==================== dmem_arbiter
Figure 1. Clock distribution (dmem_arbiter).
(4 px per µm)
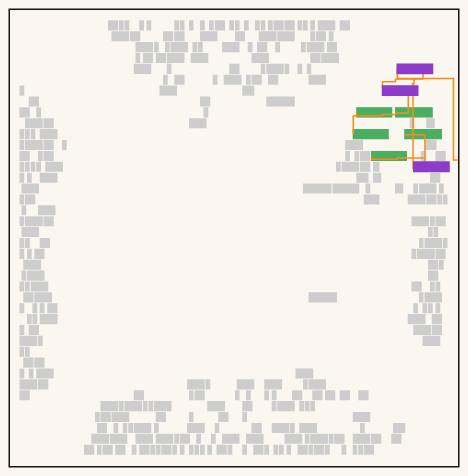

$ cat src/rtl/dmem_arbiter_pkg.sv
// Shared constants and types for the data-memory port arbiter.
package dmem_arbiter_pkg;

    // Owner encoding of the pending-response register.
    localparam logic [1:0] PORT_P0   = 2'd0;
    localparam logic [1:0] PORT_P1   = 2'd1;
    localparam logic [1:0] PORT_NONE = 2'd3;

    // Byte enable of an idle cycle: no BRAM bank or IO strobe enabled.
    localparam logic [3:0] BE_NONE = 4'b0000;

    // One requester's access fields, as presented to the MMU.
    typedef struct packed {
        logic        we;
        logic [31:0] addr;
        logic [31:0] wdata;
        logic [3:0]  be;
        logic        sgn;
    } dm_req_t;

    // Fields driven onto the MMU port while no access is granted.
    localparam dm_req_t DM_REQ_IDLE = '{
        we:    1'b0,
        addr:  32'h0,
        wdata: 32'h0,
        be:    BE_NONE,
        sgn:   1'b0
    };

endpackage

$ cat src/rtl/dmem_arb_policy.sv
// Grant policy for the two-port data-memory arbiter.
// Default build: port 0 has priority and port 1 is protected by an aging
// counter that forces a port-1 win after MAX_WAIT consecutive denials.
// With DMEM_ARB_ROUND_ROBIN_EN defined: the aging counter is replaced by a
// last_winner flop and contended cycles alternate between the ports.
module dmem_arb_policy #(
    parameter int unsigned MAX_WAIT = 4,  // legal range 1 .. 2**WAIT_W-1
    parameter int unsigned WAIT_W   = 3
) (
    input  logic clk,
    input  logic resetb,
    input  logic p0_req,
    input  logic p1_req,
    output logic p0_gnt,
    output logic p1_gnt
);

`ifdef DMEM_ARB_ROUND_ROBIN_EN

    // Set when port 1 won the most recent contended cycle.
    logic r_last_p1;

    // Contended cycles go to the port that did not win the last contention.
    always_comb begin
        p0_gnt = p0_req && (!p1_req || r_last_p1);
        p1_gnt = p1_req && (!p0_req || !r_last_p1);
    end

    // Only contended cycles move last_winner; reset favours port 0 first.
    always_ff @(posedge clk or negedge resetb) begin
        if (!resetb) begin
            r_last_p1 <= 1'b1;
        end else if (p0_req && p1_req) begin
            r_last_p1 <= !r_last_p1;
        end
    end

`else

    localparam logic [WAIT_W-1:0] MaxWait = WAIT_W'(MAX_WAIT);

    logic [WAIT_W-1:0] r_wait_cnt;
    logic              w_p1_aged;

    // Fixed priority to port 0 unless port 1 has aged out.
    always_comb begin
        w_p1_aged = (r_wait_cnt == MaxWait);
        p0_gnt    = p0_req && !(p1_req && w_p1_aged);
        p1_gnt    = p1_req && !(p0_req && !w_p1_aged);
    end

    // Count consecutive port-1 denials; any grant or abandon restarts it.
    always_ff @(posedge clk or negedge resetb) begin
        if (!resetb) begin
            r_wait_cnt <= '0;
        end else if (!p1_req || p1_gnt) begin
            r_wait_cnt <= '0;
        end else if (r_wait_cnt != MaxWait) begin
            r_wait_cnt <= r_wait_cnt + 1'b1;
        end
    end

`endif

endmodule

$ cat src/rtl/dmem_arbiter.sv
// Shares the single MMU data port between the load/store stage (port 0) and
// the boot loader / debug access unit (port 1). Grants are combinational;
// the MMU answers one clock later and the response is routed to the port
// recorded in the owner register. The grant policy lives in dmem_arb_policy;
// the optional macro DMEM_ARB_ROUND_ROBIN_EN selects round-robin contention.
module dmem_arbiter
    import dmem_arbiter_pkg::*;
#(
    parameter int unsigned MAX_WAIT = 4,
    parameter int unsigned WAIT_W   = 3
) (
    input  logic        clk,
    input  logic        resetb,

    input  logic        p0_req,
    input  logic        p0_we,
    input  logic [31:0] p0_addr,
    input  logic [31:0] p0_wdata,
    input  logic [3:0]  p0_be,
    input  logic        p0_signed,
    output logic        p0_gnt,
    output logic        p0_rvalid,

    input  logic        p1_req,
    input  logic        p1_we,
    input  logic [31:0] p1_addr,
    input  logic [31:0] p1_wdata,
    input  logic [3:0]  p1_be,
    input  logic        p1_signed,
    output logic        p1_gnt,
    output logic        p1_rvalid,

    output logic [31:0] p_rdata,

    output logic        mmu_we,
    output logic [31:0] mmu_addr,
    output logic [31:0] mmu_di,
    output logic [3:0]  mmu_be,
    output logic        mmu_signed,
    input  logic [31:0] mmu_do
);

    logic [1:0] r_owner;
    logic       w_p0_gnt;
    logic       w_p1_gnt;
    dm_req_t    w_p0_fields;
    dm_req_t    w_p1_fields;
    dm_req_t    w_mmu;

    dmem_arb_policy #(
        .MAX_WAIT (MAX_WAIT),
        .WAIT_W   (WAIT_W)
    ) u_policy (
        .clk    (clk),
        .resetb (resetb),
        .p0_req (p0_req),
        .p1_req (p1_req),
        .p0_gnt (w_p0_gnt),
        .p1_gnt (w_p1_gnt)
    );

    assign p0_gnt = w_p0_gnt;
    assign p1_gnt = w_p1_gnt;

    // Pack requester fields so the mux below stays one assignment per source.
    always_comb begin
        w_p0_fields = '{we: p0_we, addr: p0_addr, wdata: p0_wdata, be: p0_be, sgn: p0_signed};
        w_p1_fields = '{we: p1_we, addr: p1_addr, wdata: p1_wdata, be: p1_be, sgn: p1_signed};
    end

    // Winner's fields go to the MMU untouched; idle cycles drive all-zero.
    always_comb begin
        w_mmu = DM_REQ_IDLE;
        if (w_p0_gnt) begin
            w_mmu = w_p0_fields;
        end else if (w_p1_gnt) begin
            w_mmu = w_p1_fields;
        end
    end

    assign mmu_we     = w_mmu.we;
    assign mmu_addr   = w_mmu.addr;
    assign mmu_di     = w_mmu.wdata;
    assign mmu_be     = w_mmu.be;
    assign mmu_signed = w_mmu.sgn;

    // Remember who was granted so next cycle's MMU data reaches that port.
    always_ff @(posedge clk or negedge resetb) begin
        if (!resetb) begin
            r_owner <= PORT_NONE;
        end else if (w_p0_gnt) begin
            r_owner <= PORT_P0;
        end else if (w_p1_gnt) begin
            r_owner <= PORT_P1;
        end else begin
            r_owner <= PORT_NONE;
        end
    end

    assign p0_rvalid = (r_owner == PORT_P0);
    assign p1_rvalid = (r_owner == PORT_P1);
    assign p_rdata   = mmu_do;

endmodule

$ cat config.mk
export PLATFORM = sky130hd
export DESIGN_NAME = dmem_arbiter
export DESIGN_NICKNAME = d
export VERILOG_FILES = /design/src/rtl/dmem_arbiter_pkg.sv /design/src/rtl/dmem_arb_policy.sv /design/src/rtl/dmem_arbiter.sv
export SDC_FILE = /design/constraint.sdc
export NUM_CORES = 1
export LEC_CHECK = 0
export CAP_MARGIN = 15
export CORE_AREA = 2 2 110 112
export DETAILED_ROUTE_END_ITERATION = 16
export DIE_AREA = 0 0 112 114
export DONT_BUFFER_PORTS = 1
export MAX_ROUTING_LAYER = met4
export PLACE_DENSITY = 0.36
export REMOVE_ABC_BUFFERS = 1
export SLEW_MARGIN = 20
export SYNTH_ARGS = -nofsm -noshare
export SYNTH_HDL_FRONTEND = slang
export SYNTH_SLANG_ARGS = --single-unit
$ cat constraint.sdc
create_clock -name clk -period 3.5 [get_ports clk]
set_input_delay 0.7 -clock clk [delete_from_list [all_inputs] [get_ports clk]]
set_output_delay 0.7 -clock clk [all_outputs]
set_load 0.1 [all_outputs]
==================== shift_cfg_loader
## src/rtl/shift_cfg_loader_pkg.sv

```systemverilog
// Shared types and default constants for the serial configuration loader.
package shift_cfg_pkg;

   localparam int DEFAULT_WORD_W     = 32;
   localparam int DEFAULT_FLUSH_BITS = 8;
   localparam int DEFAULT_DIV_W      = 8;
   localparam int DEFAULT_RST_CYCLES = 2;

   // Sequencer states: idle, shift clock low/high phases, trailing gap,
   // target reset pulse, and the single completion cycle.
   typedef enum logic [2:0] {
      IDLE = 3'd0,
      LOW  = 3'd1,
      HIGH = 3'd2,
      GAP  = 3'd3,
      RSTP = 3'd4,
      DONE = 3'd5
   } state_t;

endpackage

```

## src/rtl/shift_cfg_loader_phase_timer.sv

```systemverilog
// Loadable down-counter timing one shift_clk phase of (load_val + 1) cycles.
module phase_timer #(
   parameter int DIV_W = 8
) (
   input  logic             clk,
   input  logic             rst,
   input  logic             load,
   input  logic [DIV_W-1:0] load_val,
   output logic             expire
);

   logic [DIV_W-1:0] count;

   // Reload at the start of a phase, otherwise count down and park at zero.
   always_ff @(posedge clk) begin
      if (rst) begin
         count <= '0;
      end else if (load) begin
         count <= load_val;
      end else if (count != '0) begin
         count <= count - 1'b1;
      end
   end

   // Zero count marks the last cycle of the current phase.
   assign expire = (count == '0);

endmodule

```

## src/rtl/shift_cfg_loader.sv

```systemverilog
// Sequencer that loads one config word into a bit-serial target: applies the
// clock selection, shifts FLUSH_BITS zeros then the word MSB first, and ends
// with a target reset pulse and a one-cycle done.
// Handshake: a request is taken on any rising edge where cfg_valid and
// cfg_ready are both high; cfg_ready is high only in IDLE and DONE, and all
// request fields are captured on that edge only.
module shift_cfg_loader
   import shift_cfg_pkg::*;
#(
   parameter int WORD_W     = DEFAULT_WORD_W,
   parameter int FLUSH_BITS = DEFAULT_FLUSH_BITS,
   parameter int DIV_W      = DEFAULT_DIV_W,
   parameter int RST_CYCLES = DEFAULT_RST_CYCLES
) (
   input  logic              clk,
   input  logic              rst,
   input  logic              cfg_valid,
   output logic              cfg_ready,
   input  logic [WORD_W-1:0] cfg_data,
   input  logic [2:0]        cfg_clksel,
   input  logic [DIV_W-1:0]  half_period,
   output logic              tgt_shift_clk,
   output logic              tgt_shift_dta,
   output logic [2:0]        tgt_clksel,
   output logic              tgt_rst,
   output logic              busy,
   output logic              done,
   output state_t            fsm_state
);

   localparam int N     = FLUSH_BITS + WORD_W;
   localparam int CNT_W = $clog2(N + 1);
   localparam int RC_W  = (RST_CYCLES > 1) ? $clog2(RST_CYCLES) : 1;

   state_t           state;
   logic [N-1:0]     sreg;
   logic [N-1:0]     load_word;
   logic [CNT_W-1:0] bit_cnt;
   logic [DIV_W-1:0] h_lat;
   logic [RC_W-1:0]  rst_cnt;
   logic             accept;
   logic             phase_end;
   logic             timer_load;
   logic [DIV_W-1:0] timer_val;

   assign accept    = cfg_valid && cfg_ready;
   // Zero extension places the flush zeros ahead of the word MSB.
   assign load_word = N'(cfg_data);
   // A new phase starts on accept and at the end of every LOW or HIGH phase;
   // the first phase uses the live half_period since h_lat is not yet valid.
   assign timer_load = accept || (phase_end && (state == LOW || state == HIGH));
   assign timer_val  = accept ? half_period : h_lat;
   assign fsm_state  = state;

   phase_timer #(.DIV_W(DIV_W)) u_timer (
      .clk      (clk),
      .rst      (rst),
      .load     (timer_load),
      .load_val (timer_val),
      .expire   (phase_end)
   );

   // Main sequencer: all target-facing and handshake outputs are registered here.
   always_ff @(posedge clk) begin
      if (rst) begin
         state         <= IDLE;
         cfg_ready     <= 1'b1;
         busy          <= 1'b0;
         done          <= 1'b0;
         tgt_shift_clk <= 1'b0;
         tgt_shift_dta <= 1'b0;
         tgt_clksel    <= 3'b000;
         tgt_rst       <= 1'b0;
         sreg          <= '0;
         bit_cnt       <= '0;
         h_lat         <= '0;
         rst_cnt       <= '0;
      end else begin
         done <= 1'b0;
         case (state)
            IDLE, DONE: begin
               if (accept) begin
                  state         <= LOW;
                  cfg_ready     <= 1'b0;
                  busy          <= 1'b1;
                  h_lat         <= half_period;
                  tgt_clksel    <= cfg_clksel;
                  tgt_shift_clk <= 1'b0;
                  tgt_shift_dta <= load_word[N-1];
                  sreg          <= load_word << 1;
                  bit_cnt       <= '0;
               end else begin
                  state <= IDLE;
               end
            end
            LOW: begin
               if (phase_end) begin
                  state         <= HIGH;
                  tgt_shift_clk <= 1'b1;
               end
            end
            HIGH: begin
               if (phase_end) begin
                  tgt_shift_clk <= 1'b0;
                  if (bit_cnt < CNT_W'(N)) begin
                     bit_cnt <= bit_cnt + 1'b1;
                  end
                  if (bit_cnt == CNT_W'(N - 1)) begin
                     state         <= GAP;
                     tgt_shift_dta <= 1'b0;
                  end else begin
                     // Data only moves on entry to LOW, keeping it stable
                     // around each rising edge of the shift clock.
                     state         <= LOW;
                     tgt_shift_dta <= sreg[N-1];
                     sreg          <= sreg << 1;
                  end
               end
            end
            GAP: begin
               if (phase_end) begin
                  state   <= RSTP;
                  tgt_rst <= 1'b1;
                  rst_cnt <= RC_W'(RST_CYCLES - 1);
               end
            end
            RSTP: begin
               if (rst_cnt == '0) begin
                  state     <= DONE;
                  tgt_rst   <= 1'b0;
                  done      <= 1'b1;
                  busy      <= 1'b0;
                  cfg_ready <= 1'b1;
               end else begin
                  rst_cnt <= rst_cnt - 1'b1;
               end
            end
            default: begin
               state <= IDLE;
            end
         endcase
      end
   end

endmodule

```

## config.mk

```make
export PLATFORM = sky130hd
export DESIGN_NAME = shift_cfg_loader
export DESIGN_NICKNAME = d
export VERILOG_FILES = /design/src/rtl/shift_cfg_loader_pkg.sv /design/src/rtl/shift_cfg_loader_phase_timer.sv /design/src/rtl/shift_cfg_loader.sv
export SDC_FILE = /design/constraint.sdc
export NUM_CORES = 1
export LEC_CHECK = 0
export ABC_AREA = 1
export CORE_ASPECT_RATIO = 1.5
export CORE_MARGIN = 2
export CORE_UTILIZATION = 47
export CTS_BUF_LIST = sky130_fd_sc_hd__clkbuf_16
export DETAILED_ROUTE_END_ITERATION = 10
export PLACE_DENSITY = 0.68
export SYNTH_ARGS = -nofsm -noshare
export SYNTH_HDL_FRONTEND = slang
export SYNTH_SLANG_ARGS = --single-unit
```

## constraint.sdc

```tcl
create_clock -name clk -period 2.46 [get_ports clk]
set_clock_uncertainty 0.05 [all_clocks]
set_input_delay 0.492 -clock clk [delete_from_list [all_inputs] [get_ports clk]]
set_output_delay 0.492 -clock clk [all_outputs]
set_load 0.005 [all_outputs]
```

==================== wb_decode_timeout
### config.mk
export PLATFORM = sky130hd
export DESIGN_NAME = wb_decode_timeout
export DESIGN_NICKNAME = d
export VERILOG_FILES = /design/src/rtl/wb_pkg.sv /design/src/rtl/wb_timeout_ctr.sv /design/src/rtl/wb_decode_timeout.sv
export SDC_FILE = /design/constraint.sdc
export NUM_CORES = 1
export LEC_CHECK = 0
export CORE_AREA = 3 3 138 140
export CTS_BUF_LIST = sky130_fd_sc_hd__clkbuf_16
export DETAILED_ROUTE_END_ITERATION = 16
export DIE_AREA = 0 0 141 143
export HOLD_SLACK_MARGIN = 0.05
export PLACE_DENSITY = 0.63
export SETUP_SLACK_MARGIN = 0.3
export SLEW_MARGIN = 20
export SYNTH_ARGS = -nofsm -noshare
export SYNTH_HDL_FRONTEND = slang
export SYNTH_SLANG_ARGS = --single-unit
### constraint.sdc
create_clock -name clk -period 1.98 [get_ports clk]
set_input_delay 0.396 -clock clk [delete_from_list [all_inputs] [get_ports clk]]
set_output_delay 0.396 -clock clk [all_outputs]
set_load 0.05 [all_outputs]
### src/rtl/wb_pkg.sv
// rtl/wb_pkg.sv - shared Wishbone widths and decoder state encoding
package wb_pkg;

  localparam int WB_ADR_W = 36;
  localparam int WB_DAT_W = 32;
  localparam int WB_SEL_W = 4;

  typedef enum logic [3:0] {
    ST_IDLE   = 4'b0001,
    ST_ACTIVE = 4'b0010,
    ST_RESP   = 4'b0100,
    ST_ERR    = 4'b1000
  } wb_state_e;

endpackage

### src/rtl/wb_timeout_ctr.sv
// rtl/wb_timeout_ctr.sv - saturating bus watchdog counter
module wb_timeout_ctr #(
  parameter int TIMEOUT = 1023
) (
  input  logic clk,
  input  logic rst_n,
  input  logic i_clr,
  input  logic i_en,
  output logic o_expire
);

  localparam int CW = $clog2(TIMEOUT + 1);
  localparam logic [CW-1:0] C_LAST = CW'(TIMEOUT - 1);
  localparam logic [CW-1:0] C_MAX  = CW'(TIMEOUT);

  logic [CW-1:0] r_cnt;

  always_ff @(posedge clk or negedge rst_n) begin
    if (!rst_n) begin
      r_cnt <= '0;
    end else if (i_clr) begin
      r_cnt <= '0;
    end else if (i_en && (r_cnt != C_MAX)) begin
      r_cnt <= r_cnt + CW'(1);
    end
  end

  // Expire fires on the last allowed wait cycle, so the FSM leaves ACTIVE after exactly TIMEOUT cycles.
  assign o_expire = (r_cnt == C_LAST);

endmodule

### src/rtl/wb_decode_timeout.sv
// rtl/wb_decode_timeout.sv - Wishbone address decoder with per-cycle watchdog
module wb_decode_timeout
  import wb_pkg::*;
#(
  parameter int          NSLAVE   = 4,
  parameter int          SEL_W    = 2,
  parameter int          SEL_LSB  = 34,
  parameter int          TIMEOUT  = 1023,
  parameter logic [31:0] ERR_DATA = 32'hDEADB0B0
) (
  input  logic                       clk,
  input  logic                       rst_n,
  input  logic [WB_ADR_W-1:0]        m_adr_i,
  input  logic [WB_DAT_W-1:0]        m_dat_i,
  input  logic                       m_we_i,
  input  logic [WB_SEL_W-1:0]        m_sel_i,
  input  logic                       m_stb_i,
  input  logic                       m_cyc_i,
  output logic [WB_DAT_W-1:0]        m_dat_o,
  output logic                       m_ack_o,
  output logic [WB_ADR_W-1:0]        s_adr_o,
  output logic [WB_DAT_W-1:0]        s_dat_o,
  output logic                       s_we_o,
  output logic [WB_SEL_W-1:0]        s_sel_o,
  output logic [NSLAVE-1:0]          s_stb_o,
  output logic [NSLAVE-1:0]          s_cyc_o,
  input  logic [WB_DAT_W*NSLAVE-1:0] s_dat_i,
  input  logic [NSLAVE-1:0]          s_ack_i,
  output logic                       err_o,
  output logic [WB_ADR_W-1:0]        err_adr_o,
  input  logic                       err_clr_i
);

  wb_state_e             r_state;
  logic [SEL_W-1:0]      r_idx;
  logic                  r_ack;
  logic [WB_DAT_W-1:0]   r_dat;
  logic                  r_err;
  logic [WB_ADR_W-1:0]   r_err_adr;

  logic [SEL_W-1:0]      w_idx;
  logic                  w_mapped;
  logic                  w_req;
  logic                  w_expire;
  logic                  w_sack;
  logic [WB_DAT_W-1:0]   w_sdat;
  logic [NSLAVE-1:0]     w_onehot;

  assign s_adr_o = m_adr_i;
  assign s_dat_o = m_dat_i;
  assign s_we_o  = m_we_i;
  assign s_sel_o = m_sel_i;

  assign w_idx    = m_adr_i[SEL_LSB +: SEL_W];
  assign w_mapped = (int'(w_idx) < NSLAVE);
  assign w_req    = m_cyc_i && m_stb_i;

  // Only the latched slave's ack and data are visible; stray acks from other slaves are dropped here.
  always_comb begin
    w_sack   = 1'b0;
    w_sdat   = '0;
    w_onehot = '0;
    for (int k = 0; k < NSLAVE; k++) begin
      if (r_idx == SEL_W'(k)) begin
        w_sack      = s_ack_i[k];
        w_sdat      = s_dat_i[WB_DAT_W*k +: WB_DAT_W];
        w_onehot[k] = 1'b1;
      end
    end
  end

  assign s_stb_o = (r_state == ST_ACTIVE) ? w_onehot : '0;
  assign s_cyc_o = (r_state == ST_ACTIVE) ? w_onehot : '0;

  wb_timeout_ctr #(
    .TIMEOUT (TIMEOUT)
  ) u_ctr (
    .clk      (clk),
    .rst_n    (rst_n),
    .i_clr    (r_state == ST_IDLE),
    .i_en     (r_state == ST_ACTIVE),
    .o_expire (w_expire)
  );

  always_ff @(posedge clk or negedge rst_n) begin
    if (!rst_n) begin
      r_state   <= ST_IDLE;
      r_idx     <= '0;
      r_ack     <= 1'b0;
      r_dat     <= '0;
      r_err     <= 1'b0;
      r_err_adr <= '0;
    end else begin
      r_ack <= 1'b0;
      if (err_clr_i) begin
        r_err <= 1'b0;
      end
      case (r_state)
        ST_IDLE: begin
          if (w_req && w_mapped) begin
            r_state <= ST_ACTIVE;
            r_idx   <= w_idx;
          end else if (w_req) begin
            r_state   <= ST_ERR;
            r_ack     <= 1'b1;
            r_dat     <= ERR_DATA;
            r_err     <= 1'b1;
            r_err_adr <= m_adr_i;
          end
        end
        ST_ACTIVE: begin
          if (!m_cyc_i) begin
            r_state <= ST_IDLE;
          end else if (w_sack) begin
            r_state <= ST_RESP;
            r_ack   <= 1'b1;
            r_dat   <= w_sdat;
          end else if (w_expire) begin
            r_state   <= ST_ERR;
            r_ack     <= 1'b1;
            r_dat     <= ERR_DATA;
            r_err     <= 1'b1;
            r_err_adr <= m_adr_i;
          end
        end
        // RESP/ERR hold the ack for one cycle so the master has dropped its strobe before IDLE samples again.
        ST_RESP: r_state <= ST_IDLE;
        ST_ERR:  r_state <= ST_IDLE;
        default: r_state <= ST_IDLE;
      endcase
    end
  end

  assign m_ack_o   = r_ack;
  assign m_dat_o   = r_dat;
  assign err_o     = r_err;
  assign err_adr_o = r_err_adr;

endmodule


==> layout pictures side by side <==
Signal wires on met2.
shot_01.png
(3 px per µm) Cells faint in the background.
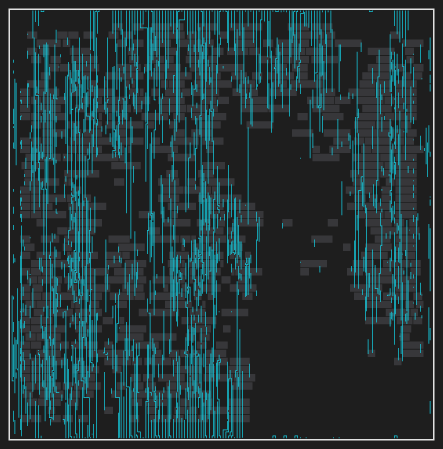
shot_02.png
(4 px per µm) Cells faint in the background.
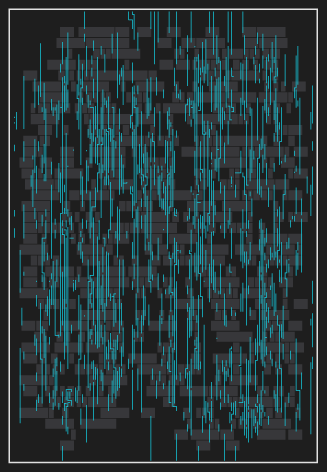
shot_03.png
(4 px per µm) Cells faint in the background.
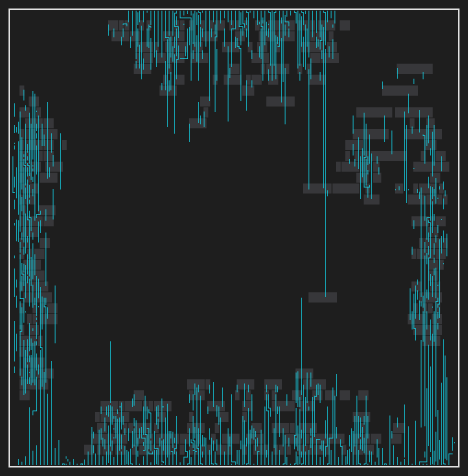
| from | picture |
|---|---|
| dmem_arbiter | shot_03.png |
| wb_decode_timeout | shot_01.png |
| shift_cfg_loader | shot_02.png |
- largest die: shot_01.png

Figure 2. Cell classes on the final placement (dmem_arbiter).
(3 px per µm) Fill, decap, tap and diode cells in gray.
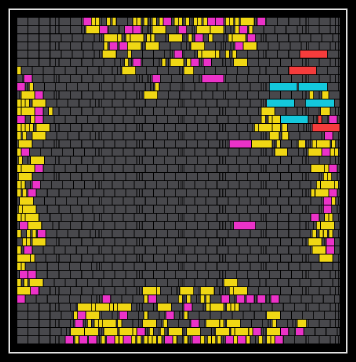
yellow -> remaining logic cells  # cells 229
cyan -> registers  # cells 5
red -> clock drivers and dummy loads  # cells 4
magenta -> remaining buffers and delay cells  # cells 77
Finished Core Util: 0.2182
register share of the cell area: 0.04995
Placeable Area: 11,710 µm²

Notes on Figure 1 above:
orange -> clock wires  # length 130 µm
purple -> clock-net drivers  # count 3
green -> flip-flops  # count 5
flops lie = upper right
routed clock nets = 4
clock insertion delay at the later pin of the skew report: 0.23 ns
worst clock skew: 0.001126 ns
clock network power: 188 µW
power share of the clock group: 0.190

==> results.txt, dmem_arbiter <==
Implementation run completed; key figures follow.

Yosys:
- The run gives the fraction of the mapped netlist area in adder cells as 0.01511.
- The run puts the fraction of the yosys area taken by sequential cells at 0.07704.
- The run puts the distinct cell type count of the synthesized netlist at 18.
- The run gives the most frequent cell after synthesis as sky130_fd_sc_hd__nand2_1.
- The run puts the simple logic cell fraction of the synthesized area at 0.3520.
- The synthesized design contains 0 enable-type register cells.
- The run puts the area figure in the yosys stat output at 1657 µm².
- For this run, asynchronously set or reset flops after synthesis account for 1.000.
- The run puts the area of the mapped netlist at 1657 µm².

Clock network:
- Counting along the longest clock path gives a buffer depth of 2.
- The run puts the post-CTS setup buffer count at 0.
- The run gives the number of gates given a new drive strength after cts as 0.

Worst setup path:
- The largest individual stage delay along the critical path comes from the cell sky130_fd_sc_hd__and3_4.
- OpenSTA lists the critical path startpoint as u_policy.r_wait_cnt[0].
- The run gives the peak per-stage delay on the critical path as 0.41 ns.
- STA lists the startpoint of the worst register-to-register path as u_policy.r_wait_cnt[0].

Cells and area:
- The run gives the relative area of non-clock buffer cells in the final design as 0.2409.
- The run puts the non-clock inverter instance count of the final layout at 3.
- The largest register by flop count is u_policy.r_wait_cnt.
- The run puts the area used by sequential logic in the layout at 127.6 µm².
- The run gives the non-clock buffer count in the final layout as 77.

Place:
- The run gives the number of port buffers as 0.
- The HPWL after detailed placement is 6892 µm.

Final timing:
- The run puts the maximum clock frequency at 351.0 MHz.
- In the final report, the number of hold violations comes to 0.

Global route:
- The run puts the number of global-route vias before repair at 2,039.

Detailed routing:
- After detailed routing, the number of vias per cell comes to 4.883.
- In the detailed route, the total length drawn on met2 is 3859 µm.
- The run puts the iteration count of the initial detailed-routing pass at 4.

Floorplan:
- From left edge to right edge, the die measures 112 µm.
- The run puts the number of ports placed on the die boundary at 282.
- The run gives the overall chip area as 12,770 µm².

Pwr:
- The run gives the cell-internal power as 367.3 µW.
- The run gives the total chip power as 986.0 µW.
- The run puts the power per cell area at 385.9 nW/µm².

Run:
- The run puts the number of warnings the tools reported at 26.

Run status:
- The flow ran to the end, and the final reports show no timing, DRC or antenna violations.
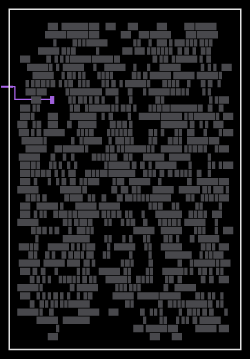
Figure 3: shift_cfg_loader, port wiring.
(3 px per µm)
purple -> `cfg_valid`  # bits 1, direction input, edge left, end cells 1, buffers 1, wire 14.1 µm
total I/O pin count: 58
number of buffers added on ports: 57

==> results.txt, shift_cfg_loader <==
Implementation run completed; key figures follow.

Detailed routing:
- The run puts the final antenna-violating net count at 0.
- Summed over all layers, the routed wires come to 8484 µm.
- Detailed routing inserted a total of 3,625 vias.
- The run puts the final routed wire length divided by cell count at 11.62 µm.
- The routed wirelength on the met1 layer is recorded as 3648 µm.
- The first TritonRoute pass finished after 4 iterations.

Global route:
- The run gives the met3 demand-to-capacity share in global routing as 0.02711.
- Looking at the global route congestion table, the highest-usage layer is met2.
- The run puts the maximum number of pins on one net before global-route repair at 55.

Cells and area:
- The largest register by flop count is sreg.
- The run puts the number of inserted filler cells in the final layout at 779.
- Counting only logic cells after layout, the most numerous master is sky130_fd_sc_hd__nand2_1.
- The run puts the number of antenna cells inserted at 0.
- The run gives the clock tree cell share of total cell area as 0.06075.
- The run gives the area added between synthesis and finish as 23.48%.
- The run puts the flip-flop count of the largest register, all copies and words added at 39.
- Leaving out the clock tree, the finished layout contains a buffer count of 67.

Final timing:
- The run puts the maximum clock frequency at 510.3 MHz.
- The run puts the total count of hold-check failures in the final report at 0.

Pwr:
- The run gives the relative contribution of the clock network to total power as 0.247.
- The highest supply drop recorded on VDD is 0.5345 mV.
- The run puts the switching share of power at 0.3824.

Yosys:
- The run puts the fraction of the mapped netlist area in adder cells at 0.01009.
- The run gives the cell type contributing the most total cell area after synthesis as sky130_fd_sc_hd__dfxtp_1.
- Synthesis inferred 74 register bits.
- The run gives the simple logic cell fraction of the synthesized area as 0.3750.
- The run gives the synthesized area per cell as 6.447 µm².
- The gate-level netlist out of Yosys references 24 unique cell types.

Clock network:
- The run puts the number of gates given a new drive strength after cts at 0.
- The run gives the post-CTS setup buffer count as 0.

Place:
- The run puts the worst setup timing slack at the placement stage at 0.3343 ns.

Run status:
- The flow ran to the end, and the final reports show no timing, DRC or antenna violations.

Worst setup path:
- In this design, the largest share of critical-path delay is due to buffers and inverters.
- For reference, the critical path is launched at fsm_state[1].
- The run gives the endpoint of the worst setup timing path as sreg[33].
- The run puts the required time at the endpoint of the critical path at 2.61 ns.
- Traced cell by cell, the critical path runs through nand3_4 -> inv_2 -> nand2_1 -> nand2_2 -> buf_4 -> nand3_1 -> nand2_1 -> nor2_1.
- The worst setup path is launched from a flip-flop.

Floorplan:
- The run puts the tap cell count at 102.
- The run gives the overall die height as 113.0 µm.

Run:
- The run puts the number of max-capacitance violations reported at 0.
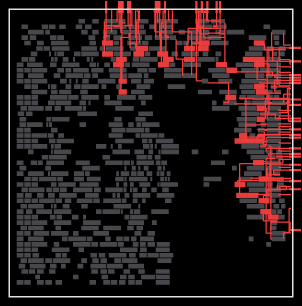
Figure 4: wb_decode_timeout, port wiring.
(2 px per µm)
red -> `m_adr_i`  # bits 36, direction input, edge 21 right, 15 top, end cells 38, buffers 72, wire 1,750 µm
total I/O pin count: 361
number of buffers added on ports: 286

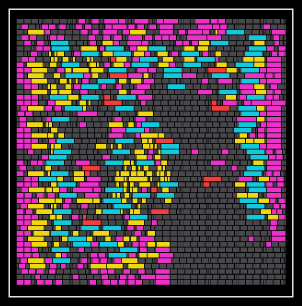
Figure 5: wb_decode_timeout, cell classes on the final placement.
(2 px per µm) Fill, decap, tap and diode cells in gray.
yellow -> remaining logic cells  # cells 202
red -> clock drivers and dummy loads  # cells 16
magenta -> remaining buffers and delay cells  # cells 325
cyan -> registers  # cells 86
number of standard-cell rows in the floorplan: 49
register share of the cell area: 0.2400
final instance area: 8984 µm²

==> results.txt, wb_decode_timeout <==
Implementation run completed; key figures follow.

Run status:
- The run finished, with violations left.
- The checks that failed: negative setup slack.

Floorplan:
- The run puts the floorplan die width at 141 µm.
- According to the floorplan report, the placeable core area is 17,960 µm².

Cells and area:
- The run puts the relative area of non-clock buffer cells in the final design at 0.4316.
- The run gives the number of cells in the finished layout apart from fillers as 858.
- Counting the fill cells in the layout gives 1,552.
- The run puts the non-clock buffer count in the final layout at 325.
- Among all cell classes, the greatest summed area belongs to buffers.

Pwr:
- The run gives the cell-internal power as 4.341 mW.
- The run puts the total chip power at 7.133 mW.
- Of the total power, the clock network draws 0.224.
- The run gives the leakage dissipation as 4.033 nW.

Yosys:
- The run puts the post-synth tally of flip-flops with integrated enable at 0.
- The run gives the area figure in the yosys stat output as 4946 µm².
- The run gives the gate count after technology mapping as 383.
- The run puts the cell count in the Yosys report at 383.

Worst setup path:
- The run puts the peak per-stage delay on the critical path at 0.58 ns.
- The most critical setup path has its endpoint at s_cyc_o[1].
- Per STA, the worst path accumulates the most delay in the family simple AND/OR/NAND/NOR gates.
- The run puts the logic depth of the worst setup path including buffers at 3.
- The worst setup path is captured at a primary output.

Min path:
- In the hold report, the worst path ends at u_ctr.r_cnt[9].

Clock network:
- CTS placed an instance of sky130_fd_sc_hd__clkbuf_16 at the clock tree root.
- The run gives the worst-skew pair later-pin latency as 0.34 ns.
- The report puts the hold buffer count at CTS at 1.

Global route:
- The initial antenna violation count is 1.
- The run gives the maximum number of pins on one net before global-route repair as 38.
- Across every metal layer, demand over resource in global routing totals 0.1685.

Final timing:
- The routed design could run at a clock period as short as 2.193 ns.
- After layout, the worst setup slack is -0.2127 ns.
- The run gives the ratio of final minimum period to clock period as 1.107.
- The run gives the number of setup violations in the final report as 14.

Detailed routing:
- The run gives the iteration count of the initial detailed-routing pass as 4.
- The run gives the met1 routed wirelength after detailed routing as 6083 µm.
- Summing over every cut layer, the via total after detailed routing is 4,044.
- The run puts the wire length after detailed routing at 17,140 µm.

Place:
- The HPWL after detailed placement is 12,880 µm.
- The run gives the final estimated routing congestion in global placement as 0.8060.
- The run puts the worst setup timing slack at the placement stage at -0.3177 ns.

==================== universal_shift_reg
### config.mk
export PLATFORM = sky130hd
export DESIGN_NAME = universal_shift_reg
export DESIGN_NICKNAME = d
export VERILOG_FILES = /design/src/rtl/usr_pkg.sv /design/src/rtl/usr_word_counter.sv /design/src/rtl/universal_shift_reg.sv
export SDC_FILE = /design/constraint.sdc
export NUM_CORES = 1
export LEC_CHECK = 0
export ABC_AREA = 0
export CAP_MARGIN = 20
export CORE_MARGIN = 2
export CORE_UTILIZATION = 30
export CTS_CLUSTER_DIAMETER = 60
export CTS_CLUSTER_SIZE = 28
export DETAILED_ROUTE_END_ITERATION = 6
export GPL_TIMING_DRIVEN = 1
export PLACE_DENSITY = 0.69
export SLEW_MARGIN = 20
export SYNTH_ARGS = -nofsm -noshare
export SYNTH_HDL_FRONTEND = slang
export SYNTH_SLANG_ARGS = --single-unit
### constraint.sdc
create_clock -name clk -period 2.1 [get_ports clk]
set_clock_uncertainty 0.2 [all_clocks]
set_input_delay 0.315 -clock clk [delete_from_list [all_inputs] [get_ports clk]]
set_output_delay 0.315 -clock clk [all_outputs]
set_load 0.01 [all_outputs]
### src/rtl/usr_pkg.sv
// Shared mode encodings for the universal shift register and its mode controller.
package usr_pkg;

   localparam logic [1:0] MODE_HOLD = 2'b00;
   localparam logic [1:0] MODE_SHR  = 2'b01;
   localparam logic [1:0] MODE_SHL  = 2'b10;
   localparam logic [1:0] MODE_LOAD = 2'b11;

   typedef enum logic [1:0] {
      M_HOLD = MODE_HOLD,
      M_SHR  = MODE_SHR,
      M_SHL  = MODE_SHL,
      M_LOAD = MODE_LOAD
   } usr_mode_t;

endpackage

### src/rtl/usr_word_counter.sv
// Counts shifts modulo WIDTH and pulses done for one cycle as each word completes.
module usr_word_counter #(
   parameter int unsigned WIDTH = 8,
   parameter int unsigned CNT_W = $clog2(WIDTH + 1)
) (
   input  logic             clk,
   input  logic             rst_n,
   input  logic             shift_en,
   input  logic             clr,
   output logic [CNT_W-1:0] cnt,
   output logic             done
);

   localparam logic [CNT_W-1:0] LAST = CNT_W'(WIDTH - 1);

   // Clear dominates; a non-shifting cycle always drops the pulse.
   always_ff @(posedge clk or negedge rst_n) begin
      if (!rst_n) begin
         cnt  <= '0;
         done <= 1'b0;
      end else if (clr) begin
         cnt  <= '0;
         done <= 1'b0;
      end else if (shift_en) begin
         if (cnt == LAST) begin
            cnt  <= '0;
            done <= 1'b1;
         end else begin
            cnt  <= cnt + CNT_W'(1);
            done <= 1'b0;
         end
      end else begin
         done <= 1'b0;
      end
   end

endmodule

### src/rtl/universal_shift_reg.sv
// Universal shift register: hold / shift right / shift left / load, sync clear, gated outputs.
// Optional registered parity output enabled by defining USR_PARITY_EN.
module universal_shift_reg
   import usr_pkg::*;
#(
   parameter int unsigned WIDTH = 8,
   parameter int unsigned CNT_W = $clog2(WIDTH + 1)
) (
   input  logic             clk,
   input  logic             rst_n,
   input  logic             s0,
   input  logic             s1,
   input  logic             mr,
   input  logic             g1,
   input  logic             g2,
   input  logic             dsr_i,
   input  logic             dsl_i,
   input  logic [WIDTH-1:0] d_i,
   output logic [WIDTH-1:0] q_o,
   output logic             q_oe_o,
   output logic             q0_o,
   output logic             qmsb_o,
   output logic [CNT_W-1:0] shift_cnt_o,
`ifdef USR_PARITY_EN
   output logic             parity_o,
`endif
   output logic             word_done_o
);

   logic [WIDTH-1:0] q_r;
   logic [WIDTH-1:0] q_next;
   logic             shift_en;
   logic             cnt_clr;
   usr_mode_t        mode;

   assign mode = usr_mode_t'({s0, s1});

   // Next-state data path; master clear overrides every mode.
   always_comb begin
      q_next   = q_r;
      shift_en = 1'b0;
      cnt_clr  = 1'b0;
      if (!mr) begin
         q_next  = '0;
         cnt_clr = 1'b1;
      end else begin
         case (mode)
            M_SHR: begin
               q_next   = {dsr_i, q_r[WIDTH-1:1]};
               shift_en = 1'b1;
            end
            M_SHL: begin
               q_next   = {q_r[WIDTH-2:0], dsl_i};
               shift_en = 1'b1;
            end
            M_LOAD: begin
               q_next  = d_i;
               cnt_clr = 1'b1;
            end
            default: q_next = q_r;
         endcase
      end
   end

   always_ff @(posedge clk or negedge rst_n) begin
      if (!rst_n) q_r <= '0;
      else        q_r <= q_next;
   end

`ifdef USR_PARITY_EN
   // Parity tracks q_r on the same edge so it always equals ^q_r.
   always_ff @(posedge clk or negedge rst_n) begin
      if (!rst_n) parity_o <= 1'b0;
      else        parity_o <= ^q_next;
   end
`endif

   usr_word_counter #(
      .WIDTH (WIDTH),
      .CNT_W (CNT_W)
   ) u_word_counter (
      .clk      (clk),
      .rst_n    (rst_n),
      .shift_en (shift_en),
      .clr      (cnt_clr),
      .cnt      (shift_cnt_o),
      .done     (word_done_o)
   );

   // Enables gate only the parallel bus; serial taps stay live for cascading.
   assign q_oe_o = ~(g1 | g2);
   assign q_o    = q_oe_o ? q_r : '0;
   assign q0_o   = q_r[0];
   assign qmsb_o = q_r[WIDTH-1];

endmodule

==================== quant_relu_pack
$ cat src/rtl/cnn_pkg.sv
// Shared types and constants for the CNN accelerator layer stages.
package cnn_pkg;

    localparam int unsigned FLEN_W  = 6;
    localparam int unsigned CH_W    = 9;
    localparam int unsigned CNT_W   = 19;
    localparam int unsigned DATA_W  = 32;
    localparam int unsigned BYTE_W  = 8;
    localparam int unsigned SHIFT_W = 5;
    localparam int unsigned LANE_W  = 2;

    localparam int INT8_MAX = 127;
    localparam int INT8_MIN = -128;

    typedef enum logic [1:0] {
        IDLE = 2'd0,
        RUN  = 2'd1,
        DONE = 2'd2
    } state_t;

endpackage

$ cat src/rtl/quant_relu_sat.sv
// Requantizer: rounding arithmetic right shift, optional ReLU, int8 saturation.
module quant_relu_sat
    import cnn_pkg::*;
(
    input  logic [DATA_W-1:0]  acc,
    input  logic [SHIFT_W-1:0] shift,
    input  logic               relu_en,
    output logic [BYTE_W-1:0]  result
);

    // One guard bit so adding the rounding offset cannot overflow.
    localparam int unsigned EXT_W = DATA_W + 1;
    localparam logic signed [EXT_W-1:0] SAT_HI = EXT_W'(INT8_MAX);
    localparam logic signed [EXT_W-1:0] SAT_LO = EXT_W'(INT8_MIN);

    logic signed [EXT_W-1:0] ext;
    logic signed [EXT_W-1:0] rnd;
    logic signed [EXT_W-1:0] sum;
    logic signed [EXT_W-1:0] shifted;
    logic signed [EXT_W-1:0] clamped;

    // Round half toward +inf, shift, clamp and saturate.
    always_comb begin
        ext = $signed({acc[DATA_W-1], acc});
        rnd = '0;
        if (shift != '0) begin
            rnd = $signed(EXT_W'(1) << (shift - SHIFT_W'(1)));
        end
        sum     = ext + rnd;
        shifted = sum >>> shift;
        clamped = shifted;
        if (relu_en && shifted[EXT_W-1]) begin
            clamped = '0;
        end
        if (clamped > SAT_HI) begin
            result = BYTE_W'(INT8_MAX);
        end else if (clamped < SAT_LO) begin
            result = BYTE_W'(INT8_MIN);
        end else begin
            result = clamped[BYTE_W-1:0];
        end
    end

endmodule

$ cat src/rtl/quant_relu_pack.sv
// Quantize/ReLU stage feeding the max-pool: packs four int8 results per output word.
module quant_relu_pack
    import cnn_pkg::*;
#(
    parameter int unsigned C_S00_AXIS_TDATA_WIDTH = 32
) (
    input  logic                                clk,
    input  logic                                rstn,
    input  logic [C_S00_AXIS_TDATA_WIDTH-1:0]   S_AXIS_TDATA,
    input  logic [C_S00_AXIS_TDATA_WIDTH/8-1:0] S_AXIS_TKEEP,
    input  logic                                S_AXIS_TUSER,
    input  logic                                S_AXIS_TLAST,
    input  logic                                S_AXIS_TVALID,
    output logic                                S_AXIS_TREADY,
    output logic [C_S00_AXIS_TDATA_WIDTH-1:0]   M_AXIS_TDATA,
    output logic [C_S00_AXIS_TDATA_WIDTH/8-1:0] M_AXIS_TKEEP,
    output logic                                M_AXIS_TUSER,
    output logic                                M_AXIS_TLAST,
    output logic                                M_AXIS_TVALID,
    input  logic                                M_AXIS_TREADY,
    input  logic                                qr_start,
    output logic                                qr_done,
    input  logic [FLEN_W-1:0]                   flen,
    input  logic [CH_W-1:0]                     out_channel,
    input  logic [SHIFT_W-1:0]                  shift,
    input  logic                                relu_en
);

    state_t              state;
    state_t              state_next;
    logic [CNT_W-1:0]    total;
    logic [CNT_W-1:0]    in_cnt;
    logic [LANE_W-1:0]   lane;
    logic [3*BYTE_W-1:0] pack;
    logic [BYTE_W-1:0]   q;
    logic                start_c;
    logic                in_fire_c;
    logic                out_fire_c;
    logic                unused_ok;

    assign unused_ok    = ^{S_AXIS_TKEEP, S_AXIS_TUSER, S_AXIS_TLAST};
    assign M_AXIS_TKEEP = '1;
    assign M_AXIS_TUSER = 1'b0;

    quant_relu_sat u_sat (
        .acc     (S_AXIS_TDATA),
        .shift   (shift),
        .relu_en (relu_en),
        .result  (q)
    );

    // Accept while beats remain, except a lane-3 beat that would overwrite a stalled word.
    assign S_AXIS_TREADY = (state == RUN) && (in_cnt < total) &&
                           ((lane != 2'd3) || !M_AXIS_TVALID || M_AXIS_TREADY);
    assign in_fire_c     = S_AXIS_TVALID && S_AXIS_TREADY;
    assign out_fire_c    = M_AXIS_TVALID && M_AXIS_TREADY;
    assign start_c       = (state == IDLE) && qr_start;

    // State register.
    always_ff @(posedge clk or negedge rstn) begin
        if (!rstn) begin
            state <= IDLE;
        end else begin
            state <= state_next;
        end
    end

    // Next-state logic.
    always_comb begin
        state_next = state;
        case (state)
            IDLE:    if (qr_start) state_next = RUN;
            RUN:     if (out_fire_c && M_AXIS_TLAST) state_next = DONE;
            DONE:    if (!qr_start) state_next = IDLE;
            default: state_next = IDLE;
        endcase
    end

    // Done flag follows the DONE state.
    always_ff @(posedge clk or negedge rstn) begin
        if (!rstn) begin
            qr_done <= 1'b0;
        end else begin
            qr_done <= (state_next == DONE);
        end
    end

    // Layer size, input counter and lane packing.
    always_ff @(posedge clk or negedge rstn) begin
        if (!rstn) begin
            total  <= '0;
            in_cnt <= '0;
            lane   <= '0;
            pack   <= '0;
        end else if (start_c) begin
            total  <= CNT_W'(flen) * CNT_W'(flen) * CNT_W'(out_channel);
            in_cnt <= '0;
            lane   <= '0;
            pack   <= '0;
        end else if (in_fire_c) begin
            in_cnt <= in_cnt + CNT_W'(1);
            lane   <= lane + LANE_W'(1);
            case (lane)
                2'd0:    pack[7:0]   <= q;
                2'd1:    pack[15:8]  <= q;
                2'd2:    pack[23:16] <= q;
                default: pack        <= pack;
            endcase
        end
    end

    // Output word register; a new word may load in the cycle the old one drains.
    always_ff @(posedge clk or negedge rstn) begin
        if (!rstn) begin
            M_AXIS_TDATA  <= '0;
            M_AXIS_TVALID <= 1'b0;
            M_AXIS_TLAST  <= 1'b0;
        end else if (in_fire_c && (lane == 2'd3)) begin
            M_AXIS_TDATA  <= {q, pack};
            M_AXIS_TVALID <= 1'b1;
            M_AXIS_TLAST  <= (in_cnt == total - CNT_W'(1));
        end else if (out_fire_c) begin
            M_AXIS_TVALID <= 1'b0;
            M_AXIS_TLAST  <= 1'b0;
        end
    end

endmodule
$ cat config.mk
export PLATFORM = sky130hd
export DESIGN_NAME = quant_relu_pack
export DESIGN_NICKNAME = d
export VERILOG_FILES = /design/src/rtl/cnn_pkg.sv /design/src/rtl/quant_relu_sat.sv /design/src/rtl/quant_relu_pack.sv
export SDC_FILE = /design/constraint.sdc
export NUM_CORES = 1
export LEC_CHECK = 0
export ABC_AREA = 1
export CAP_MARGIN = 20
export CELL_PAD_IN_SITES_DETAIL_PLACEMENT = 1
export CELL_PAD_IN_SITES_GLOBAL_PLACEMENT = 2
export CORE_MARGIN = 1.5
export CORE_UTILIZATION = 36
export CTS_BUF_LIST = sky130_fd_sc_hd__clkbuf_8
export CTS_CLUSTER_DIAMETER = 150
export DETAILED_ROUTE_END_ITERATION = 12
export PLACE_DENSITY_LB_ADDON = 0.05
export SETUP_SLACK_MARGIN = 0.05
export SLEW_MARGIN = 5
export SYNTH_ARGS = -nofsm -noshare
export SYNTH_HDL_FRONTEND = slang
export SYNTH_HIERARCHICAL = 1
export SYNTH_SLANG_ARGS = --single-unit
export TNS_END_PERCENT = 50
$ cat constraint.sdc
create_clock -name clk -period 4.53 [get_ports clk]
set_input_delay 0.906 -clock clk [delete_from_list [all_inputs] [get_ports clk]]
set_output_delay 0.906 -clock clk [all_outputs]
set_load 0.05 [all_outputs]
==================== sprite_line_fetcher_flat
[config.mk]
export PLATFORM = sky130hd
export DESIGN_NAME = sprite_line_fetcher_flat
export DESIGN_NICKNAME = d
export VERILOG_FILES = /design/src/rtl/sprite_pkg.sv /design/src/rtl/sprite_line_fetcher_if.sv /design/src/rtl/sprite_obj_table.sv /design/src/rtl/sprite_line_fetcher.sv /design/src/flat_wrapper.sv
export SDC_FILE = /design/constraint.sdc
export NUM_CORES = 1
export LEC_CHECK = 0
export CAP_MARGIN = 20
export CORE_MARGIN = 2
export CORE_UTILIZATION = 55
export DETAILED_ROUTE_END_ITERATION = 8
export GPL_TIMING_DRIVEN = 1
export PLACE_DENSITY_LB_ADDON = 0.3
export SLEW_MARGIN = 30
export SYNTH_ARGS = -nofsm -noshare
export SYNTH_HDL_FRONTEND = slang
export SYNTH_SLANG_ARGS = --single-unit
[constraint.sdc]
create_clock -name clock -period 22.5 [get_ports clock]
set_input_delay 4.5 -clock clock [delete_from_list [all_inputs] [get_ports clock]]
set_output_delay 4.5 -clock clock [all_outputs]
set_load 0.05 [all_outputs]
[src/rtl/sprite_pkg.sv]
// Shared constants, state encoding and helpers for the sprite line fetcher.
// Optional horizontal flip support is controlled by the SPRITE_HFLIP_EN macro.
package sprite_pkg;

  localparam int SPR_SIZE    = 16;
  localparam int SPR_COORD_W = 4;
  localparam int SPR_SEL_W   = 6;
  localparam int SPR_PIX_W   = 2;

  localparam logic [SPR_PIX_W-1:0] SPR_TRANSPARENT = 2'd0;

  typedef enum logic [2:0] {
    IDLE,
    SCAN,
    FETCH,
    DRAIN,
    DONE
  } fetch_state_e;

  // Mirrored column of a 16-wide pattern: 15 - col is the bitwise inverse.
  function automatic logic [SPR_COORD_W-1:0] spr_col_addr(
    input logic [SPR_COORD_W-1:0] col,
    input logic                   flip
  );
    return flip ? ~col : col;
  endfunction

endpackage

[src/rtl/sprite_line_fetcher_if.sv]
// Bundle of line control, object table, pattern memory and line buffer signals.
// The obj_flip member only exists when SPRITE_HFLIP_EN is defined.
interface sprite_line_fetcher_if
  import sprite_pkg::*;
#(
  parameter int NUM_OBJ = 8,
  parameter int X_W     = 10,
  parameter int Y_W     = 10
);

  localparam int IDX_W = $clog2(NUM_OBJ);

  logic                   line_start;
  logic [Y_W-1:0]         line_num;
  logic                   obj_we;
  logic [IDX_W-1:0]       obj_idx;
  logic                   obj_en;
  logic [X_W-1:0]         obj_x;
  logic [Y_W-1:0]         obj_y;
  logic [SPR_SEL_W-1:0]   obj_sel;
`ifdef SPRITE_HFLIP_EN
  logic                   obj_flip;
`endif
  logic [SPR_SEL_W-1:0]   mem_select;
  logic [SPR_COORD_W-1:0] mem_x;
  logic [SPR_COORD_W-1:0] mem_y;
  logic [SPR_PIX_W-1:0]   mem_pixel;
  logic                   lb_we;
  logic [X_W-1:0]         lb_addr;
  logic [SPR_PIX_W-1:0]   lb_data;
  logic                   busy;
  logic                   done;
  logic                   overflow;

  modport slave (
    input  line_start, line_num, obj_we, obj_idx, obj_en, obj_x, obj_y, obj_sel,
`ifdef SPRITE_HFLIP_EN
    input  obj_flip,
`endif
    input  mem_pixel,
    output mem_select, mem_x, mem_y, lb_we, lb_addr, lb_data, busy, done, overflow
  );

  modport master (
    output line_start, line_num, obj_we, obj_idx, obj_en, obj_x, obj_y, obj_sel,
`ifdef SPRITE_HFLIP_EN
    output obj_flip,
`endif
    output mem_pixel,
    input  mem_select, mem_x, mem_y, lb_we, lb_addr, lb_data, busy, done, overflow
  );

endinterface

[src/rtl/sprite_obj_table.sv]
// Object table: one write port, one combinational indexed read port.
// Per-entry flip bit is stored only when SPRITE_HFLIP_EN is defined.
module sprite_obj_table
  import sprite_pkg::*;
#(
  parameter int NUM_OBJ = 8,
  parameter int X_W     = 10,
  parameter int Y_W     = 10
) (
  input  logic                       clock,
  input  logic                       reset,
  input  logic                       wr_en_i,
  input  logic [$clog2(NUM_OBJ)-1:0] wr_idx_i,
  input  logic                       wr_obj_en_i,
  input  logic [X_W-1:0]             wr_x_i,
  input  logic [Y_W-1:0]             wr_y_i,
  input  logic [SPR_SEL_W-1:0]       wr_sel_i,
`ifdef SPRITE_HFLIP_EN
  input  logic                       wr_flip_i,
  output logic                       rd_flip_o,
`endif
  input  logic [$clog2(NUM_OBJ)-1:0] rd_idx_i,
  output logic                       rd_en_o,
  output logic [X_W-1:0]             rd_x_o,
  output logic [Y_W-1:0]             rd_y_o,
  output logic [SPR_SEL_W-1:0]       rd_sel_o
);

  logic [NUM_OBJ-1:0]   en_q;
  logic [X_W-1:0]       x_q   [NUM_OBJ];
  logic [Y_W-1:0]       y_q   [NUM_OBJ];
  logic [SPR_SEL_W-1:0] sel_q [NUM_OBJ];
`ifdef SPRITE_HFLIP_EN
  logic [NUM_OBJ-1:0]   flip_q;
`endif

  always_ff @(posedge clock or posedge reset) begin
    if (reset) begin
      en_q <= '0;
      for (int i = 0; i < NUM_OBJ; i++) begin
        x_q[i]   <= '0;
        y_q[i]   <= '0;
        sel_q[i] <= '0;
      end
`ifdef SPRITE_HFLIP_EN
      flip_q <= '0;
`endif
    end else if (wr_en_i) begin
      en_q[wr_idx_i]  <= wr_obj_en_i;
      x_q[wr_idx_i]   <= wr_x_i;
      y_q[wr_idx_i]   <= wr_y_i;
      sel_q[wr_idx_i] <= wr_sel_i;
`ifdef SPRITE_HFLIP_EN
      flip_q[wr_idx_i] <= wr_flip_i;
`endif
    end
  end

  assign rd_en_o  = en_q[rd_idx_i];
  assign rd_x_o   = x_q[rd_idx_i];
  assign rd_y_o   = y_q[rd_idx_i];
  assign rd_sel_o = sel_q[rd_idx_i];
`ifdef SPRITE_HFLIP_EN
  assign rd_flip_o = flip_q[rd_idx_i];
`endif

endmodule

[src/rtl/sprite_line_fetcher.sv]
// Per-scanline sprite scheduler: scans the object table, fetches pattern rows and
// writes opaque pixels to the line buffer. SPRITE_HFLIP_EN adds per-object mirroring.
//
// state | meaning
// IDLE  | waiting for line_start
// SCAN  | one table entry per cycle, collecting hits into the found list
// FETCH | 16 pattern reads per found entry, highest table index first
// DRAIN | last pattern read still in flight
// DONE  | done pulse, then back to IDLE
module sprite_line_fetcher
  import sprite_pkg::*;
#(
  parameter int NUM_OBJ      = 8,
  parameter int MAX_PER_LINE = 4,
  parameter int X_W          = 10,
  parameter int Y_W          = 10,
  parameter int SCREEN_W     = 640
) (
  input logic clock,
  input logic reset,
  sprite_line_fetcher_if.slave bus
);

  localparam int IDX_W = $clog2(NUM_OBJ);
  localparam int CNT_W = $clog2(MAX_PER_LINE + 1);
  localparam int PTR_W = (MAX_PER_LINE > 1) ? $clog2(MAX_PER_LINE) : 1;
  localparam int AW    = X_W + 1;

  localparam logic [IDX_W-1:0]       LAST_IDX   = IDX_W'(NUM_OBJ - 1);
  localparam logic [CNT_W-1:0]       MAX_CNT    = CNT_W'(MAX_PER_LINE);
  localparam logic [AW-1:0]          SCREEN_LIM = AW'(SCREEN_W);
  localparam logic [SPR_COORD_W-1:0] LAST_COL   = SPR_COORD_W'(SPR_SIZE - 1);

  fetch_state_e state_q;
  logic [IDX_W-1:0] idx_q;
  logic [Y_W-1:0]   line_q;
  logic [CNT_W-1:0] found_q;
  logic [PTR_W-1:0] ptr_q;
  logic [SPR_COORD_W-1:0] col_q;
  logic [X_W-1:0]   cur_x_q;

  logic [SPR_SEL_W-1:0]   fl_sel_q [MAX_PER_LINE];
  logic [X_W-1:0]         fl_x_q   [MAX_PER_LINE];
  logic [SPR_COORD_W-1:0] fl_row_q [MAX_PER_LINE];

  logic [SPR_SEL_W-1:0]   mem_select_q;
  logic [SPR_COORD_W-1:0] mem_x_q;
  logic [SPR_COORD_W-1:0] mem_y_q;
  logic [AW-1:0]          issue_addr_q;
  logic                   pend_valid_q;
  logic [AW-1:0]          pend_addr_q;
  logic                   lb_we_q;
  logic [X_W-1:0]         lb_addr_q;
  logic [SPR_PIX_W-1:0]   lb_data_q;
  logic                   busy_q;
  logic                   done_q;
  logic                   overflow_q;

  logic                 rd_en;
  logic [X_W-1:0]       rd_x;
  logic [Y_W-1:0]       rd_y;
  logic [SPR_SEL_W-1:0] rd_sel;
  logic                 cur_flip;

`ifdef SPRITE_HFLIP_EN
  logic                    rd_flip;
  logic [MAX_PER_LINE-1:0] fl_flip_q;
  logic                    cur_flip_q;
  assign cur_flip = cur_flip_q;
`else
  assign cur_flip = 1'b0;
`endif

  sprite_obj_table #(
    .NUM_OBJ (NUM_OBJ),
    .X_W     (X_W),
    .Y_W     (Y_W)
  ) u_obj_table (
    .clock       (clock),
    .reset       (reset),
    .wr_en_i     (bus.obj_we),
    .wr_idx_i    (bus.obj_idx),
    .wr_obj_en_i (bus.obj_en),
    .wr_x_i      (bus.obj_x),
    .wr_y_i      (bus.obj_y),
    .wr_sel_i    (bus.obj_sel),
`ifdef SPRITE_HFLIP_EN
    .wr_flip_i   (bus.obj_flip),
    .rd_flip_o   (rd_flip),
`endif
    .rd_idx_i    (idx_q),
    .rd_en_o     (rd_en),
    .rd_x_o      (rd_x),
    .rd_y_o      (rd_y),
    .rd_sel_o    (rd_sel)
  );

  // Modular line distance; objects above the line wrap to large values and miss.
  logic [Y_W-1:0]   diff;
  logic             hit;
  logic             push;
  logic [CNT_W-1:0] found_m1;
  logic [SPR_COORD_W-1:0] col_nx;
  logic             pix_write;

  assign diff      = line_q - rd_y;
  assign hit       = rd_en && (diff[Y_W-1:SPR_COORD_W] == '0);
  assign push      = (state_q == SCAN) && hit && (found_q < MAX_CNT);
  assign found_m1  = found_q - CNT_W'(1);
  assign col_nx    = col_q + SPR_COORD_W'(1);
  assign pix_write = pend_valid_q && (bus.mem_pixel != SPR_TRANSPARENT) &&
                     (pend_addr_q < SCREEN_LIM);

  // Next entry to fetch: at the end of SCAN the newest hit may still be in flight.
  logic [PTR_W-1:0]       ld_idx;
  logic [PTR_W-1:0]       ld_ptr;
  logic [SPR_SEL_W-1:0]   ld_sel;
  logic [X_W-1:0]         ld_x;
  logic [SPR_COORD_W-1:0] ld_row;
  logic                   ld_flip;

  always_comb begin
    ld_idx  = (state_q == SCAN) ? found_m1[PTR_W-1:0] : (ptr_q - PTR_W'(1));
    ld_ptr  = ld_idx;
    ld_sel  = fl_sel_q[ld_idx];
    ld_x    = fl_x_q[ld_idx];
    ld_row  = fl_row_q[ld_idx];
    ld_flip = 1'b0;
`ifdef SPRITE_HFLIP_EN
    ld_flip = fl_flip_q[ld_idx];
`endif
    if (push) begin
      ld_ptr = found_q[PTR_W-1:0];
      ld_sel = rd_sel;
      ld_x   = rd_x;
      ld_row = diff[SPR_COORD_W-1:0];
`ifdef SPRITE_HFLIP_EN
      ld_flip = rd_flip;
`endif
    end
  end

  always_ff @(posedge clock or posedge reset) begin
    if (reset) begin
      state_q      <= IDLE;
      idx_q        <= '0;
      line_q       <= '0;
      found_q      <= '0;
      ptr_q        <= '0;
      col_q        <= '0;
      cur_x_q      <= '0;
      for (int i = 0; i < MAX_PER_LINE; i++) begin
        fl_sel_q[i] <= '0;
        fl_x_q[i]   <= '0;
        fl_row_q[i] <= '0;
      end
`ifdef SPRITE_HFLIP_EN
      fl_flip_q    <= '0;
      cur_flip_q   <= 1'b0;
`endif
      mem_select_q <= '0;
      mem_x_q      <= '0;
      mem_y_q      <= '0;
      issue_addr_q <= '0;
      pend_valid_q <= 1'b0;
      pend_addr_q  <= '0;
      lb_we_q      <= 1'b0;
      lb_addr_q    <= '0;
      lb_data_q    <= '0;
      busy_q       <= 1'b0;
      done_q       <= 1'b0;
      overflow_q   <= 1'b0;
    end else begin
      pend_valid_q <= (state_q == FETCH);
      pend_addr_q  <= issue_addr_q;
      lb_we_q      <= pix_write;
      if (pix_write) begin
        lb_addr_q <= pend_addr_q[X_W-1:0];
        lb_data_q <= bus.mem_pixel;
      end
      done_q <= 1'b0;

      unique case (state_q)
        IDLE: begin
          if (bus.line_start) begin
            state_q    <= SCAN;
            idx_q      <= '0;
            found_q    <= '0;
            overflow_q <= 1'b0;
            line_q     <= bus.line_num;
            busy_q     <= 1'b1;
          end
        end
        SCAN: begin
          if (push) begin
            fl_sel_q[found_q[PTR_W-1:0]] <= rd_sel;
            fl_x_q[found_q[PTR_W-1:0]]   <= rd_x;
            fl_row_q[found_q[PTR_W-1:0]] <= diff[SPR_COORD_W-1:0];
`ifdef SPRITE_HFLIP_EN
            fl_flip_q[found_q[PTR_W-1:0]] <= rd_flip;
`endif
            found_q <= found_q + CNT_W'(1);
          end else if (hit) begin
            overflow_q <= 1'b1;
          end
          idx_q <= idx_q + IDX_W'(1);
          if (idx_q == LAST_IDX) begin
            if ((found_q == '0) && !push) begin
              state_q <= DONE;
              done_q  <= 1'b1;
            end else begin
              state_q      <= FETCH;
              ptr_q        <= ld_ptr;
              col_q        <= '0;
              mem_select_q <= ld_sel;
              mem_y_q      <= ld_row;
              mem_x_q      <= spr_col_addr('0, ld_flip);
              cur_x_q      <= ld_x;
              issue_addr_q <= AW'(ld_x);
`ifdef SPRITE_HFLIP_EN
              cur_flip_q   <= ld_flip;
`endif
            end
          end
        end
        FETCH: begin
          if (col_q == LAST_COL) begin
            if (ptr_q == '0) begin
              state_q <= DRAIN;
            end else begin
              ptr_q        <= ld_ptr;
              col_q        <= '0;
              mem_select_q <= ld_sel;
              mem_y_q      <= ld_row;
              mem_x_q      <= spr_col_addr('0, ld_flip);
              cur_x_q      <= ld_x;
              issue_addr_q <= AW'(ld_x);
`ifdef SPRITE_HFLIP_EN
              cur_flip_q   <= ld_flip;
`endif
            end
          end else begin
            col_q        <= col_nx;
            mem_x_q      <= spr_col_addr(col_nx, cur_flip);
            issue_addr_q <= AW'(cur_x_q) + AW'(col_nx);
          end
        end
        DRAIN: begin
          state_q <= DONE;
          done_q  <= 1'b1;
        end
        DONE: begin
          state_q <= IDLE;
          busy_q  <= 1'b0;
        end
        default: begin
          state_q <= IDLE;
          busy_q  <= 1'b0;
        end
      endcase
    end
  end

  assign bus.mem_select = mem_select_q;
  assign bus.mem_x      = mem_x_q;
  assign bus.mem_y      = mem_y_q;
  assign bus.lb_we      = lb_we_q;
  assign bus.lb_addr    = lb_addr_q;
  assign bus.lb_data    = lb_data_q;
  assign bus.busy       = busy_q;
  assign bus.done       = done_q;
  assign bus.overflow   = overflow_q;

endmodule
[src/flat_wrapper.sv]
// flat-port wrapper written by rule: the top's interface ports become plain ports
module sprite_line_fetcher_flat import sprite_pkg::*;
#(
  parameter int NUM_OBJ      = 8,
  parameter int MAX_PER_LINE = 4,
  parameter int X_W          = 10,
  parameter int Y_W          = 10,
  parameter int SCREEN_W     = 640
)
  (clock, reset, bus_line_start, bus_line_num, bus_obj_we, bus_obj_idx, bus_obj_en, bus_obj_x, bus_obj_y, bus_obj_sel, bus_mem_pixel, bus_mem_select, bus_mem_x, bus_mem_y, bus_lb_we, bus_lb_addr, bus_lb_data, bus_busy, bus_done, bus_overflow);
  sprite_line_fetcher_if #(.NUM_OBJ(NUM_OBJ), .X_W(X_W), .Y_W(Y_W)) bus_i ();
  input logic clock;
  input logic reset;
  input wire logic [$bits(bus_i.line_start)-1:0] bus_line_start;
  input wire logic [$bits(bus_i.line_num)-1:0] bus_line_num;
  input wire logic [$bits(bus_i.obj_we)-1:0] bus_obj_we;
  input wire logic [$bits(bus_i.obj_idx)-1:0] bus_obj_idx;
  input wire logic [$bits(bus_i.obj_en)-1:0] bus_obj_en;
  input wire logic [$bits(bus_i.obj_x)-1:0] bus_obj_x;
  input wire logic [$bits(bus_i.obj_y)-1:0] bus_obj_y;
  input wire logic [$bits(bus_i.obj_sel)-1:0] bus_obj_sel;
  input wire logic [$bits(bus_i.mem_pixel)-1:0] bus_mem_pixel;
  output wire logic [$bits(bus_i.mem_select)-1:0] bus_mem_select;
  output wire logic [$bits(bus_i.mem_x)-1:0] bus_mem_x;
  output wire logic [$bits(bus_i.mem_y)-1:0] bus_mem_y;
  output wire logic [$bits(bus_i.lb_we)-1:0] bus_lb_we;
  output wire logic [$bits(bus_i.lb_addr)-1:0] bus_lb_addr;
  output wire logic [$bits(bus_i.lb_data)-1:0] bus_lb_data;
  output wire logic [$bits(bus_i.busy)-1:0] bus_busy;
  output wire logic [$bits(bus_i.done)-1:0] bus_done;
  output wire logic [$bits(bus_i.overflow)-1:0] bus_overflow;
  assign bus_i.line_start = bus_line_start;
  assign bus_i.line_num = bus_line_num;
  assign bus_i.obj_we = bus_obj_we;
  assign bus_i.obj_idx = bus_obj_idx;
  assign bus_i.obj_en = bus_obj_en;
  assign bus_i.obj_x = bus_obj_x;
  assign bus_i.obj_y = bus_obj_y;
  assign bus_i.obj_sel = bus_obj_sel;
  assign bus_i.mem_pixel = bus_mem_pixel;
  assign bus_mem_select = bus_i.mem_select;
  assign bus_mem_x = bus_i.mem_x;
  assign bus_mem_y = bus_i.mem_y;
  assign bus_lb_we = bus_i.lb_we;
  assign bus_lb_addr = bus_i.lb_addr;
  assign bus_lb_data = bus_i.lb_data;
  assign bus_busy = bus_i.busy;
  assign bus_done = bus_i.done;
  assign bus_overflow = bus_i.overflow;
  sprite_line_fetcher #(.NUM_OBJ(NUM_OBJ), .MAX_PER_LINE(MAX_PER_LINE), .X_W(X_W), .Y_W(Y_W), .SCREEN_W(SCREEN_W)) u_core (.clock(clock), .reset(reset), .bus(bus_i));
endmodule
Figure 6. Clock distribution (universal_shift_reg).
(10 px per µm)
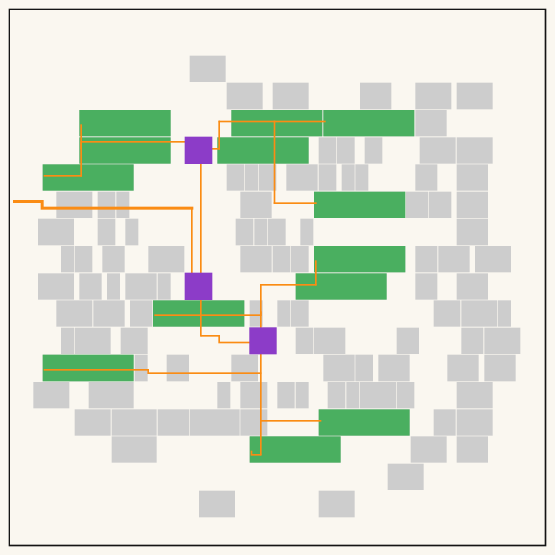
orange -> clock wires  # length 165 µm
green -> flip-flops  # count 13
purple -> clock-net drivers  # count 3
routed clock nets = 4
power share of the clock group: 0.263
clock insertion delay at the later pin of the skew report: 0.27 ns
clock network power: 149 µW

==> results.txt, universal_shift_reg <==
Implementation run completed; key figures follow.

Cells and area:
- The finished layout reports a core utilization of 0.4994.
- The repair_antennas step left the layout with diodes totalling 0.
- The run puts the non-clock inverter instance count of the final layout at 1.
- The run puts the area used by sequential logic in the layout at 325.3 µm².
- The largest registers in the layout are q_r x8, u_word_counter.cnt x4, u_word_counter.done x1.
- The register with the most flip-flops in the layout has 8 of them.

Worst setup path:
- The critical path endpoint has a required time of 1.58 ns.
- The run gives the capturing element type of the critical path as a primary output.
- The run gives the dominant delay contributor by cell family on the critical path as buffers and inverters.

Pwr:
- The run puts the total chip power at 564.6 µW.
- The run gives the switching power as 149.4 µW.
- The run gives the power per cell area as 501.4 nW/µm².
- The run puts the cell-internal power at 415.2 µW.
- The run puts the leakage dissipation at 0.5223 nW.

Clock network:
- The run gives the count of H-tree levels built during CTS as 1.
- The run gives the clock slew at the register clock pins of the worst setup and hold paths as 0.08 ns.
- The run gives the post-CTS setup buffer count as 0.

Floorplan:
- The run gives the core box area as 2255 µm².
- In this run the horizontal extent of the chip is 53.48 µm.
- The run gives the initial core utilization as 0.3257.

Yosys:
- For reference, the mux area share after synthesis is 0.01363.
- Per the synthesis report, the adder-cell share of the synthesized area is 0.05111.
- The run gives the async set or reset register ratio after synthesis as 1.000.
- The run gives the simple logic cell fraction of the synthesized area as 0.2266.

Detailed routing:
- The run gives the final routed wire length divided by cell count as 12.42 µm.
- The run puts the met3 wire length at 186 µm.

Global route:
- The run puts the met1 usage in global routing at 0.1896.
- Summed over all layers, the global routing overflow is 0.

Final timing:
- For the final routed database, the setup TNS stands at 0 ns.
- The run puts the number of pins with negative max-slew slack in the final report at 0.

Run status:
- The flow ran to the end, and the final reports show no timing, DRC or antenna violations.

Place:
- The run gives the final estimated routing congestion in global placement as 0.7139.
- The run gives the post-detailed-placement half-perimeter wirelength as 1415 µm.
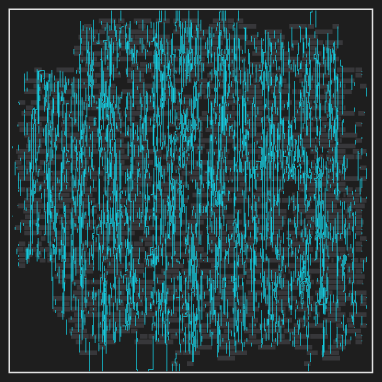
Figure 7: sprite_line_fetcher_flat, signal wires on met2.
(2 px per µm) Cells faint in the background.
nets with wire on the layer = 1,204
longest straight run = 84.7 µm
wire length on this layer = 16,500 µm
DR vias: 9,871
global routing usage on met2: 0.3433
Routed WL: 33,980 µm

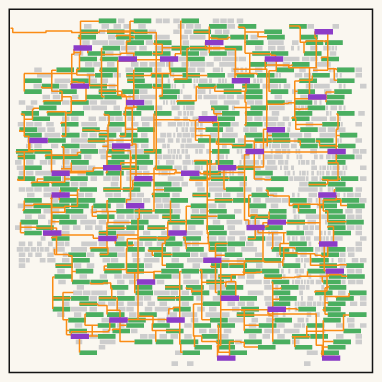
Figure 8: sprite_line_fetcher_flat, clock distribution.
(2 px per µm)
purple -> clock-net drivers  # count 40
green -> flip-flops  # count 380
orange -> clock wires  # length 4,420 µm
routed clock nets = 41
flops lie = all over the die
power share of the clock group: 0.377
worst clock skew: 0.01694 ns
clock network power: 617 µW
clock insertion delay at the later pin of the skew report: 0.52 ns

==> results.txt, sprite_line_fetcher_flat <==
Implementation run completed; key figures follow.

Global route:
- The run puts the first-pass GRT wire length at 55,570 µm.

Yosys:
- In the synthesized netlist, the dominant kind of combinational cell is multiplexers.
- After synthesis, the cell types taking the most area are sky130_fd_sc_hd__dfrtp_1 (55%), sky130_fd_sc_hd__mux2_2 (21%), sky130_fd_sc_hd__mux4_2 (9.7%), sky130_fd_sc_hd__mux2i_1 (1.8%), sky130_fd_sc_hd__nand2_1 (1.5%).
- The number of nets handed over by synthesis was 1,240.
- Per the synthesis report, the XOR/XNOR share of the synthesized area is 0.008144.

Floorplan:
- The chip occupies 32,720 µm².
- The run puts the total number of placement rows at 64.

Place:
- The run gives the post-detailed-placement half-perimeter wirelength as 20,880 µm.

Detailed routing:
- The run gives the met1 routed wirelength after detailed routing as 15,760 µm.
- The run puts the met3 wire length at 1172 µm.

Final timing:
- The run gives the number of pins with negative max-slew slack in the final report as 0.

Pwr:
- The run gives the power group with the largest share as registers.
- The highest supply drop recorded on VDD is 0.05943 mV.

Cells and area:
- There are 380 flip-flops and latches.
- The run gives the final layout net count as 1,309.

Run status:
- The run finished with clean final reports.
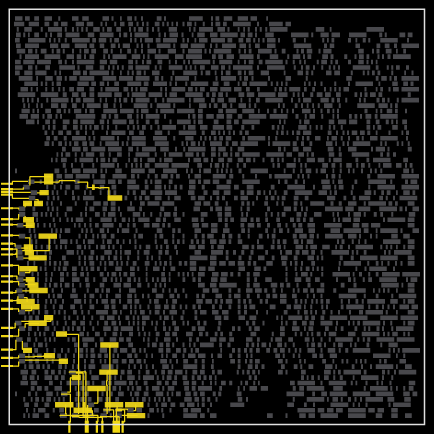
Figure 9: quant_relu_pack, port wiring.
(2 px per µm)
yellow -> `S_AXIS_TDATA`  # bits 32, direction input, edge 22 left, 10 bottom, end cells 35, buffers 34, wire 698 µm
total I/O pin count: 105
number of buffers added on ports: 93

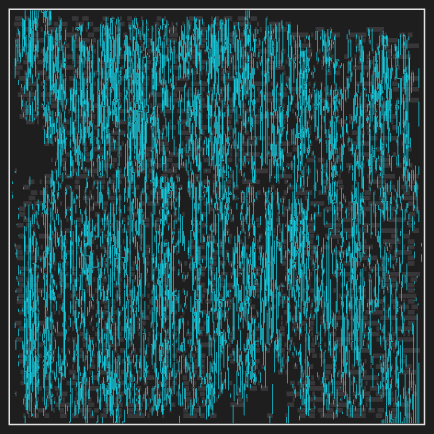
Figure 10: quant_relu_pack, signal wires on met2.
(2 px per µm) Cells faint in the background.
nets with wire on the layer = 2,569
share of all routed wire = 50%
Routed WL: 56,680 µm
DR vias: 16,296
global routing usage on met2: 0.4492

==> results.txt, quant_relu_pack <==
Implementation run completed; key figures follow.

Final timing:
- The run gives the number of setup violations in the final report as 30.
- The run gives the worst slew margin relative to its limit as 0.3778.
- Setup repair after global routing could not meet its margin everywhere.
- The run gives the final worst setup slack as -2.292 ns.
- Across all hold checks on the routed design, the worst slack comes to 0.4790 ns.

Detailed routing:
- The run gives the final routed wire length divided by cell count as 17.20 µm.

Global route:
- The run gives the global router's overall resource usage as 0.2587.
- The run gives the met3 demand-to-capacity share in global routing as 0.01538.

Cells and area:
- The final antenna diode tally reported by the flow is 0.
- The run gives the flop share of the area as 0.1191.
- Ranked by flip-flop count, first place goes to M_AXIS_TDATA.
- The final report gives the standard cell area, fillers excluded, as 21,210 µm².

Worst setup path:
- In this run the register-to-register setup slack is 1.39 ns.

Yosys:
- The run gives the area of the mapped netlist as 14,970 µm².
- The run puts the distinct cell type count of the synthesized netlist at 55.
- Of the total synthesized cell area, the portion taken by AND, OR, NAND and NOR gates is 0.4404.
- The run puts the async set or reset register ratio after synthesis at 1.000.

Place:
- The run puts the post-detailed-placement half-perimeter wirelength at 45,380 µm.

Run status:
- The final reports fail on negative setup slack.
- The flow ran to the end, but the final reports show violations.

Pwr:
- The run puts the switching share of power at 0.5038.
- IR analysis of the VDD net gives a maximum drop of 1.117 mV.

Min path:
- The run gives the launch instance of the worst min-delay path as pack[21].

Clock network:
- The run gives the CTS tree as done.

==> screenshots <==
Clock nets.
panel A
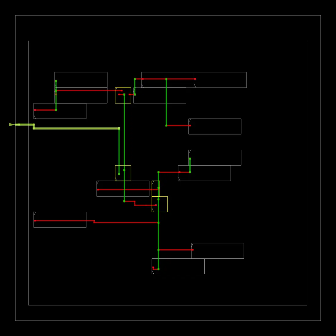
panel B
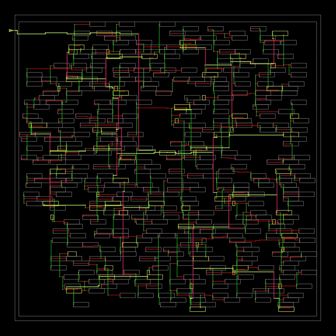
panel C
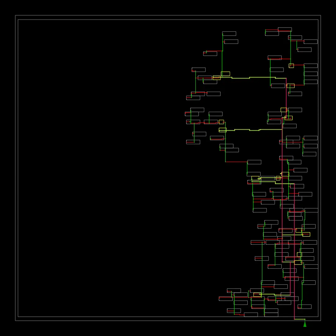
- quant_relu_pack = panel C
- sprite_line_fetcher_flat = panel B
- universal_shift_reg = panel A



==> screenshots <==
Port wiring.
image #1
(2 px per µm)
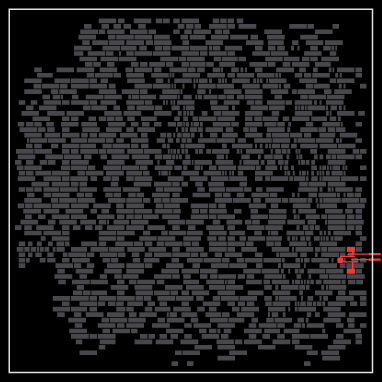
image #2
(3 px per µm)
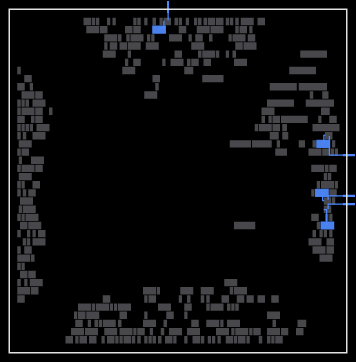
image #3
(8 px per µm)
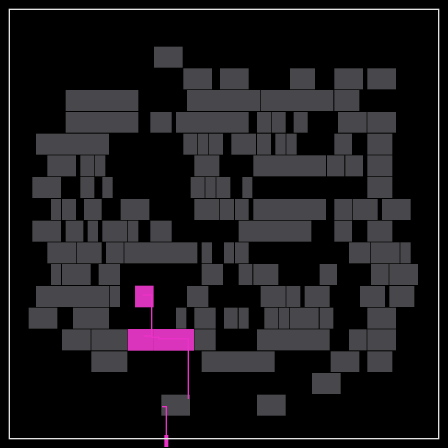
dmem_arbiter is image #2.
sprite_line_fetcher_flat is image #1.
universal_shift_reg is image #3.


## Gallery

Clock distribution.
Plate I
(3 px per µm)
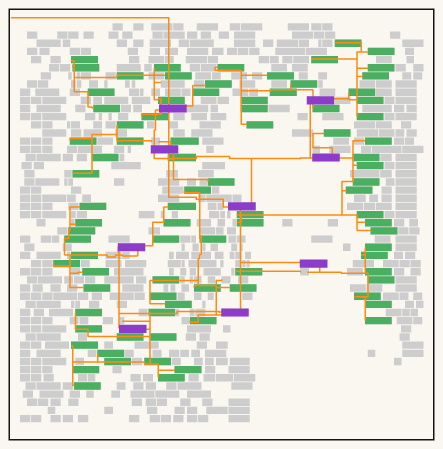
Plate II
(2 px per µm)
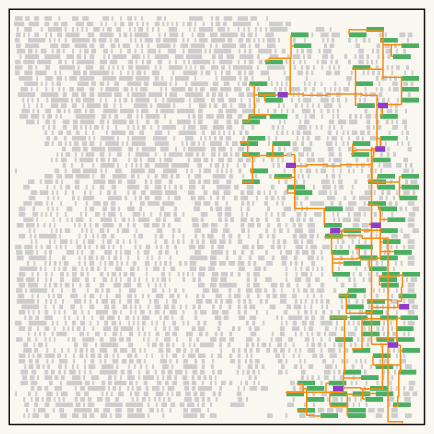
Plate III
(4 px per µm)
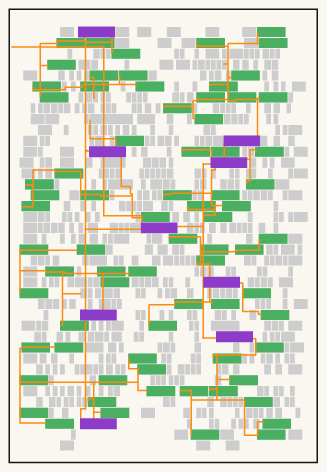
| picture | from |
|---|---|
| Plate III | shift_cfg_loader |
| Plate II | quant_relu_pack |
| Plate I | wb_decode_timeout |

Power is estimated from default activity; no workload was simulated.
